######## block 1 ########
==> block_1/drive_strength.png <==
Scale bar: 20 µm.
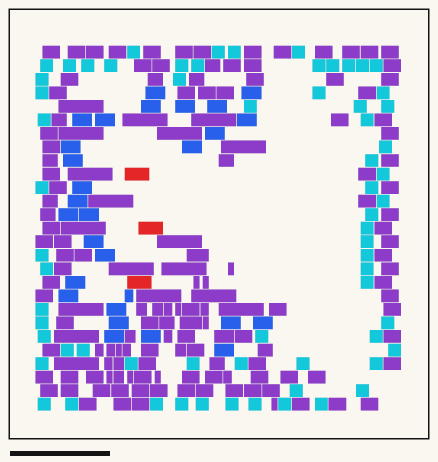

**src/rtl/ahb_bram_ctrl.sv**
```systemverilog
// AHB-Lite slave driving a single-port, byte-write, read-first BRAM (1-cycle read latency).
// Define AHB_BRAM_ERR_EN to return ERROR for oversized or misaligned transfers.
module ahb_bram_ctrl #(
    parameter int ADDR_WIDTH = 12,
    parameter int COL_WIDTH  = 8,
    parameter int NB_COL     = 4
) (
    input  logic                        clk,
    input  logic                        rst_n,
    input  logic                        HSEL,
    input  logic [31:0]                 HADDR,
    input  logic [1:0]                  HTRANS,
    input  logic                        HWRITE,
    input  logic [2:0]                  HSIZE,
    input  logic [NB_COL*COL_WIDTH-1:0] HWDATA,
    input  logic                        HREADY,
    output logic                        HREADYOUT,
    output logic                        HRESP,
    output logic [NB_COL*COL_WIDTH-1:0] HRDATA,
    output logic [NB_COL-1:0]           ram_we,
    output logic [ADDR_WIDTH-1:0]       ram_addr,
    output logic [NB_COL*COL_WIDTH-1:0] ram_din,
    input  logic [NB_COL*COL_WIDTH-1:0] ram_dout
);

`ifdef AHB_BRAM_ERR_EN
    typedef enum logic [2:0] {ST_IDLE, ST_WDATA, ST_RSTALL, ST_RDATA, ST_ERR1, ST_ERR2} state_t;
`else
    typedef enum logic [1:0] {ST_IDLE, ST_WDATA, ST_RSTALL, ST_RDATA} state_t;
`endif

    state_t                  state_q, state_d;
    logic [ADDR_WIDTH-1:0]   addr_q, addr_d;
    logic [NB_COL-1:0]       mask_q, mask_d;

    logic                    accept;
    logic [ADDR_WIDTH-1:0]   wordAddr;
    logic [NB_COL-1:0]       laneMask;
    logic                    unused_ok;

    assign accept    = HSEL & HTRANS[1] & HREADY;
    assign wordAddr  = HADDR[ADDR_WIDTH+1:2];
    assign HRDATA    = ram_dout;
    assign ram_din   = HWDATA;
    assign unused_ok = ^{HTRANS[0], HADDR[31:ADDR_WIDTH+2]};

    // Low address bits beyond the transfer size are ignored; sizes above word act as word.
    always_comb begin
        laneMask = 4'b1111;
        case (HSIZE)
            3'd0:    laneMask = 4'b0001 << HADDR[1:0];
            3'd1:    laneMask = HADDR[1] ? 4'b1100 : 4'b0011;
            default: laneMask = 4'b1111;
        endcase
    end

`ifdef AHB_BRAM_ERR_EN
    logic sizeErr;
    assign sizeErr = (HSIZE > 3'd2) ||
                     ((HSIZE == 3'd1) && HADDR[0]) ||
                     ((HSIZE == 3'd2) && (HADDR[1:0] != 2'b00));
`endif

    always_ff @(posedge clk or negedge rst_n) begin
        if (!rst_n) begin
            state_q <= ST_IDLE;
            addr_q  <= '0;
            mask_q  <= '0;
        end else begin
            state_q <= state_d;
            addr_q  <= addr_d;
            mask_q  <= mask_d;
        end
    end

    always_comb begin
        state_d   = state_q;
        addr_d    = addr_q;
        mask_d    = mask_q;
        HREADYOUT = 1'b1;
        HRESP     = 1'b0;
        ram_we    = '0;
        ram_addr  = wordAddr;

        // A write owns the port only in its data phase; a read normally uses it in its address phase.
        case (state_q)
            ST_WDATA: begin
                ram_addr = addr_q;
                ram_we   = mask_q;
            end
            ST_RSTALL: begin
                ram_addr  = addr_q;
                HREADYOUT = 1'b0;
            end
`ifdef AHB_BRAM_ERR_EN
            ST_ERR1: begin
                HREADYOUT = 1'b0;
                HRESP     = 1'b1;
            end
            ST_ERR2: begin
                HRESP = 1'b1;
            end
`endif
            default: ;
        endcase

        case (state_q)
            ST_RSTALL: state_d = ST_RDATA;
`ifdef AHB_BRAM_ERR_EN
            ST_ERR1:   state_d = ST_ERR2;
`endif
            default: begin
                state_d = ST_IDLE;
                if (accept) begin
`ifdef AHB_BRAM_ERR_EN
                    if (sizeErr) begin
                        state_d = ST_ERR1;
                    end else
`endif
                    if (HWRITE) begin
                        state_d = ST_WDATA;
                        addr_d  = wordAddr;
                        mask_d  = laneMask;
                    end else if (state_q == ST_WDATA) begin
                        // Port is busy with the write this cycle, so replay the read address next cycle.
                        state_d = ST_RSTALL;
                        addr_d  = wordAddr;
                    end else begin
                        state_d = ST_RDATA;
                    end
                end
            end
        endcase
    end

endmodule

```
**config.mk**
```make
export PLATFORM = sky130hd
export DESIGN_NAME = ahb_bram_ctrl
export DESIGN_NICKNAME = d
export VERILOG_FILES = /design/src/rtl/ahb_bram_ctrl.sv
export SDC_FILE = /design/constraint.sdc
export NUM_CORES = 1
export LEC_CHECK = 0
export CAP_MARGIN = 30
export CORE_AREA = 5 5 79 81
export CTS_CLUSTER_DIAMETER = 60
export CTS_CLUSTER_SIZE = 40
export DETAILED_ROUTE_END_ITERATION = 10
export DIE_AREA = 0 0 84 86
export GPL_TIMING_DRIVEN = 0
export PLACE_DENSITY = 0.89
export RECOVER_POWER = 50
export SLEW_MARGIN = 20
export SYNTH_ARGS = -nofsm -noshare
export SYNTH_HDL_FRONTEND = slang
export SYNTH_SLANG_ARGS = --single-unit
export TNS_END_PERCENT = 5
```
**constraint.sdc**
```tcl
create_clock -name clk -period 2.8 [get_ports clk]
set_input_delay 0.56 -clock clk [delete_from_list [all_inputs] [get_ports clk]]
set_output_delay 0.56 -clock clk [all_outputs]
set_load 0.05 [all_outputs]
```
######## block 2 ########
$ cat config.mk
export PLATFORM = sky130hd
export DESIGN_NAME = mux4x1_stream_rr_flat
export DESIGN_NICKNAME = d
export VERILOG_FILES = /design/src/rtl/mux4x1_stream_rr_if.sv /design/src/rtl/mux4x1_stream_rr.sv /design/src/flat_wrapper.sv
export SDC_FILE = /design/constraint.sdc
export NUM_CORES = 1
export LEC_CHECK = 0
export ABC_AREA = 1
export CAP_MARGIN = 20
export CORE_ASPECT_RATIO = 0.8
export CORE_MARGIN = 1
export CORE_UTILIZATION = 39
export DETAILED_ROUTE_END_ITERATION = 16
export PLACE_DENSITY = 0.76
export SKIP_LAST_GASP = 1
export SYNTH_ARGS = -nofsm -noshare
export SYNTH_HDL_FRONTEND = slang
export SYNTH_SLANG_ARGS = --single-unit
export TNS_END_PERCENT = 50
$ cat constraint.sdc
create_clock -name clk -period 2.56 [get_ports clk]
set_input_delay 0.256 -clock clk [delete_from_list [all_inputs] [get_ports clk]]
set_output_delay 0.256 -clock clk [all_outputs]
set_load 0.02 [all_outputs]
$ cat src/rtl/mux4x1_stream_rr_if.sv
// Stream bundle between four producers, the round-robin merger and one consumer.
interface mux4x1_stream_rr_if #(
  parameter int unsigned WIDTH = 8
);
  logic [3:0]         in_valid;
  logic [4*WIDTH-1:0] in_data;
  logic [3:0]         in_ready;
  logic               out_valid;
  logic [WIDTH-1:0]   out_data;
  logic [1:0]         out_sel;
  logic               out_ready;

  modport slave (
    input  in_valid, in_data, out_ready,
    output in_ready, out_valid, out_data, out_sel
  );

  modport master (
    output in_valid, in_data, out_ready,
    input  in_ready, out_valid, out_data, out_sel
  );
endinterface

$ cat src/rtl/mux4x1_stream_rr.sv
// Four-into-one stream merger with round-robin arbitration and a one-entry
// registered output stage; out_sel tags each beat with its source channel.
module mux4x1_stream_rr #(
  parameter int unsigned WIDTH = 8
) (
  input  logic                clk,
  input  logic                rst,
  mux4x1_stream_rr_if.slave   bus
);

  localparam int unsigned NCH = 4;

  typedef enum logic {EMPTY = 1'b0, FULL = 1'b1} state_e;

  state_e           state_q, state_d;
  logic [WIDTH-1:0] out_data_q, out_data_d;
  logic [1:0]       out_sel_q, out_sel_d;
  logic [1:0]       last_grant_q, last_grant_d;

  logic       found;
  logic [1:0] winner;
  logic [1:0] idx;
  logic       can_accept;
  logic       take;

  // Round-robin search starting one past the last granted channel.
  always_comb begin
    found  = 1'b0;
    winner = 2'd0;
    idx    = 2'd0;
    for (int k = 1; k <= int'(NCH); k++) begin
      idx = last_grant_q + 2'(k);
      if (!found && bus.in_valid[idx]) begin
        found  = 1'b1;
        winner = idx;
      end
    end
  end

  // Output slot is free when empty or being drained this cycle.
  assign can_accept = (state_q == EMPTY) | bus.out_ready;
  assign take       = found & can_accept & ~rst;

  always_comb begin
    bus.in_ready = 4'b0000;
    if (take) bus.in_ready = 4'(1) << winner;
  end

  always_comb begin
    state_d      = state_q;
    out_data_d   = out_data_q;
    out_sel_d    = out_sel_q;
    last_grant_d = last_grant_q;
    if (take) begin
      state_d      = FULL;
      out_sel_d    = winner;
      last_grant_d = winner;
      for (int i = 0; i < int'(NCH); i++) begin
        if (winner == 2'(i)) out_data_d = bus.in_data[i*WIDTH +: WIDTH];
      end
    end else if ((state_q == FULL) && bus.out_ready) begin
      state_d = EMPTY;
    end
  end

  always_ff @(posedge clk) begin
    if (rst) begin
      state_q      <= EMPTY;
      out_data_q   <= '0;
      out_sel_q    <= 2'd0;
      last_grant_q <= 2'd3;
    end else begin
      state_q      <= state_d;
      out_data_q   <= out_data_d;
      out_sel_q    <= out_sel_d;
      last_grant_q <= last_grant_d;
    end
  end

  assign bus.out_valid = (state_q == FULL);
  assign bus.out_data  = out_data_q;
  assign bus.out_sel   = out_sel_q;

endmodule
$ cat src/flat_wrapper.sv
// flat-port wrapper written by rule: the top's interface ports become plain ports
module mux4x1_stream_rr_flat 
#(
  parameter int unsigned WIDTH = 8
)
  (clk, rst, bus_in_valid, bus_in_data, bus_out_ready, bus_in_ready, bus_out_valid, bus_out_data, bus_out_sel);
  mux4x1_stream_rr_if #(.WIDTH(WIDTH)) bus_i ();
  input  logic clk;
  input  logic rst;
  input wire logic [$bits(bus_i.in_valid)-1:0] bus_in_valid;
  input wire logic [$bits(bus_i.in_data)-1:0] bus_in_data;
  input wire logic [$bits(bus_i.out_ready)-1:0] bus_out_ready;
  output wire logic [$bits(bus_i.in_ready)-1:0] bus_in_ready;
  output wire logic [$bits(bus_i.out_valid)-1:0] bus_out_valid;
  output wire logic [$bits(bus_i.out_data)-1:0] bus_out_data;
  output wire logic [$bits(bus_i.out_sel)-1:0] bus_out_sel;
  assign bus_i.in_valid = bus_in_valid;
  assign bus_i.in_data = bus_in_data;
  assign bus_i.out_ready = bus_out_ready;
  assign bus_in_ready = bus_i.in_ready;
  assign bus_out_valid = bus_i.out_valid;
  assign bus_out_data = bus_i.out_data;
  assign bus_out_sel = bus_i.out_sel;
  mux4x1_stream_rr #(.WIDTH(WIDTH)) u_core (.clk(clk), .rst(rst), .bus(bus_i));
endmodule
######## block 3 ########
## config.mk

```make
export PLATFORM = sky130hd
export DESIGN_NAME = riscv_alu_bist
export DESIGN_NICKNAME = d
export VERILOG_FILES = /design/src/rtl/riscv_alu_pkg.sv /design/src/rtl/alu_bist_rom.sv /design/src/rtl/riscv_alu_bist.sv
export SDC_FILE = /design/constraint.sdc
export NUM_CORES = 1
export LEC_CHECK = 0
export ABC_AREA = 1
export CAP_MARGIN = 20
export CORE_ASPECT_RATIO = 2
export CORE_UTILIZATION = 38
export DETAILED_ROUTE_END_ITERATION = 8
export PLACE_DENSITY = 0.73
export SYNTH_ARGS = -nofsm -noshare
export SYNTH_HDL_FRONTEND = slang
export SYNTH_SLANG_ARGS = --single-unit
export TNS_END_PERCENT = 100
```

## constraint.sdc

```tcl
create_clock -name clk -period 2.05 [get_ports clk]
set_input_delay 0.205 -clock clk [delete_from_list [all_inputs] [get_ports clk]]
set_output_delay 0.205 -clock clk [all_outputs]
set_load 0.1 [all_outputs]
```

## src/rtl/riscv_alu_pkg.sv

```systemverilog
`default_nettype none
// ============================================================================
// Package     : riscv_alu_pkg
// Description : Shared definitions for the RISC-V ALU self-test sequencer:
//               ALU control encodings, the test-vector record, the golden
//               vector table and the sequencer state encoding.
// Revision    : 1.0 - initial release
// ============================================================================
package riscv_alu_pkg;

    // ALU control encodings understood by the single-cycle ALU
    localparam logic [3:0] ALU_AND = 4'b0000;
    localparam logic [3:0] ALU_OR  = 4'b0001;
    localparam logic [3:0] ALU_ADD = 4'b0010;
    localparam logic [3:0] ALU_SUB = 4'b0110;
    localparam logic [3:0] ALU_SLT = 4'b0111;
    localparam logic [3:0] ALU_NOR = 4'b1100;

    // Reported as the first failing index when every vector matched
    localparam logic [3:0] NO_FAIL_IDX = 4'hF;

    // The table is addressed by a 4-bit index, so it always has 16 slots
    localparam int BIST_TABLE_DEPTH = 16;

    // One self-test vector: operation, operands and the expected response
    typedef struct packed {
        logic [3:0]  ctl;
        logic [31:0] a;
        logic [31:0] b;
        logic [31:0] exp_out;
        logic        exp_zero;
    } bist_vec_t;

    // Golden vectors. Slots 8..15 are filler (AND of zeros) so that a run
    // configured for more than 8 vectors still sees self-consistent entries.
    localparam bist_vec_t GOLDEN_TABLE [BIST_TABLE_DEPTH] = '{
        '{ALU_AND, 32'h0000_000F, 32'h0000_000A, 32'h0000_000A, 1'b0},
        '{ALU_OR,  32'h0000_0000, 32'h0000_000A, 32'h0000_000A, 1'b0},
        '{ALU_ADD, 32'h0000_0009, 32'h0000_0001, 32'h0000_000A, 1'b0},
        '{ALU_SUB, 32'h0000_0008, 32'h0000_0002, 32'h0000_0006, 1'b0},
        '{ALU_SLT, 32'h0000_0008, 32'h0000_0009, 32'h0000_0001, 1'b0},
        '{ALU_SLT, 32'h0000_000A, 32'h0000_0009, 32'h0000_0000, 1'b1},
        '{ALU_NOR, 32'h0000_0000, 32'h0000_000A, 32'hFFFF_FFF5, 1'b0},
        '{ALU_SUB, 32'h0000_0005, 32'h0000_0005, 32'h0000_0000, 1'b1},
        '{ALU_AND, 32'h0000_0000, 32'h0000_0000, 32'h0000_0000, 1'b1},
        '{ALU_AND, 32'h0000_0000, 32'h0000_0000, 32'h0000_0000, 1'b1},
        '{ALU_AND, 32'h0000_0000, 32'h0000_0000, 32'h0000_0000, 1'b1},
        '{ALU_AND, 32'h0000_0000, 32'h0000_0000, 32'h0000_0000, 1'b1},
        '{ALU_AND, 32'h0000_0000, 32'h0000_0000, 32'h0000_0000, 1'b1},
        '{ALU_AND, 32'h0000_0000, 32'h0000_0000, 32'h0000_0000, 1'b1},
        '{ALU_AND, 32'h0000_0000, 32'h0000_0000, 32'h0000_0000, 1'b1},
        '{ALU_AND, 32'h0000_0000, 32'h0000_0000, 32'h0000_0000, 1'b1}
    };

    // Sequencer states
    typedef enum logic [2:0] {
        ST_IDLE   = 3'd0,
        ST_DRIVE  = 3'd1,
        ST_SETTLE = 3'd2,
        ST_CHECK  = 3'd3,
        ST_DONE   = 3'd4
    } bist_state_e;

    // 4-bit increment that sticks at 15 instead of wrapping
    function automatic logic [3:0] sat_inc4(input logic [3:0] value);
        return (value == 4'hF) ? value : value + 4'd1;
    endfunction

endpackage : riscv_alu_pkg
`default_nettype wire

```

## src/rtl/alu_bist_rom.sv

```systemverilog
`default_nettype none
// ============================================================================
// Module      : alu_bist_rom
// Description : Combinational index-to-vector lookup into the golden table.
//               Kept as its own block so a product can swap in its own table.
// Revision    : 1.0 - initial release
// ============================================================================
module alu_bist_rom
    import riscv_alu_pkg::*;
(
    input  logic [3:0]  i_idx,
    output logic [3:0]  o_ctl,
    output logic [31:0] o_a,
    output logic [31:0] o_b,
    output logic [31:0] o_exp_out,
    output logic        o_exp_zero
);

    bist_vec_t w_vec;

    // Pure table read; the 4-bit index covers every slot
    always_comb begin
        w_vec = GOLDEN_TABLE[i_idx];
    end

    assign o_ctl      = w_vec.ctl;
    assign o_a        = w_vec.a;
    assign o_b        = w_vec.b;
    assign o_exp_out  = w_vec.exp_out;
    assign o_exp_zero = w_vec.exp_zero;

endmodule : alu_bist_rom
`default_nettype wire

```

## src/rtl/riscv_alu_bist.sv

```systemverilog
`default_nettype none
// ============================================================================
// Module      : riscv_alu_bist
// Description : Self-test sequencer for the single-cycle RISC-V ALU. Walks the
//               golden vector table, drives ALUctl/A/B, waits for the ALU to
//               settle, compares ALUout/zero and reports pass, a saturating
//               failure count and the index of the first failing vector.
// Revision    : 1.0 - initial release
// ============================================================================
module riscv_alu_bist
    import riscv_alu_pkg::*;
#(
    parameter int NUM_VECTORS   = 8,   // 1..15
    parameter int SETTLE_CYCLES = 1    // 1..15
) (
    input  logic        clk,
    input  logic        rst_n,
    input  logic        start,
    output logic [3:0]  ALUctl,
    output logic [31:0] A,
    output logic [31:0] B,
    input  logic [31:0] ALUout,
    input  logic        zero,
    output logic        busy,
    output logic        done,
    output logic        pass,
    output logic [3:0]  fail_count,
    output logic [3:0]  first_fail_idx
);

    localparam logic [3:0] c_LAST_IDX    = 4'(NUM_VECTORS - 1);
    localparam logic [3:0] c_SETTLE_LOAD = 4'(SETTLE_CYCLES);

    bist_state_e r_state;
    logic [3:0]  r_idx;
    logic [3:0]  r_settle_cnt;
    logic        r_busy;
    logic        r_done;
    logic        r_pass;
    logic [3:0]  r_fail_count;
    logic [3:0]  r_first_fail_idx;
    logic [3:0]  r_alu_ctl;
    logic [31:0] r_a;
    logic [31:0] r_b;

    logic [3:0]  w_rom_ctl;
    logic [31:0] w_rom_a;
    logic [31:0] w_rom_b;
    logic [31:0] w_rom_exp_out;
    logic        w_rom_exp_zero;
    logic        w_accept;
    logic        w_mismatch;
    logic        w_last_vec;
    logic [3:0]  w_fail_count_upd;

    // The ROM is addressed by the current vector index in every state; in
    // CHECK the index still points at the vector that was driven.
    alu_bist_rom u_rom (
        .i_idx      (r_idx),
        .o_ctl      (w_rom_ctl),
        .o_a        (w_rom_a),
        .o_b        (w_rom_b),
        .o_exp_out  (w_rom_exp_out),
        .o_exp_zero (w_rom_exp_zero)
    );

    // Start acceptance, compare result and the updated failure count
    always_comb begin
        w_accept         = start && ((r_state == ST_IDLE) || (r_state == ST_DONE));
        w_mismatch       = (ALUout != w_rom_exp_out) || (zero != w_rom_exp_zero);
        w_last_vec       = (r_idx == c_LAST_IDX);
        w_fail_count_upd = w_mismatch ? sat_inc4(r_fail_count) : r_fail_count;
    end

    // Sequencer: state, vector index, settle counter and busy/done flags
    always_ff @(posedge clk or negedge rst_n) begin
        if (!rst_n) begin
            r_state      <= ST_IDLE;
            r_idx        <= 4'd0;
            r_settle_cnt <= 4'd0;
            r_busy       <= 1'b0;
            r_done       <= 1'b0;
        end else begin
            case (r_state)
                ST_IDLE, ST_DONE: begin
                    if (w_accept) begin
                        r_state <= ST_DRIVE;
                        r_idx   <= 4'd0;
                        r_busy  <= 1'b1;
                        r_done  <= 1'b0;
                    end
                end
                ST_DRIVE: begin
                    r_settle_cnt <= c_SETTLE_LOAD;
                    r_state      <= ST_SETTLE;
                end
                ST_SETTLE: begin
                    r_settle_cnt <= r_settle_cnt - 4'd1;
                    // "<=" rather than "==" keeps the FSM from stalling if
                    // the counter were ever loaded with zero
                    if (r_settle_cnt <= 4'd1) begin
                        r_state <= ST_CHECK;
                    end
                end
                ST_CHECK: begin
                    if (w_last_vec) begin
                        r_state <= ST_DONE;
                        r_busy  <= 1'b0;
                        r_done  <= 1'b1;
                    end else begin
                        r_idx   <= r_idx + 4'd1;
                        r_state <= ST_DRIVE;
                    end
                end
                default: begin
                    r_state <= ST_IDLE;
                    r_busy  <= 1'b0;
                    r_done  <= 1'b0;
                end
            endcase
        end
    end

    // ALU operand/control drive: loaded in DRIVE, held through DONE
    always_ff @(posedge clk or negedge rst_n) begin
        if (!rst_n) begin
            r_alu_ctl <= 4'd0;
            r_a       <= 32'd0;
            r_b       <= 32'd0;
        end else if (r_state == ST_DRIVE) begin
            r_alu_ctl <= w_rom_ctl;
            r_a       <= w_rom_a;
            r_b       <= w_rom_b;
        end
    end

    // Result bookkeeping: cleared on an accepted start, updated in CHECK
    always_ff @(posedge clk or negedge rst_n) begin
        if (!rst_n) begin
            r_fail_count     <= 4'd0;
            r_first_fail_idx <= NO_FAIL_IDX;
            r_pass           <= 1'b0;
        end else if (w_accept) begin
            r_fail_count     <= 4'd0;
            r_first_fail_idx <= NO_FAIL_IDX;
            r_pass           <= 1'b0;
        end else if (r_state == ST_CHECK) begin
            r_fail_count <= w_fail_count_upd;
            if (w_mismatch && (r_first_fail_idx == NO_FAIL_IDX)) begin
                r_first_fail_idx <= r_idx;
            end
            // pass becomes visible on the same edge that raises done
            if (w_last_vec) begin
                r_pass <= (w_fail_count_upd == 4'd0);
            end
        end
    end

    assign ALUctl         = r_alu_ctl;
    assign A              = r_a;
    assign B              = r_b;
    assign busy           = r_busy;
    assign done           = r_done;
    assign pass           = r_pass;
    assign fail_count     = r_fail_count;
    assign first_fail_idx = r_first_fail_idx;

endmodule : riscv_alu_bist
`default_nettype wire

```


==> notes/layouts.md <==
Pictures saved along the way, in no particular order.

Clock distribution.
Scale bar: 20 µm.
(a)
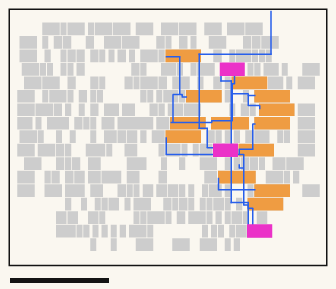
(b)
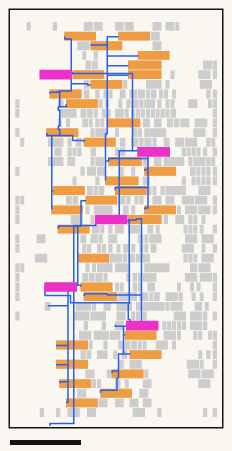
(c)
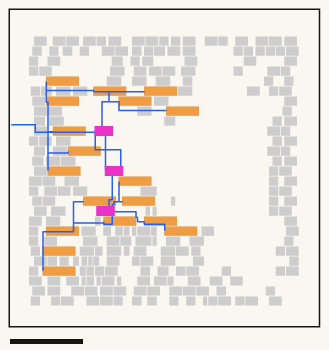
| picture | from |
|---|---|
| (b) | block 3 |
| (c) | block 1 |
| (a) | block 2 |
- most sequential cells: (b)
- smallest die: (a)

==> block_1/registers.png <==
Scale bar: 20 µm. Other cells in gray.
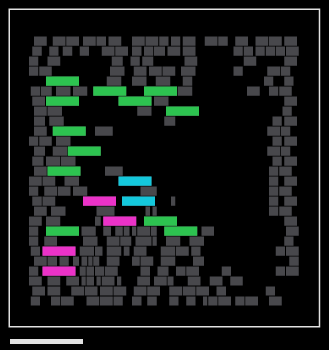
legend:
  cyan:
    signal: state_q
    sequential_cells: 2
  green:
    signal: addr_q
    sequential_cells: 12
  magenta:
    signal: mask_q
    sequential_cells: 4

Notes on block_1/drive_strength.png above:
legend:
  red:
    size: drive 6 and up
    cells: 3
    most_used: clkbuf_8
  purple:
    size: drive 1 or less
    cells: 149
    most_used: clkdlybuf4s50_1
  blue:
    size: drive 2
    cells: 28
    most_used: mux2_2
  cyan:
    size: drive 3 to 4
    cells: 65
    most_used: buf_4

==> impl_metrics.csv, block 1 <==
group,metric,value,unit
clock_tree,clock-sinks,18,
final_layout,final-nonclk-buf-share,0.594,
timing,tightest_slew,862,ps
yosys,top_logic_kind,"buffers and inverters",
detailed_routing,drtIter0Drc,8,
critical_path,cp-endpoint,"ram_addr[10]",
run,cap_violations,0,
place,dp_slack,106,ps
status,outcome,"finished clean",
global_route,grt_pass1_wl,5.90,mm
floorplanning,tap_cells,72,
clock_tree,clkTransAtPathRegs,60,ps
critical_path,crit_arrival,2080,ps
final_layout,final.clkbuf_count,3,
critical_path,cp_top_family,"buffers and inverters",
critical_path,cp-start-kind,"flip-flop",
timing,layout_setup_ws,159,ps
hold_path,hold_end,"addr_q[8]$_DFFE_PN0P_",
detailed_routing,wl_met1,1.26,mm
yosys,syn_inst,138,
yosys,ys_cells,138,
final_layout,fillCellCount,529,
detailed_routing,drc,0,
hold_path,whs_path_depth,1,
clock_tree,cts_max_level,1,
==> block 1: what timing repair did <==
item	CTS	global route
setup buffers	0	0
hold buffers	0	0
gates resized	10	0
endpoints found under the setup margin	10	0
==> block 1: power groups by stage <==
stage / logic, W / clock network [W] / registers (W)
floorplan: 0.000782 / 0 / 0.000379
global placement: 0.00107 / 0 / 0.000386
detailed placement: 0.00109 / 0 / 0.000393
CTS: 0.00105 / 0.000181 / 0.000388
global route: 0.00107 / 0.000193 / 0.000398
finish: 0.00103 / 0.000174 / 0.000387
==> block 1: cell usage in the layout (no fill, tap or decap), drive strengths merged <==
master         count
and2               4
buf               66
clkbuf             5
clkdlybuf4s50     69
conb               1
dfrtp             18
dlygate4sd2       10
dlygate4sd3       24
ha                 2
inv                4
mux2              28
nand3              1
nor2               3
nor2b              2
nor3               1
o21ai              6
or3b               1
==> block 1: stage by stage <==
| stage | hold WS, ps | total power, W |
|---|---|---|
| 2_1_floorplan | 264 | 0.00116 |
| 3_3_place_gp | 482 | 0.00146 |
| 3_5_place_dp | 494 | 0.00148 |
| 4_1_cts | 510 | 0.00162 |
| 5_1_grt | 519 | 0.00166 |
| 6_report | 498 | 0.00159 |
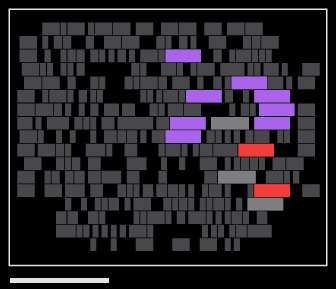
(block_2/registers.png)
Scale bar: 20 µm. Other sequential cells in the stronger gray, the rest of the logic in the fainter gray.
legend:
  red:
    signal: u_core.bus.out_sel
    sequential_cells: 2
  purple:
    signal: u_core.bus.out_data
    sequential_cells: 8
not colored: 3

==> block_2/drive_strength.png <==
Scale bar: 20 µm.
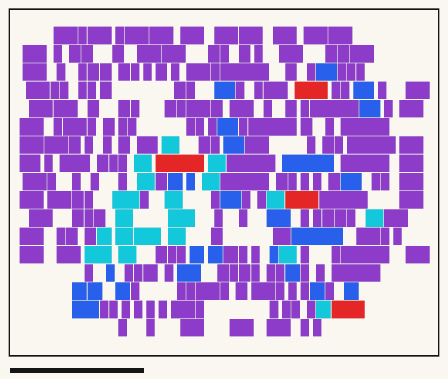
legend:
  purple:
    size: drive 1 or less
    cells: 217
    most_used: nand2_1
  red:
    size: drive 6 and up
    cells: 4
    most_used: clkbuf_8
  cyan:
    size: drive 3 to 4
    cells: 19
    most_used: buf_4
  blue:
    size: drive 2
    cells: 25
    most_used: a21oi_2
Area Growth Syn to Fin: 56.4%
final setup margin: -46.3 ps
Signal buffers: 66

==> impl_metrics.csv, block 2 <==
group,metric,value,unit
status,outcome,"finished with violations",
status,violations,"setup timing",
pwr,comb_power,0.00127,W
timing,finalSetupViolations,1,
critical_path,rr_worst_depth,16,
final_layout,clk_share,0.0242,
clock_tree,cts-buffers-inserted,3,
yosys,yosysWarningCount,0,
detailed_routing,wl_met3,154,µm
global_route,grt_max_degree,13,
global_route,grt-ovfl-total,0,
critical_path,cp-start-kind,"input port",
timing,layout_setup_ws,-46.3,ps
global_route,gr-usage-met2,0.330,
pwr,power.share.switching,0.481,
## block 2: metrics by stage
stage	area, µm²	power [W]
floorplan	1190	0.00115
global placement	1810	0.00156
detailed placement	1810	0.00157
CTS	1860	0.00176
global route	1860	0.00191
finish	1860	0.00176
## block 2: Yosys cell counts, drive strengths merged
cell type | n | share of area
nor2 | 9 | 0.045
dfxtp | 13 | 0.22
clkbuf | 1 | 0.0032
a31oi | 1 | 0.0053
nand3 | 22 | 0.10
nand4 | 1 | 0.0053
o21ai | 18 | 0.076
buf | 6 | 0.041
a21boi | 1 | 0.0095
nand2 | 79 | 0.29
inv | 39 | 0.13
o211ai | 1 | 0.0063
a21oi | 10 | 0.067
nor3 | 1 | 0.0042
## block 2: path summary, 6_finish.rpt
path | startpoint | endpoint | slack, ps
worst max-delay path | bus_in_valid[2] | bus_in_ready[3] | -50
worst min-delay path | u_core.bus.out_data[7]$_SDFFE_PP0P_ | u_core.bus.out_data[7]$_SDFFE_PP0P_ | 470
worst max register to register | u_core.last_grant_q[0]$_SDFFE_PP1P_ | u_core.bus.out_data[3]$_SDFFE_PP0P_ | 440
worst min register to register | u_core.bus.out_data[7]$_SDFFE_PP0P_ | u_core.bus.out_data[7]$_SDFFE_PP0P_ | 470
==> block_3/drive_strength.png <==
Scale bar: 20 µm.
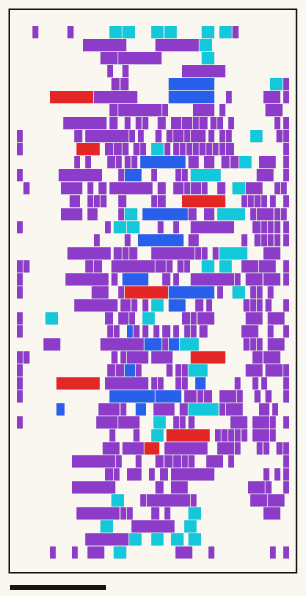
legend:
  purple:
    size: drive 1 or less
    cells: 343
    most_used: nand2_1
  cyan:
    size: drive 3 to 4
    cells: 39
    most_used: buf_4
  blue:
    size: drive 2
    cells: 18
    most_used: dfstp_2
  red:
    size: drive 6 and up
    cells: 8
    most_used: clkbuf_16
Signal buffers: 67
final setup margin: 196 ps
Area Growth Syn to Fin: 25.3%
Final Instance Area: 0.00318 mm²

==> impl_metrics.csv, block 3 <==
group,metric,value,unit
status,outcome,"finished clean",
global_route,grt_max_degree,35,
final_layout,final_util,0.499,
yosys,ys_cells,336,
global_route,grt_pass1_wl,9.16,mm
yosys,synth_chip_area,0.00253,mm²
pwr,pwr_density_cell,1710,mW/mm²
yosys,top_cell_area_share,0.296,
final_layout,clk_share,0.0477,
critical_path,path_buffers,1,
critical_path,critPathCaptureType,"flip-flop",
yosys,ys_types,35,
run,cap_violations,0,
floorplanning,tap_cells,86,
clock_tree,cts_tree,"yes",
place,gp_congestion,0.867,
pwr,seqPwrFrac,0.220,
pwr,comb_power,0.00345,W
final_layout,combGateArea,0.00135,mm²
floorplanning,core,0.00636,mm²
detailed_routing,drtIter0Drc,57,
pwr,powerSeq,0.00119,W
block 3: worst paths after layout:
kind / from / endpoint / slack, ps / depth (start not counted)
min in group clk: r_settle_cnt[3]$_DFFE_PN0P_ / r_settle_cnt[3]$_DFFE_PN0P_ / 480 / 1
max in group asynchronous: rst_n / first_fail_idx[0]$_DFFE_PN1P_ / 1380 / 2
worst min-delay path: rst_n / ALUctl[2]$_DFFE_PN0P_ / 330 / 2
worst max register to register: r_idx[0]$_DFFE_PN0P_ / pass$_DFFE_PN0P_ / 200 / 12
worst max-delay path: r_idx[0]$_DFFE_PN0P_ / pass$_DFFE_PN0P_ / 200 / 12
worst min register to register: r_settle_cnt[3]$_DFFE_PN0P_ / r_settle_cnt[3]$_DFFE_PN0P_ / 480 / 1
block 3: through the flow:
step | total power [W] | instances | worst slack (ps)
after floorplan | 0.00392 | 391 | 94.6
after global placement | 0.00457 | 486 | 142
after detailed placement | 0.00463 | 486 | 125
after CTS | 0.00542 | 494 | 119
after global routing | 0.00571 | 494 | 3.72
final | 0.00542 | 494 | 196
block 3: repair_timing:
item / CTS / global route
endpoints found under the setup margin: 0 / 1
endpoints found under the hold margin: 0 / 0
gates resized: 0 / 5

######## block 4 ########
==> block_4/clock_map.png <==
Scale bar: 20 µm.
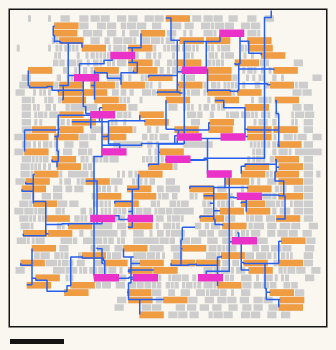

[src/rtl/load_unit_ctrl.sv]
`timescale 1ns/1ps
// Load unit controller: sequences one RV32I load at a time from execute to the data bus,
// with alignment check, response timeout, byte/half extraction and a valid/ready result.
package instr_type;
  typedef enum logic [2:0] {
    lk_lb      = 3'd0,
    lk_lh      = 3'd1,
    lk_lw      = 3'd2,
    lk_lbu     = 3'd3,
    lk_lhu     = 3'd4,
    lk_invalid = 3'd7
  } load_kind_t;
endpackage

module load_unit_ctrl
  import instr_type::*;
#(
  parameter int TIMEOUT = 256
) (
  input  logic        i_clk,
  input  logic        i_rst,
  input  logic        i_req_valid,
  output logic        o_req_ready,
  input  load_kind_t  i_req_kind,
  input  logic [31:0] i_req_addr,
  input  logic [4:0]  i_req_rd,
  output logic        o_mem_req_valid,
  input  logic        i_mem_req_ready,
  output logic [31:0] o_mem_addr,
  input  logic        i_mem_rsp_valid,
  input  logic [31:0] i_mem_rsp_data,
  input  logic        i_mem_rsp_err,
  output logic        o_res_valid,
  input  logic        i_res_ready,
  output logic [4:0]  o_res_rd,
  output logic [31:0] o_res_data,
  output logic        o_res_exc,
  output logic [3:0]  o_res_cause,
  output logic [31:0] o_res_tval
);

  localparam int TW = $clog2(TIMEOUT);
  localparam logic [TW-1:0] TMO_LAST = TW'(TIMEOUT - 1);

  typedef enum logic [1:0] {
    S_IDLE = 2'd0,
    S_REQ  = 2'd1,
    S_WAIT = 2'd2,
    S_RESP = 2'd3
  } state_t;

  state_t        r_state, w_next_state;
  logic          r_drain, w_next_drain;
  logic [TW-1:0] r_timer;
  load_kind_t    r_kind;
  logic [31:0]   r_addr;
  logic [4:0]    r_rd;
  logic          r_req_ready, r_mem_req_valid, r_res_valid;
  logic          w_req_ready_nxt, w_mem_req_valid_nxt, w_res_valid_nxt;
  logic [31:0]   r_data, r_tval;
  logic          r_exc;
  logic [3:0]    r_cause;
  logic          w_accept, w_illegal, w_misaligned, w_timeout;

  function automatic logic kind_legal(input load_kind_t kind);
    case (kind)
      lk_lb, lk_lh, lk_lw, lk_lbu, lk_lhu: kind_legal = 1'b1;
      default:                             kind_legal = 1'b0;
    endcase
  endfunction

  function automatic logic kind_misaligned(input load_kind_t kind, input logic [1:0] off);
    case (kind)
      lk_lh, lk_lhu: kind_misaligned = off[0];
      lk_lw:         kind_misaligned = (off != 2'b00);
      default:       kind_misaligned = 1'b0;
    endcase
  endfunction

  function automatic logic [31:0] extract(input load_kind_t kind, input logic [1:0] off,
                                          input logic [31:0] word);
    logic [7:0]  b;
    logic [15:0] h;
    b = word[{off, 3'b000} +: 8];
    h = word[{off[1], 4'b0000} +: 16];
    case (kind)
      lk_lb:   extract = {{24{b[7]}}, b};
      lk_lbu:  extract = {24'd0, b};
      lk_lh:   extract = {{16{h[15]}}, h};
      lk_lhu:  extract = {16'd0, h};
      lk_lw:   extract = word;
      default: extract = 32'd0;
    endcase
  endfunction

  assign w_accept     = (r_state == S_IDLE) && i_req_valid && r_req_ready;
  assign w_illegal    = !kind_legal(i_req_kind);
  assign w_misaligned = kind_misaligned(i_req_kind, i_req_addr[1:0]);
  // A response in the last WAIT cycle still wins over the timeout.
  assign w_timeout    = (r_state == S_WAIT) && !i_mem_rsp_valid && (r_timer == TMO_LAST);

  // State register, drain flag, WAIT timer and registered handshake outputs.
  always_ff @(posedge i_clk or posedge i_rst) begin
    if (i_rst) begin
      r_state         <= S_IDLE;
      r_drain         <= 1'b0;
      r_timer         <= '0;
      r_req_ready     <= 1'b0;
      r_mem_req_valid <= 1'b0;
      r_res_valid     <= 1'b0;
    end else begin
      r_state         <= w_next_state;
      r_drain         <= w_next_drain;
      r_req_ready     <= w_req_ready_nxt;
      r_mem_req_valid <= w_mem_req_valid_nxt;
      r_res_valid     <= w_res_valid_nxt;
      if (r_state == S_REQ) begin
        r_timer <= '0;
      end else if (r_state == S_WAIT) begin
        r_timer <= r_timer + TW'(1);
      end
    end
  end

  // Next-state and drain logic.
  always_comb begin
    w_next_state = r_state;
    w_next_drain = r_drain;
    case (r_state)
      S_IDLE: begin
        if (w_accept) begin
          w_next_state = (w_illegal || w_misaligned) ? S_RESP : S_REQ;
        end else begin
          w_next_state = S_IDLE;
        end
      end
      S_REQ:  w_next_state = i_mem_req_ready ? S_WAIT : S_REQ;
      S_WAIT: w_next_state = (i_mem_rsp_valid || w_timeout) ? S_RESP : S_WAIT;
      S_RESP: w_next_state = i_res_ready ? S_IDLE : S_RESP;
      default: w_next_state = S_IDLE;
    endcase
    if (w_timeout) begin
      w_next_drain = 1'b1;
    end else if (r_drain && i_mem_rsp_valid && (r_state != S_WAIT)) begin
      w_next_drain = 1'b0;
    end else begin
      w_next_drain = r_drain;
    end
  end

  // Output decode from the next state, registered above.
  always_comb begin
    w_req_ready_nxt     = (w_next_state == S_IDLE) && !w_next_drain;
    w_mem_req_valid_nxt = (w_next_state == S_REQ);
    w_res_valid_nxt     = (w_next_state == S_RESP);
  end

  // Request capture and result formation.
  always_ff @(posedge i_clk or posedge i_rst) begin
    if (i_rst) begin
      r_kind  <= lk_lb;
      r_addr  <= 32'd0;
      r_rd    <= 5'd0;
      r_data  <= 32'd0;
      r_exc   <= 1'b0;
      r_cause <= 4'd0;
      r_tval  <= 32'd0;
    end else if (w_accept) begin
      r_kind  <= i_req_kind;
      r_addr  <= i_req_addr;
      r_rd    <= i_req_rd;
      r_data  <= 32'd0;
      r_exc   <= w_illegal || w_misaligned;
      r_cause <= w_illegal ? 4'd2 : (w_misaligned ? 4'd4 : 4'd0);
      r_tval  <= (!w_illegal && w_misaligned) ? i_req_addr : 32'd0;
    end else if ((r_state == S_WAIT) && (i_mem_rsp_valid || w_timeout)) begin
      if (w_timeout || i_mem_rsp_err) begin
        r_data  <= 32'd0;
        r_exc   <= 1'b1;
        r_cause <= 4'd5;
        r_tval  <= r_addr;
      end else begin
        r_data  <= extract(r_kind, r_addr[1:0], i_mem_rsp_data);
        r_exc   <= 1'b0;
        r_cause <= 4'd0;
        r_tval  <= 32'd0;
      end
    end
  end

  assign o_req_ready     = r_req_ready;
  assign o_mem_req_valid = r_mem_req_valid;
  assign o_mem_addr      = {r_addr[31:2], 2'b00};
  assign o_res_valid     = r_res_valid;
  assign o_res_rd        = r_rd;
  assign o_res_data      = r_data;
  assign o_res_exc       = r_exc;
  assign o_res_cause     = r_cause;
  assign o_res_tval      = r_tval;

endmodule

[config.mk]
export PLATFORM = sky130hd
export DESIGN_NAME = load_unit_ctrl
export DESIGN_NICKNAME = d
export VERILOG_FILES = /design/src/rtl/load_unit_ctrl.sv
export SDC_FILE = /design/constraint.sdc
export NUM_CORES = 1
export LEC_CHECK = 0
export CAP_MARGIN = 40
export CORE_UTILIZATION = 47
export DETAILED_ROUTE_END_ITERATION = 8
export PLACE_DENSITY = 0.8
export RECOVER_POWER = 25
export SLEW_MARGIN = 10
export SYNTH_ARGS = -nofsm -noshare
export SYNTH_HDL_FRONTEND = slang
export SYNTH_SLANG_ARGS = --single-unit
[constraint.sdc]
create_clock -name i_clk -period 5.05 [get_ports i_clk]
set_input_delay 1.01 -clock i_clk [delete_from_list [all_inputs] [get_ports i_clk]]
set_output_delay 1.01 -clock i_clk [all_outputs]
set_load 0.01 [all_outputs]
######## block 5 ########
[src/rtl/smg_scan_ctrl_if.sv]
// smg_scan_ctrl_if
//   Display-value update channel for smg_scan_ctrl.
//   data_i    : 32-bit display value, sampled by the controller when upd_i=1
//   upd_i     : single-cycle update request
//   upd_ack_o : single-cycle pulse when the staged value reaches the shadow
//   master drives data_i/upd_i; slave (the controller) drives upd_ack_o.
interface smg_scan_ctrl_if;
   logic [31:0] data_i;
   logic        upd_i;
   logic        upd_ack_o;

   modport master (output data_i, output upd_i, input upd_ack_o);
   modport slave  (input data_i, input upd_i, output upd_ack_o);
endinterface

[src/rtl/smg_scan_ctrl.sv]
// smg_scan_ctrl
//   Four-digit common-anode seven-segment scan controller. Shows one 16-bit
//   halfword of a double-buffered 32-bit value. It also generates the
//   periodic flag1s_o strobe.
//   Optional build macro SMG_LZ_BLANK_EN enables leading-zero blanking.
//   Without it, every digit shows its hex value.
// Ports
//   clk_i       : core clock
//   rst_i       : asynchronous active-high reset
//   upd_if      : update channel (data_i, upd_i, upd_ack_o), slave side
//   page_auto_i : 1 = page toggles on every flag1s_o pulse
//   half_sel_i  : page select when page_auto_i=0, taken at frame boundary
//   flag1s_o    : 1-cycle pulse every TICK_DIV cycles
//   seg_byte_o  : digit enables, active-low, bit n = nibble n
//   seg_bit_o   : segments {g,f,e,d,c,b,a}, active-low
//   dp_o        : decimal point, active-low, lit on digit 0 of high page
//
// Digit FSM
//   state | meaning
//   DIG0  | slot for nibble 0 (rightmost digit)
//   DIG1  | slot for nibble 1
//   DIG2  | slot for nibble 2
//   DIG3  | slot for nibble 3; its scan tick is the frame boundary
module smg_scan_ctrl #(
   parameter int CLK_HZ    = 25000000,
   parameter int SCAN_HZ   = 1000,
   parameter int TICK_HZ   = 1,
   parameter int GHOST_CYC = 16      // must be 1..SCAN_DIV-1
) (
   input  logic             clk_i,
   input  logic             rst_i,
   smg_scan_ctrl_if.slave   upd_if,
   input  logic             page_auto_i,
   input  logic             half_sel_i,
   output logic             flag1s_o,
   output logic [3:0]       seg_byte_o,
   output logic [6:0]       seg_bit_o,
   output logic             dp_o
);

   localparam int SCAN_DIV = CLK_HZ / SCAN_HZ;
   localparam int TICK_DIV = CLK_HZ / TICK_HZ;
   localparam int SCAN_W   = (SCAN_DIV > 1) ? $clog2(SCAN_DIV) : 1;
   localparam int TICK_W   = (TICK_DIV > 1) ? $clog2(TICK_DIV) : 1;

   // Down-counters: the reload value marks the first cycle of a period.
   // Zero is the terminal count.
   localparam logic [SCAN_W-1:0] SCAN_LAST = SCAN_W'(SCAN_DIV - 1);
   localparam logic [TICK_W-1:0] TICK_LAST = TICK_W'(TICK_DIV - 1);
   // The first GHOST_CYC cycles of a slot are the top GHOST_CYC counter values.
   localparam logic [SCAN_W-1:0] GHOST_TH  = SCAN_W'(SCAN_DIV - GHOST_CYC);

   typedef enum logic [1:0] {DIG0 = 2'd0, DIG1 = 2'd1, DIG2 = 2'd2, DIG3 = 2'd3} digit_t;

   digit_t             digit, digit_nxt;
   logic [SCAN_W-1:0]  scan_cnt;
   logic [TICK_W-1:0]  tick_cnt;
   logic [31:0]        staging, shadow;
   logic               pending;
   logic               page;

   logic               scan_tc, tick_tc, frame_tc, ghost;
   logic [15:0]        half;
   logic [3:0]         nib;
   logic [6:0]         seg_nxt;

   assign scan_tc  = (scan_cnt == '0);
   assign tick_tc  = (tick_cnt == '0);
   assign frame_tc = scan_tc && (digit == DIG3);
   assign ghost    = (scan_cnt >= GHOST_TH);

   always_ff @(posedge clk_i or posedge rst_i) begin
      if (rst_i) digit <= DIG0;
      else       digit <= digit_nxt;
   end

   always_comb begin
      digit_nxt = digit;
      if (scan_tc) begin
         case (digit)
            DIG0:    digit_nxt = DIG1;
            DIG1:    digit_nxt = DIG2;
            DIG2:    digit_nxt = DIG3;
            default: digit_nxt = DIG0;
         endcase
      end
   end

   always_comb begin
      half    = page ? shadow[31:16] : shadow[15:0];
      nib     = half[{digit, 2'b00} +: 4];
      seg_nxt = 7'h7F;
      case (nib)
         4'h0: seg_nxt = 7'h40;
         4'h1: seg_nxt = 7'h79;
         4'h2: seg_nxt = 7'h24;
         4'h3: seg_nxt = 7'h30;
         4'h4: seg_nxt = 7'h19;
         4'h5: seg_nxt = 7'h12;
         4'h6: seg_nxt = 7'h02;
         4'h7: seg_nxt = 7'h78;
         4'h8: seg_nxt = 7'h00;
         4'h9: seg_nxt = 7'h10;
         4'hA: seg_nxt = 7'h08;
         4'hB: seg_nxt = 7'h03;
         4'hC: seg_nxt = 7'h46;
         4'hD: seg_nxt = 7'h21;
         4'hE: seg_nxt = 7'h06;
         default: seg_nxt = 7'h0E;
      endcase
`ifdef SMG_LZ_BLANK_EN
      // Blank a digit when it and every digit to its left are zero.
      // Digit 0 is never blanked.
      case (digit)
         DIG3:    if (half[15:12] == 4'h0)  seg_nxt = 7'h7F;
         DIG2:    if (half[15:8]  == 8'h00) seg_nxt = 7'h7F;
         DIG1:    if (half[15:4]  == 12'h0) seg_nxt = 7'h7F;
         default: ;
      endcase
`endif
   end

   always_ff @(posedge clk_i or posedge rst_i) begin
      if (rst_i) begin
         tick_cnt         <= TICK_LAST;
         scan_cnt         <= SCAN_LAST;
         flag1s_o         <= 1'b0;
         staging          <= '0;
         shadow           <= '0;
         pending          <= 1'b0;
         page             <= 1'b0;
         upd_if.upd_ack_o <= 1'b0;
         seg_byte_o       <= 4'hF;
         seg_bit_o        <= 7'h7F;
         dp_o             <= 1'b1;
      end else begin
         tick_cnt <= tick_tc ? TICK_LAST : tick_cnt - 1'b1;
         scan_cnt <= scan_tc ? SCAN_LAST : scan_cnt - 1'b1;
         flag1s_o <= tick_tc;

         // A request in the same cycle as a load refills staging.
         // pending stays set, so the new value lands on the next frame.
         upd_if.upd_ack_o <= frame_tc && pending;
         if (frame_tc && pending) shadow <= staging;
         if (upd_if.upd_i) begin
            staging <= upd_if.data_i;
            pending <= 1'b1;
         end else if (frame_tc) begin
            pending <= 1'b0;
         end

         if (page_auto_i) begin
            if (flag1s_o) page <= ~page;
         end else if (frame_tc) begin
            page <= half_sel_i;
         end

         seg_byte_o <= ghost ? 4'hF : ~(4'b0001 << digit);
         seg_bit_o  <= seg_nxt;
         dp_o       <= ~((digit == DIG0) && page);
      end
   end

endmodule

[src/flat_wrapper.sv]
// flat-port wrapper written by rule: the top's interface ports become plain ports
module smg_scan_ctrl_flat 
#(
   parameter int CLK_HZ    = 25000000,
   parameter int SCAN_HZ   = 1000,
   parameter int TICK_HZ   = 1,
   parameter int GHOST_CYC = 16                              
)
  (clk_i, rst_i, page_auto_i, half_sel_i, flag1s_o, seg_byte_o, seg_bit_o, dp_o, upd_if_data_i, upd_if_upd_i, upd_if_upd_ack_o);
  smg_scan_ctrl_if upd_if_i ();
  input  logic clk_i;
  input  logic rst_i;
  input  logic page_auto_i;
  input  logic half_sel_i;
  output logic flag1s_o;
  output logic [3:0] seg_byte_o;
  output logic [6:0] seg_bit_o;
  output logic dp_o;
  input wire logic [$bits(upd_if_i.data_i)-1:0] upd_if_data_i;
  input wire logic [$bits(upd_if_i.upd_i)-1:0] upd_if_upd_i;
  output wire logic [$bits(upd_if_i.upd_ack_o)-1:0] upd_if_upd_ack_o;
  assign upd_if_i.data_i = upd_if_data_i;
  assign upd_if_i.upd_i = upd_if_upd_i;
  assign upd_if_upd_ack_o = upd_if_i.upd_ack_o;
  smg_scan_ctrl #(.CLK_HZ(CLK_HZ), .SCAN_HZ(SCAN_HZ), .TICK_HZ(TICK_HZ), .GHOST_CYC(GHOST_CYC)) u_core (.clk_i(clk_i), .rst_i(rst_i), .upd_if(upd_if_i), .page_auto_i(page_auto_i), .half_sel_i(half_sel_i), .flag1s_o(flag1s_o), .seg_byte_o(seg_byte_o), .seg_bit_o(seg_bit_o), .dp_o(dp_o));
endmodule
[config.mk]
export PLATFORM = sky130hd
export DESIGN_NAME = smg_scan_ctrl_flat
export DESIGN_NICKNAME = d
export VERILOG_FILES = /design/src/rtl/smg_scan_ctrl_if.sv /design/src/rtl/smg_scan_ctrl.sv /design/src/flat_wrapper.sv
export SDC_FILE = /design/constraint.sdc
export NUM_CORES = 1
export LEC_CHECK = 0
export ABC_AREA = 1
export CAP_MARGIN = 20
export CORE_MARGIN = 5
export CORE_UTILIZATION = 58
export CTS_CLUSTER_DIAMETER = 200
export CTS_CLUSTER_SIZE = 16
export DETAILED_ROUTE_END_ITERATION = 16
export HOLD_SLACK_MARGIN = 0.1
export PLACE_DENSITY = 0.91
export SLEW_MARGIN = 10
export SYNTH_ARGS = -nofsm -noshare
export SYNTH_HDL_FRONTEND = slang
export SYNTH_SLANG_ARGS = --single-unit
[constraint.sdc]
create_clock -name clk_i -period 4.54 [get_ports clk_i]
set_input_delay 0.908 -clock clk_i [delete_from_list [all_inputs] [get_ports clk_i]]
set_output_delay 0.908 -clock clk_i [all_outputs]
set_load 0.01 [all_outputs]
######## block 6 ########
**config.mk**
```make
export PLATFORM = sky130hd
export DESIGN_NAME = hs_tx_ctrl
export DESIGN_NICKNAME = d
export VERILOG_FILES = /design/src/rtl/hs_pkg.sv /design/src/rtl/synch_ff2.sv /design/src/rtl/hs_tx_ctrl.sv
export SDC_FILE = /design/constraint.sdc
export NUM_CORES = 1
export LEC_CHECK = 0
export ABC_AREA = 1
export CAP_MARGIN = 10
export CORE_MARGIN = 4
export CORE_UTILIZATION = 35
export CTS_CLUSTER_DIAMETER = 50
export DETAILED_ROUTE_END_ITERATION = 10
export PLACE_DENSITY_LB_ADDON = 0.2
export SKIP_CTS_REPAIR_TIMING = 1
export SYNTH_ARGS = -nofsm -noshare
export SYNTH_HDL_FRONTEND = slang
export SYNTH_HIERARCHICAL = 1
export SYNTH_SLANG_ARGS = --single-unit
```
**constraint.sdc**
```tcl
create_clock -name clk -period 1.7 [get_ports clk]
set_clock_uncertainty 0.2 [all_clocks]
set_input_delay 0.51 -clock clk [delete_from_list [all_inputs] [get_ports clk]]
set_output_delay 0.51 -clock clk [all_outputs]
set_load 0.005 [all_outputs]
```
**src/rtl/hs_pkg.sv**
```systemverilog
// Shared types and defaults for the 4-phase req/ack source-side controller.
package hs_pkg;

  typedef enum logic [1:0] {
    IDLE = 2'd0,
    REQ  = 2'd1,
    REL  = 2'd2
  } hs_state_t;

  localparam int HS_TIMEOUT_DEFAULT = 64;

endpackage

```
**src/rtl/synch_ff2.sv**
```systemverilog
// Two-flop synchronizer bringing an asynchronous signal into the clk domain.
module synch_ff2 #(
  parameter int WIDTH = 1
) (
  input  logic             clk,
  input  logic             reset,
  input  logic [WIDTH-1:0] d,
  output logic [WIDTH-1:0] q
);

  logic [WIDTH-1:0] meta;

  always_ff @(posedge clk or posedge reset) begin
    if (reset) begin
      meta <= '0;
      q    <= '0;
    end else begin
      meta <= d;
      q    <= meta;
    end
  end

endmodule

```
**src/rtl/hs_tx_ctrl.sv**
```systemverilog
// Source-side 4-phase req/ack controller: holds one word on tx_data per transfer.
// Define HS_TIMEOUT_EN to enable the sticky err_timeout watchdog; otherwise it is tied low.
module hs_tx_ctrl
  import hs_pkg::*;
#(
  parameter int WIDTH          = 8,
  parameter int TIMEOUT_CYCLES = HS_TIMEOUT_DEFAULT
) (
  input  logic             clk,
  input  logic             reset,
  input  logic             in_valid,
  output logic             in_ready,
  input  logic [WIDTH-1:0] in_data,
  output logic             tx_req,
  output logic [WIDTH-1:0] tx_data,
  input  logic             rx_ack,
  output logic             busy,
  output logic             err_timeout
);

  hs_state_t state;
  logic      ack_s;
  logic      accept;

  if (TIMEOUT_CYCLES < 1) begin : g_bad_timeout
    $error("hs_tx_ctrl: TIMEOUT_CYCLES must be at least 1");
  end

  synch_ff2 #(.WIDTH(1)) u_ack_sync (
    .clk   (clk),
    .reset (reset),
    .d     (rx_ack),
    .q     (ack_s)
  );

  assign accept = (state == IDLE) && in_valid && in_ready;
  assign busy   = (state != IDLE);

  // in_ready is registered and only rises once the FSM is back in IDLE,
  // so a second word can never be taken while one is still in flight.
  always_ff @(posedge clk or posedge reset) begin
    if (reset) begin
      state    <= IDLE;
      tx_req   <= 1'b0;
      tx_data  <= '0;
      in_ready <= 1'b0;
    end else begin
      case (state)
        IDLE: begin
          if (accept) begin
            tx_data  <= in_data;
            tx_req   <= 1'b1;
            in_ready <= 1'b0;
            state    <= REQ;
          end else begin
            in_ready <= 1'b1;
          end
        end
        REQ: begin
          if (ack_s) begin
            tx_req <= 1'b0;
            state  <= REL;
          end
        end
        REL: begin
          if (!ack_s) begin
            in_ready <= 1'b1;
            state    <= IDLE;
          end
        end
        default: begin
          tx_req   <= 1'b0;
          in_ready <= 1'b0;
          state    <= IDLE;
        end
      endcase
    end
  end

`ifdef HS_TIMEOUT_EN
  localparam int              CNT_W   = $clog2(TIMEOUT_CYCLES + 1);
  localparam logic [CNT_W-1:0] CNT_MAX = CNT_W'(TIMEOUT_CYCLES);

  logic [CNT_W-1:0] cnt;
  logic [CNT_W-1:0] cnt_inc;
  logic             leaving;

  assign leaving = ((state == REQ) && ack_s) || ((state == REL) && !ack_s);
  assign cnt_inc = (cnt == CNT_MAX) ? cnt : cnt + 1'b1;

  // Counter restarts on every state change; the FSM itself never aborts.
  always_ff @(posedge clk or posedge reset) begin
    if (reset) begin
      cnt         <= '0;
      err_timeout <= 1'b0;
    end else if ((state == IDLE) || leaving) begin
      cnt <= '0;
    end else begin
      cnt <= cnt_inc;
      if (cnt_inc == CNT_MAX) begin
        err_timeout <= 1'b1;
      end
    end
  end
`else
  assign err_timeout = 1'b0;
`endif

endmodule

```
######## block 7 ########
File: config.mk
export PLATFORM = sky130hd
export DESIGN_NAME = emif_cal_status_poller
export DESIGN_NICKNAME = d
export VERILOG_FILES = /design/src/rtl/emif_cal_poll_pkg.sv /design/src/rtl/emif_cal_avmm_rd_master.sv /design/src/rtl/emif_cal_status_poller.sv
export SDC_FILE = /design/constraint.sdc
export NUM_CORES = 1
export LEC_CHECK = 0
export CAP_MARGIN = 20
export CORE_UTILIZATION = 45
export CTS_CLUSTER_SIZE = 14
export DETAILED_ROUTE_END_ITERATION = 10
export GPL_ROUTABILITY_DRIVEN = 0
export PLACE_DENSITY = 0.88
export REMOVE_ABC_BUFFERS = 1
export SYNTH_ARGS = -nofsm -noshare
export SYNTH_HDL_FRONTEND = slang
export SYNTH_SLANG_ARGS = --single-unit
File: constraint.sdc
create_clock -name cal_debug_clk -period 5.2 [get_ports cal_debug_clk]
set_input_delay 1.3 -clock cal_debug_clk [delete_from_list [all_inputs] [get_ports cal_debug_clk]]
set_output_delay 1.3 -clock cal_debug_clk [all_outputs]
set_load 0.02 [all_outputs]
File: src/rtl/emif_cal_poll_pkg.sv
// Shared types, constants and decode helpers for the EMIF calibration status poller.
package emif_cal_poll_pkg;

   localparam int CAL_STS_SUCCESS_BIT = 0;
   localparam int CAL_STS_FAIL_BIT    = 1;
   localparam int AVMM_ADDR_W         = 27;
   localparam int AVMM_DATA_W         = 32;

   typedef enum logic [2:0] {
      DELAY    = 3'd0,
      ISSUE    = 3'd1,
      WAIT_RSP = 3'd2,
      GAP      = 3'd3,
      NEXT     = 3'd4,
      DONE     = 3'd5
   } poll_state_e;

   typedef enum logic [1:0] {
      STS_PENDING = 2'd0,
      STS_SUCCESS = 2'd1,
      STS_FAIL    = 2'd2
   } cal_sts_e;

   // Fail wins when the IOSSM reports both bits at once.
   function automatic cal_sts_e decode_cal_status(input logic [AVMM_DATA_W-1:0] word);
      cal_sts_e sts;
      if (word[CAL_STS_FAIL_BIT]) begin
         sts = STS_FAIL;
      end else if (word[CAL_STS_SUCCESS_BIT]) begin
         sts = STS_SUCCESS;
      end else begin
         sts = STS_PENDING;
      end
      return sts;
   endfunction

   // Byte address of an interface status word; wraps modulo 2^27.
   function automatic logic [AVMM_ADDR_W-1:0] status_addr(input logic [AVMM_ADDR_W-1:0] base,
                                                          input logic [AVMM_ADDR_W-1:0] stride,
                                                          input logic [AVMM_ADDR_W-1:0] idx);
      return base + idx * stride;
   endfunction

endpackage

File: src/rtl/emif_cal_avmm_rd_master.sv
// Single-outstanding Avalon-MM read issue with waitrequest hold and a saturating response timer.
module emif_cal_avmm_rd_master
   import emif_cal_poll_pkg::*;
#(
   parameter int RSP_TIMEOUT = 255
) (
   input  logic                   clk_i,
   input  logic                   rst_n_i,
   input  logic                   issue_i,
   input  logic [AVMM_ADDR_W-1:0] addr_i,
   input  logic                   wait_rsp_i,
   input  logic                   waitrequest_i,
   input  logic                   rdata_valid_i,
   output logic                   read_o,
   output logic [AVMM_ADDR_W-1:0] addr_o,
   output logic                   accept_o,
   output logic                   rsp_valid_o,
   output logic                   rsp_timeout_o
);

   localparam int TMR_RAW_W = $clog2(RSP_TIMEOUT + 1);
   localparam int TMR_W     = (TMR_RAW_W < 8) ? 8 : TMR_RAW_W;
   localparam logic [TMR_W-1:0] TMR_LAST = TMR_W'(RSP_TIMEOUT - 1);

   logic [TMR_W-1:0] tmr_q, tmr_d;

   // Handshake: read_o and addr_o stay stable while waitrequest_i is high; the request
   // is accepted on the cycle read_o=1 and waitrequest_i=0, flagged by accept_o.
   assign read_o      = issue_i;
   assign addr_o      = issue_i ? addr_i : '0;
   assign accept_o    = issue_i & ~waitrequest_i;
   assign rsp_valid_o = wait_rsp_i & rdata_valid_i;

   // A response arriving on the expiry cycle still counts, so valid masks the timeout.
   assign rsp_timeout_o = wait_rsp_i & ~rdata_valid_i & (tmr_q >= TMR_LAST);

   always_comb begin
      tmr_d = tmr_q;
      if (!wait_rsp_i) begin
         tmr_d = '0;
      end else if (tmr_q != '1) begin
         tmr_d = tmr_q + 1'b1;
      end
   end

   always_ff @(posedge clk_i) begin
      if (!rst_n_i) begin
         tmr_q <= '0;
      end else begin
         tmr_q <= tmr_d;
      end
   end

endmodule

File: src/rtl/emif_cal_status_poller.sv
// Polls the IOSSM cal_debug status word of each EMIF interface and keeps sticky per-interface
// results for the memory-controller reset and ready logic.
module emif_cal_status_poller
   import emif_cal_poll_pkg::*;
#(
   parameter int                     NUM_IF      = 2,
   parameter logic [AVMM_ADDR_W-1:0] STATUS_BASE = 27'h000_0400,
   parameter logic [AVMM_ADDR_W-1:0] IF_STRIDE   = 27'h000_0100,
   parameter int                     START_DELAY = 64,
   parameter int                     POLL_GAP    = 16,
   parameter int                     POLL_LIMIT  = 4096,
   parameter int                     RSP_TIMEOUT = 255
) (
   input  logic                   cal_debug_clk,
   input  logic                   cal_debug_reset_n,
   input  logic                   start,
   output logic                   cal_debug_read,
   output logic                   cal_debug_write,
   output logic [AVMM_ADDR_W-1:0] cal_debug_addr,
   output logic [AVMM_DATA_W-1:0] cal_debug_write_data,
   output logic [3:0]             cal_debug_byteenable,
   input  logic                   cal_debug_waitrequest,
   input  logic [AVMM_DATA_W-1:0] cal_debug_read_data,
   input  logic                   cal_debug_read_data_valid,
   output logic                   busy,
   output logic                   cal_done,
   output logic [NUM_IF-1:0]      cal_success,
   output logic [NUM_IF-1:0]      cal_fail,
   output logic [NUM_IF-1:0]      poll_timeout,
   output logic                   rsp_timeout,
   output logic [2:0]             dbg_state
);

   localparam int IDX_W   = (NUM_IF > 1) ? $clog2(NUM_IF) : 1;
   localparam int PC_W    = $clog2(POLL_LIMIT + 1);
   localparam int CNT_MAX = (START_DELAY > POLL_GAP) ? START_DELAY : POLL_GAP;
   localparam int CNT_W   = $clog2(CNT_MAX + 1);

   localparam logic [CNT_W-1:0] DELAY_LAST = CNT_W'(START_DELAY - 1);
   localparam logic [CNT_W-1:0] GAP_LAST   = CNT_W'(POLL_GAP - 1);
   localparam logic [PC_W-1:0]  PC_LIMIT   = PC_W'(POLL_LIMIT);
   localparam logic [IDX_W-1:0] IDX_LAST   = IDX_W'(NUM_IF - 1);

   poll_state_e             state_q, state_d;
   logic [CNT_W-1:0]        cnt_q, cnt_d;
   logic [PC_W-1:0]         poll_cnt_q, poll_cnt_d;
   logic [IDX_W-1:0]        if_idx_q, if_idx_d;
   logic [NUM_IF-1:0]       success_q, success_d;
   logic [NUM_IF-1:0]       fail_q, fail_d;
   logic [NUM_IF-1:0]       ptmo_q, ptmo_d;
   logic                    rtmo_q, rtmo_d;

   logic                    issue, wait_rsp;
   logic                    accept, rsp_valid, rsp_expired;
   logic [AVMM_ADDR_W-1:0]  req_addr;
   cal_sts_e                sts;

   assign req_addr = status_addr(STATUS_BASE, IF_STRIDE, AVMM_ADDR_W'(if_idx_q));
   assign sts      = decode_cal_status(cal_debug_read_data);

   emif_cal_avmm_rd_master #(
      .RSP_TIMEOUT (RSP_TIMEOUT)
   ) u_rd_master (
      .clk_i         (cal_debug_clk),
      .rst_n_i       (cal_debug_reset_n),
      .issue_i       (issue),
      .addr_i        (req_addr),
      .wait_rsp_i    (wait_rsp),
      .waitrequest_i (cal_debug_waitrequest),
      .rdata_valid_i (cal_debug_read_data_valid),
      .read_o        (cal_debug_read),
      .addr_o        (cal_debug_addr),
      .accept_o      (accept),
      .rsp_valid_o   (rsp_valid),
      .rsp_timeout_o (rsp_expired)
   );

   always_ff @(posedge cal_debug_clk) begin
      if (!cal_debug_reset_n) begin
         state_q    <= DELAY;
         cnt_q      <= '0;
         poll_cnt_q <= '0;
         if_idx_q   <= '0;
         success_q  <= '0;
         fail_q     <= '0;
         ptmo_q     <= '0;
         rtmo_q     <= 1'b0;
      end else begin
         state_q    <= state_d;
         cnt_q      <= cnt_d;
         poll_cnt_q <= poll_cnt_d;
         if_idx_q   <= if_idx_d;
         success_q  <= success_d;
         fail_q     <= fail_d;
         ptmo_q     <= ptmo_d;
         rtmo_q     <= rtmo_d;
      end
   end

   always_comb begin
      state_d    = state_q;
      cnt_d      = cnt_q;
      poll_cnt_d = poll_cnt_q;
      if_idx_d   = if_idx_q;
      success_d  = success_q;
      fail_d     = fail_q;
      ptmo_d     = ptmo_q;
      rtmo_d     = rtmo_q;
      case (state_q)
         DELAY: begin
            if (cnt_q >= DELAY_LAST) begin
               cnt_d   = '0;
               state_d = ISSUE;
            end else begin
               cnt_d = cnt_q + 1'b1;
            end
         end
         ISSUE: begin
            if (accept) state_d = WAIT_RSP;
         end
         WAIT_RSP: begin
            if (rsp_valid) begin
               case (sts)
                  STS_SUCCESS: begin
                     success_d[if_idx_q] = 1'b1;
                     state_d             = NEXT;
                  end
                  STS_FAIL: begin
                     fail_d[if_idx_q] = 1'b1;
                     state_d          = NEXT;
                  end
                  default: begin
                     poll_cnt_d = poll_cnt_q + 1'b1;
                     if (poll_cnt_d >= PC_LIMIT) begin
                        ptmo_d[if_idx_q] = 1'b1;
                        state_d          = NEXT;
                     end else begin
                        state_d = GAP;
                     end
                  end
               endcase
            end else if (rsp_expired) begin
               rtmo_d  = 1'b1;
               state_d = DONE;
            end
         end
         GAP: begin
            if (cnt_q >= GAP_LAST) begin
               cnt_d   = '0;
               state_d = ISSUE;
            end else begin
               cnt_d = cnt_q + 1'b1;
            end
         end
         NEXT: begin
            poll_cnt_d = '0;
            if (if_idx_q == IDX_LAST) begin
               state_d = DONE;
            end else begin
               if_idx_d = if_idx_q + 1'b1;
               state_d  = ISSUE;
            end
         end
         DONE: begin
            // A restart skips the power-up delay: the IOSSM is already alive.
            if (start) begin
               success_d  = '0;
               fail_d     = '0;
               ptmo_d     = '0;
               rtmo_d     = 1'b0;
               if_idx_d   = '0;
               poll_cnt_d = '0;
               cnt_d      = '0;
               state_d    = ISSUE;
            end
         end
         default: state_d = DELAY;
      endcase
   end

   always_comb begin
      issue    = 1'b0;
      wait_rsp = 1'b0;
      busy     = 1'b1;
      cal_done = 1'b0;
      case (state_q)
         ISSUE:    issue = 1'b1;
         WAIT_RSP: wait_rsp = 1'b1;
         DONE: begin
            busy     = 1'b0;
            cal_done = 1'b1;
         end
         default: ;
      endcase
   end

   assign cal_debug_write      = 1'b0;
   assign cal_debug_write_data = '0;
   assign cal_debug_byteenable = 4'hF;
   assign cal_success          = success_q;
   assign cal_fail             = fail_q;
   assign poll_timeout         = ptmo_q;
   assign rsp_timeout          = rtmo_q;
   assign dbg_state            = state_q;

endmodule

==> block_4/drive_strength.png <==
Scale bar: 20 µm.
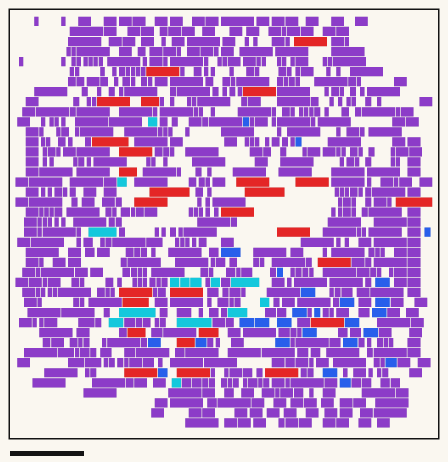
legend:
  blue:
    size: drive 2
    cells: 26
    most_used: mux2_2
  purple:
    size: drive 1 or less
    cells: 754
    most_used: nand2_1
  cyan:
    size: drive 3 to 4
    cells: 14
    most_used: buf_4
  red:
    size: drive 6 and up
    cells: 27
    most_used: clkbuf_16
Area Growth Syn to Fin: 37.6%
Signal buffers: 194
final setup margin: 2260 ps
Final Instance Area: 0.00840 mm²

About block_4/clock_map.png:
legend:
  orange:
    item: flip-flops
    count: 122
  blue:
    item: clock wires
    length: 1480 µm
  magenta:
    item: cells driving clock nets
    count: 17
routed clock nets: 18
Clk power: 0.00117 W
Latency at later pin: 420 ps

==> impl_metrics.csv, block 4 <==
group,metric,value,unit
detailed_routing,dr_wl_met2,8.22,mm
pwr,p_sw,0.00186,W
status,outcome,"finished clean",
final_layout,mostFrequentLayoutCells,"nand2_1 (196), clkdlybuf4s50_1 (183), dfrtp_1 (122), o21ai_1 (48), nor2_1 (43)",
final_layout,clk_share,0.0685,
timing,period_used_share,0.552,
floorplanning,rows,41,
detailed_routing,ant_nets,0,
timing,hold_viol,0,
floorplanning,core_util_floorplan,0.484,
pwr,power_leakage,3.80,nW
critical_path,crit_arrival,3110,ps
critical_path,critPathRequiredTime,5380,ps
global_route,busiest_layer,"met2",
run,cap_violations,0,
pwr,peakVddDrop,0.292,mV
yosys,top_cells_by_area,"dfrtp_1 (50%), nand2_1 (12%), buf_4 (4.3%)",
detailed_routing,top_layer,"met4",
detailed_routing,drt-vias-per-instance,5.48,
==> block 4: worst register-to-register path: cells and delay by family (launching register included) <==
kind	cells	cell delay [ps]
compound gates	1	90
fa+ha+maj	1	280
flops	1	380
simple gates	3	860
buf+inv	3	790
==> block 4: power groups by stage <==
| stage | Combinational [W] | Sequential [W] | Clock [W] |
|---|---|---|---|
| 3_5_place_dp | 0.00226 | 0.00168 | 0 |
| 5_1_grt | 0.00249 | 0.00172 | 0.00124 |
| 3_3_place_gp | 0.00216 | 0.00166 | 0 |
| 6_report | 0.00227 | 0.00167 | 0.00117 |
| 2_1_floorplan | 0.00137 | 0.00168 | 0 |
| 4_1_cts | 0.00227 | 0.00167 | 0.00119 |
==> block 4: worst paths after layout <==
kind                                         endpoint  slack (ps)  cells after the start
min                        o_res_data[23]$_DFFE_PP0P_         470                      1
max in group asynchronous      r_timer[0]$_DFFE_PP0P_        2300                      4
max                         o_res_data[2]$_DFFE_PP0P_        2260                      7
min in group asynchronous  o_res_tval[23]$_DFFE_PP0P_        1200                      3
max reg2reg                 o_res_data[2]$_DFFE_PP0P_        2560                      8
min reg2reg                o_res_data[23]$_DFFE_PP0P_         470                      1
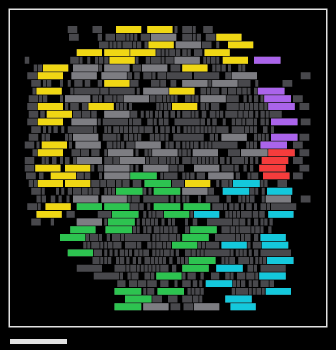
(block_5/registers.png)
Scale bar: 20 µm. Other sequential cells in the stronger gray, the rest of the logic in the fainter gray.
legend:
  yellow:
    signal: u_core.staging
    sequential_cells: 32
  red:
    signal: u_core.seg_byte_o
    sequential_cells: 4
    where: middle right
  purple:
    signal: u_core.seg_bit_o
    sequential_cells: 7
  green:
    signal: u_core.tick_cnt
    sequential_cells: 25
  cyan:
    signal: u_core.scan_cnt
    sequential_cells: 15
not colored: 39
total area of sequential cells: 0.00310 mm²
final core utilization: 0.700
sequential share of cell area: 0.435
power in sequential cells: 0.00114 W

==> impl_metrics.csv, block 5 <==
group,metric,value,unit
yosys,ys_sh_aoi,0.0873,
status,outcome,"finished clean",
yosys,simple_gate_share,0.261,
final_layout,ff_count,122,
place,dp_slack,1950,ps
clock_tree,ctsHoldBuffers,0,
clock_tree,cts-buffers-inserted,17,
final_layout,combGateArea,0.00243,mm²
clock_tree,cts_tree,"yes",
place,portBuffers,50,
global_route,antenna_found_initial,0,
run,cap_violations,0,
global_route,grt-ovfl-total,0,
pwr,comb_power_share,0.064,
final_layout,area_growth,19.1,%
floorplanning,ios,51,
global_route,grt_pass1_vias,4856,
yosys,synth.area.mux_share,0,
detailed_routing,drc,0,
hold_path,whs_path_depth,1,
final_layout,final-nonclk-buf-share,0.0726,
critical_path,path_buffers,1,
clock_tree,cts_max_level,4,
critical_path,cp_cell_sequence,"clkdlybuf4s50_1",
-- block 5: cell usage after synthesis --
cell,instances,share of area
nand2_1,158,0.099
nor2_2,7,0.0073
dfrtp_1,85,0.36
xor2_1,16,0.023
or2_2,2,0.0021
buf_4,1,0.0013
inv_1,85,0.053
nand2_4,2,0.0038
a21oi_1,4,0.0033
nor4_1,3,0.0031
o21ai_1,1,0.00083
xnor2_1,6,0.0088
nand4_1,2,0.0021
o21ai_2,32,0.047
o211ai_1,1,0.0013
inv_2,6,0.0038
buf_2,3,0.0025
nand3b_1,4,0.0050
dfstp_2,37,0.16
nor2_4,4,0.0075
nor2_1,63,0.039
nand2_2,31,0.032
ha_1,12,0.025
o31ai_1,1,0.0013
and3_1,1,0.0010
o21bai_1,1,0.0013
nor3b_1,1,0.0013
nor2_8,1,0.0033
nor3_1,6,0.0050
or2_1,1,0.0010
buf_6,6,0.011
o21ai_0,39,0.033
and2_1,1,0.0010
clkbuf_1,7,0.0044
nand3_1,56,0.047
-- block 5: layer usage --
layer	vias to the layer above	part of all wire	routed length (µm)
met4	0	0.032	402
li1	2258	-	-
met1	2192	0.41	5170
met2	183	0.49	6230
met5	-	0	0
met3	46	0.063	797
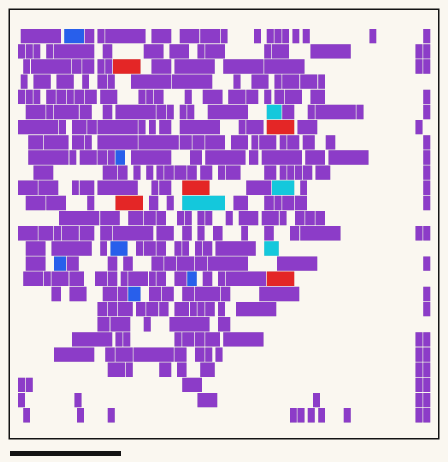
(block_7/drive_strength.png)
Scale bar: 20 µm.
legend:
  cyan:
    size: drive 3 to 4
    cells: 4
    most_used: clkinvlp_4
  purple:
    size: drive 1 or less
    cells: 323
    most_used: conb_1
  blue:
    size: drive 2
    cells: 6
    most_used: or2_2
  red:
    size: drive 6 and up
    cells: 5
    most_used: clkbuf_8
Final Instance Area: 0.00262 mm²
Signal buffers: 22
Area Growth Syn to Fin: 3.93%
final setup margin: 1650 ps

==> impl_metrics.csv, block 7 <==
group,metric,value,unit
hold_path,min_from,"poll_timeout[0]$_SDFFE_PN0P_",
pwr,comb_power,0.0000571,W
detailed_routing,drt-vias-per-instance,5.20,
yosys,yosysSeqAreaShare,0.310,
critical_path,path_buffers,2,
yosys,post-synth-top-count-cell,"buf_4",
critical_path,cp-start-kind,"flip-flop",
clock_tree,clkTransAtPathRegs,80,ps
final_layout,final_util,0.499,
yosys,syn_area,0.00252,mm²
yosys,ff_type,"dfxtp_1",
detailed_routing,top_layer,"met4",
place,placed_cells,399,
pwr,power.share.switching,0.291,
timing,finalSetupViolations,0,
timing,min_period,3550,ps
place,dp_slack,1950,ps
status,outcome,"finished clean",
critical_path,critPathRequiredTime,3900,ps
critical_path,cp_top_family,"buffers and inverters",
timing,hold_slack,481,ps
clock_tree,cts_max_level,2,
clock_tree,ctsLongestPathBuffers,2,
final_layout,combGateArea,0.00141,mm²
global_route,antenna_found_initial,0,
detailed_routing,ant_nets,0,
detailed_routing,wl_met1,2.04,mm
timing,skew,8.72,ps
critical_path,path_class,"reg -> out",
detailed_routing,wl_met3,306,µm
## block 7: placed cells by master (no fill, tap or decap), drive strengths merged, types with 6 or more instances in the layout
| master | instances |
|---|---|
| a21oi | 19 |
| a31oi | 8 |
| and3 | 7 |
| clkbuf | 6 |
| clkdlybuf4s50 | 21 |
| conb | 62 |
| dfxtp | 39 |
| inv | 7 |
| nand2 | 23 |
| nand3 | 10 |
| nand4 | 6 |
| nor2 | 39 |
| nor3 | 7 |
| o21ai | 12 |
| xor2 | 7 |
## block 7: registers in the layout, indices dropped and copies added (netlist names)
| signal | count |
|---|---|
| cal_fail | 2 |
| cal_success | 2 |
| cnt_q | 7 |
| dbg_state | 3 |
| if_idx_q | 1 |
| poll_cnt_q | 13 |
| poll_timeout | 2 |
| rsp_timeout | 1 |
| u_rd_master.tmr_q | 8 |
## block 7: final cells by class
type | instances | area share
multi-input combinational | 261 | 0.540
sequential | 39 | 0.299
inverter | 8 | 0.0115
clock inverter | 3 | 0.00766
clock buffer | 5 | 0.0263
timing repair buffer | 22 | 0.0823
tap | 70 | 0.0335
==> block_6/drive_strength.png <==
Scale bar: 10 µm.
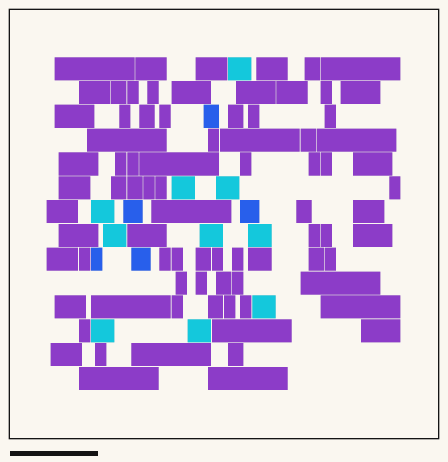
legend:
  blue:
    size: drive 2
    cells: 5
    most_used: nand2_2
  purple:
    size: drive 1 or less
    cells: 81
    most_used: nand2_1
  cyan:
    size: drive 3 to 4
    cells: 10
    most_used: buf_4

==> impl_metrics.csv, block 6 <==
group,metric,value,unit
global_route,grt_max_degree,13,
clock_tree,cts_max_level,1,
timing,hold_viol,0,
status,outcome,"finished clean",
yosys,ys_types,13,
final_layout,largestClassByArea,"flip-flops and latches",
clock_tree,cts_tree,"yes",
yosys,synth.area.mux_share,0,
floorplanning,rows,14,
final_layout,nets,110,
final_layout,seqCellArea,350,µm²
yosys,syn_inst,66,
run,warnings,27,
final_layout,final_cell_count_no_fill,112,
critical_path,rr_worst_depth,5,
critical_path,r2r_slack,370,ps
critical_path,cp-endpoint,"busy",
yosys,ys_sh_aoi,0.0300,
timing,rsz0062_at_grt,"true",
final_layout,sh_seq_area,0.389,
clock_tree,clock-sinks,14,
yosys,yosysSeqAreaShare,0.600,
-- block 6: critical path: stages, from the launching register on --
cell and delay, ps:
dfrtp_1 400, nor2_2 130, inv_1 50, clkbuf_2 100
-- block 6: where the power goes --
part / internal [W] / switching (W) / total (W)
registers: 0.000474 / 0.0000769 / 0.000550
logic: 0.000374 / 0.000330 / 0.000704
clock network: 0.0000822 / 0.000104 / 0.000186
total: 0.000930 / 0.000510 / 0.00144
-- block 6: synthesized netlist by cell type --
master	number	share of area
a21oi_1	1	0.0086
nand3_1	11	0.094
o21ai_1	1	0.0086
buf_6	1	0.019
nor2_2	1	0.011
nand2_2	2	0.021
buf_4	1	0.013
inv_1	8	0.051
dfrtp_1	14	0.60
nand2_1	23	0.15
o21a_1	1	0.013
conb_1	1	0.0064
inv_2	1	0.0064
-- block 6: layer usage --
metal  vias to the layer above  wire length, µm
li1                        261                -
met1                       235              554
met5                         -                0
met3                         5               96
met4                         0               46
met2                        19              568
-- block 6: state kept, by name, indices dropped and copies added (netlist names) --
register	flops
in_ready	1
state	2
tx_data	8
tx_req	1
u_ack_sync/meta	1
u_ack_sync/q	1

==> layout pictures side by side <==
Clock distribution.
shot_01.png
Scale bar: 20 µm.
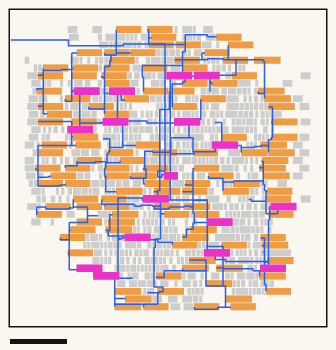
shot_02.png
Scale bar: 10 µm.
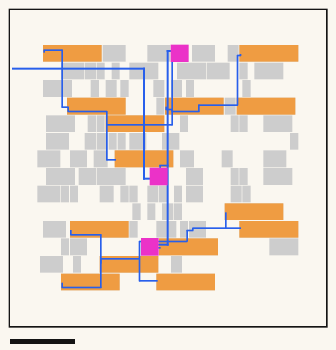
shot_03.png
Scale bar: 20 µm.
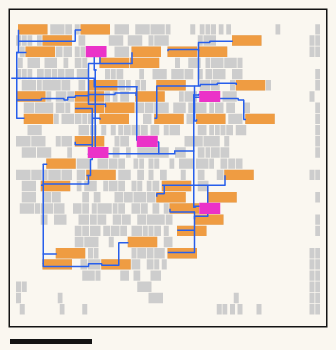
| from | picture |
|---|---|
| block 5 | shot_01.png |
| block 6 | shot_02.png |
| block 7 | shot_03.png |
- most sequential cells: shot_01.png
- smallest die: shot_02.png

Key to shot_02.png:
legend:
  magenta:
    item: cells driving clock nets
    count: 3
  blue:
    item: clock wires
    length: 204 µm
  orange:
    item: flip-flops
    count: 14
routed clock nets: 4



==> notes/layouts.md <==
Pictures saved along the way, in no particular order.

Clock routing.
picture 1
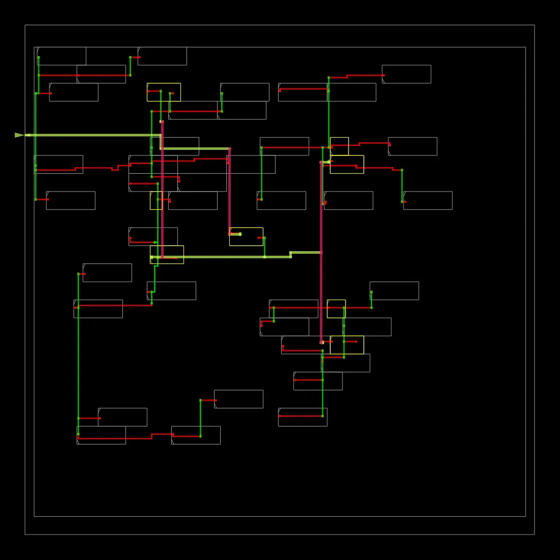
picture 2
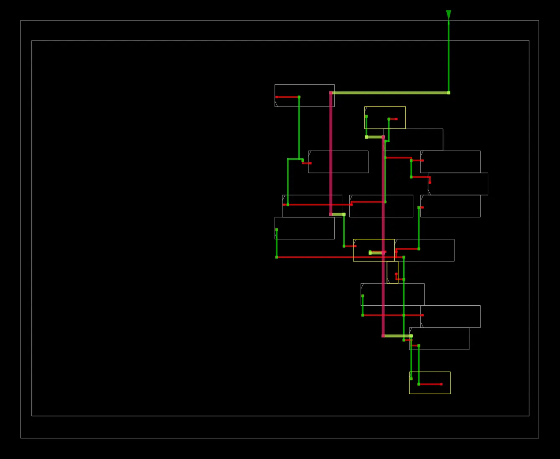
picture 3
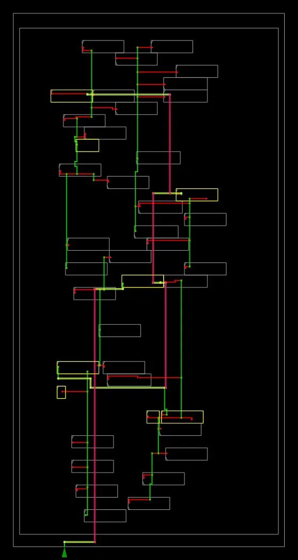
picture 4
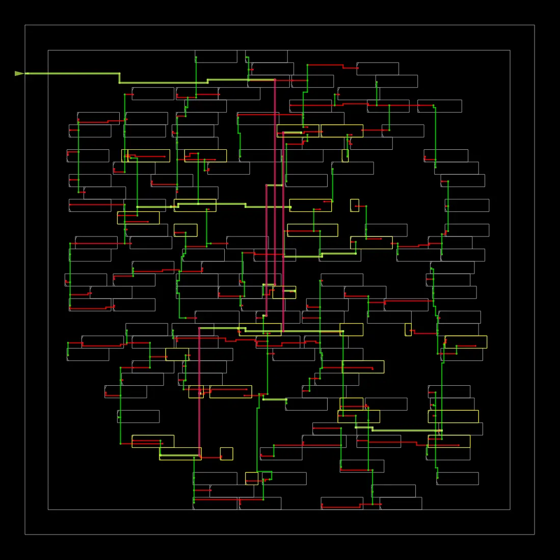
picture 5
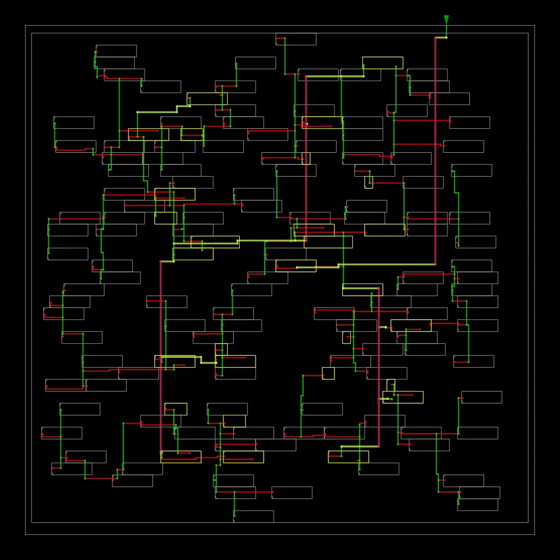
picture 6
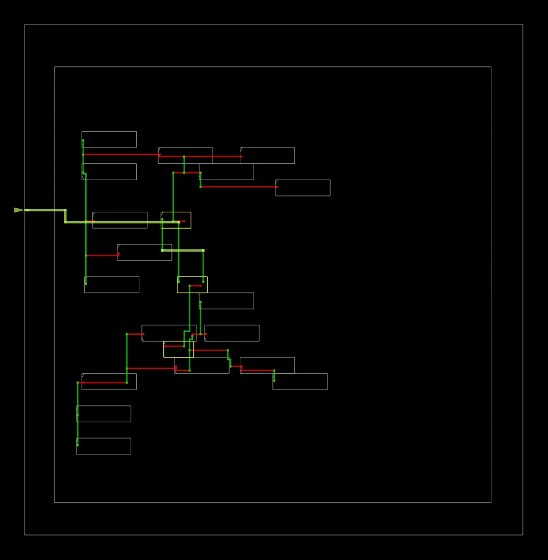
- block 7 = picture 1
- block 2 = picture 2
- block 4 = picture 5
- block 1 = picture 6
- block 3 = picture 3
- block 5 = picture 4


## Gallery

Where the registers sit.
image #1
Scale bar: 20 µm. Other sequential cells in the stronger gray, the rest of the logic in the fainter gray.
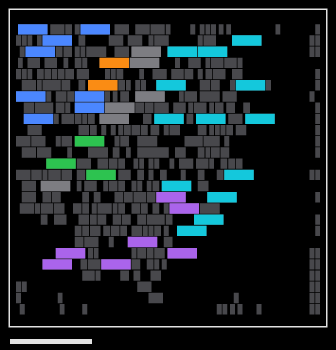
image #2
Scale bar: 20 µm. Other sequential cells in the stronger gray, the rest of the logic in the fainter gray.
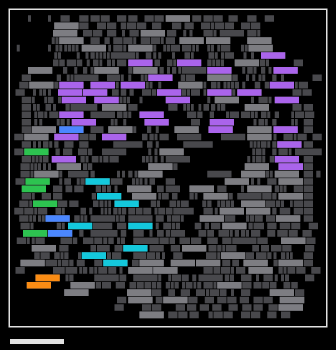
image #3
Scale bar: 10 µm. Other sequential cells in the stronger gray, the rest of the logic in the fainter gray.
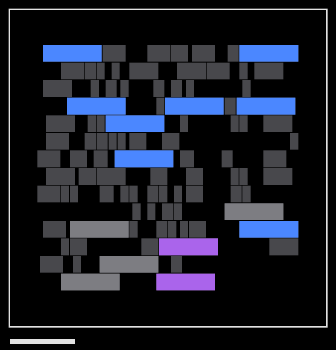
- fewest cells: image #3
- most cells: image #2
Image #1 comes from block 7.
Image #2 comes from block 4.
Image #3 comes from block 6.

Power and IR drop assume default switching activity.
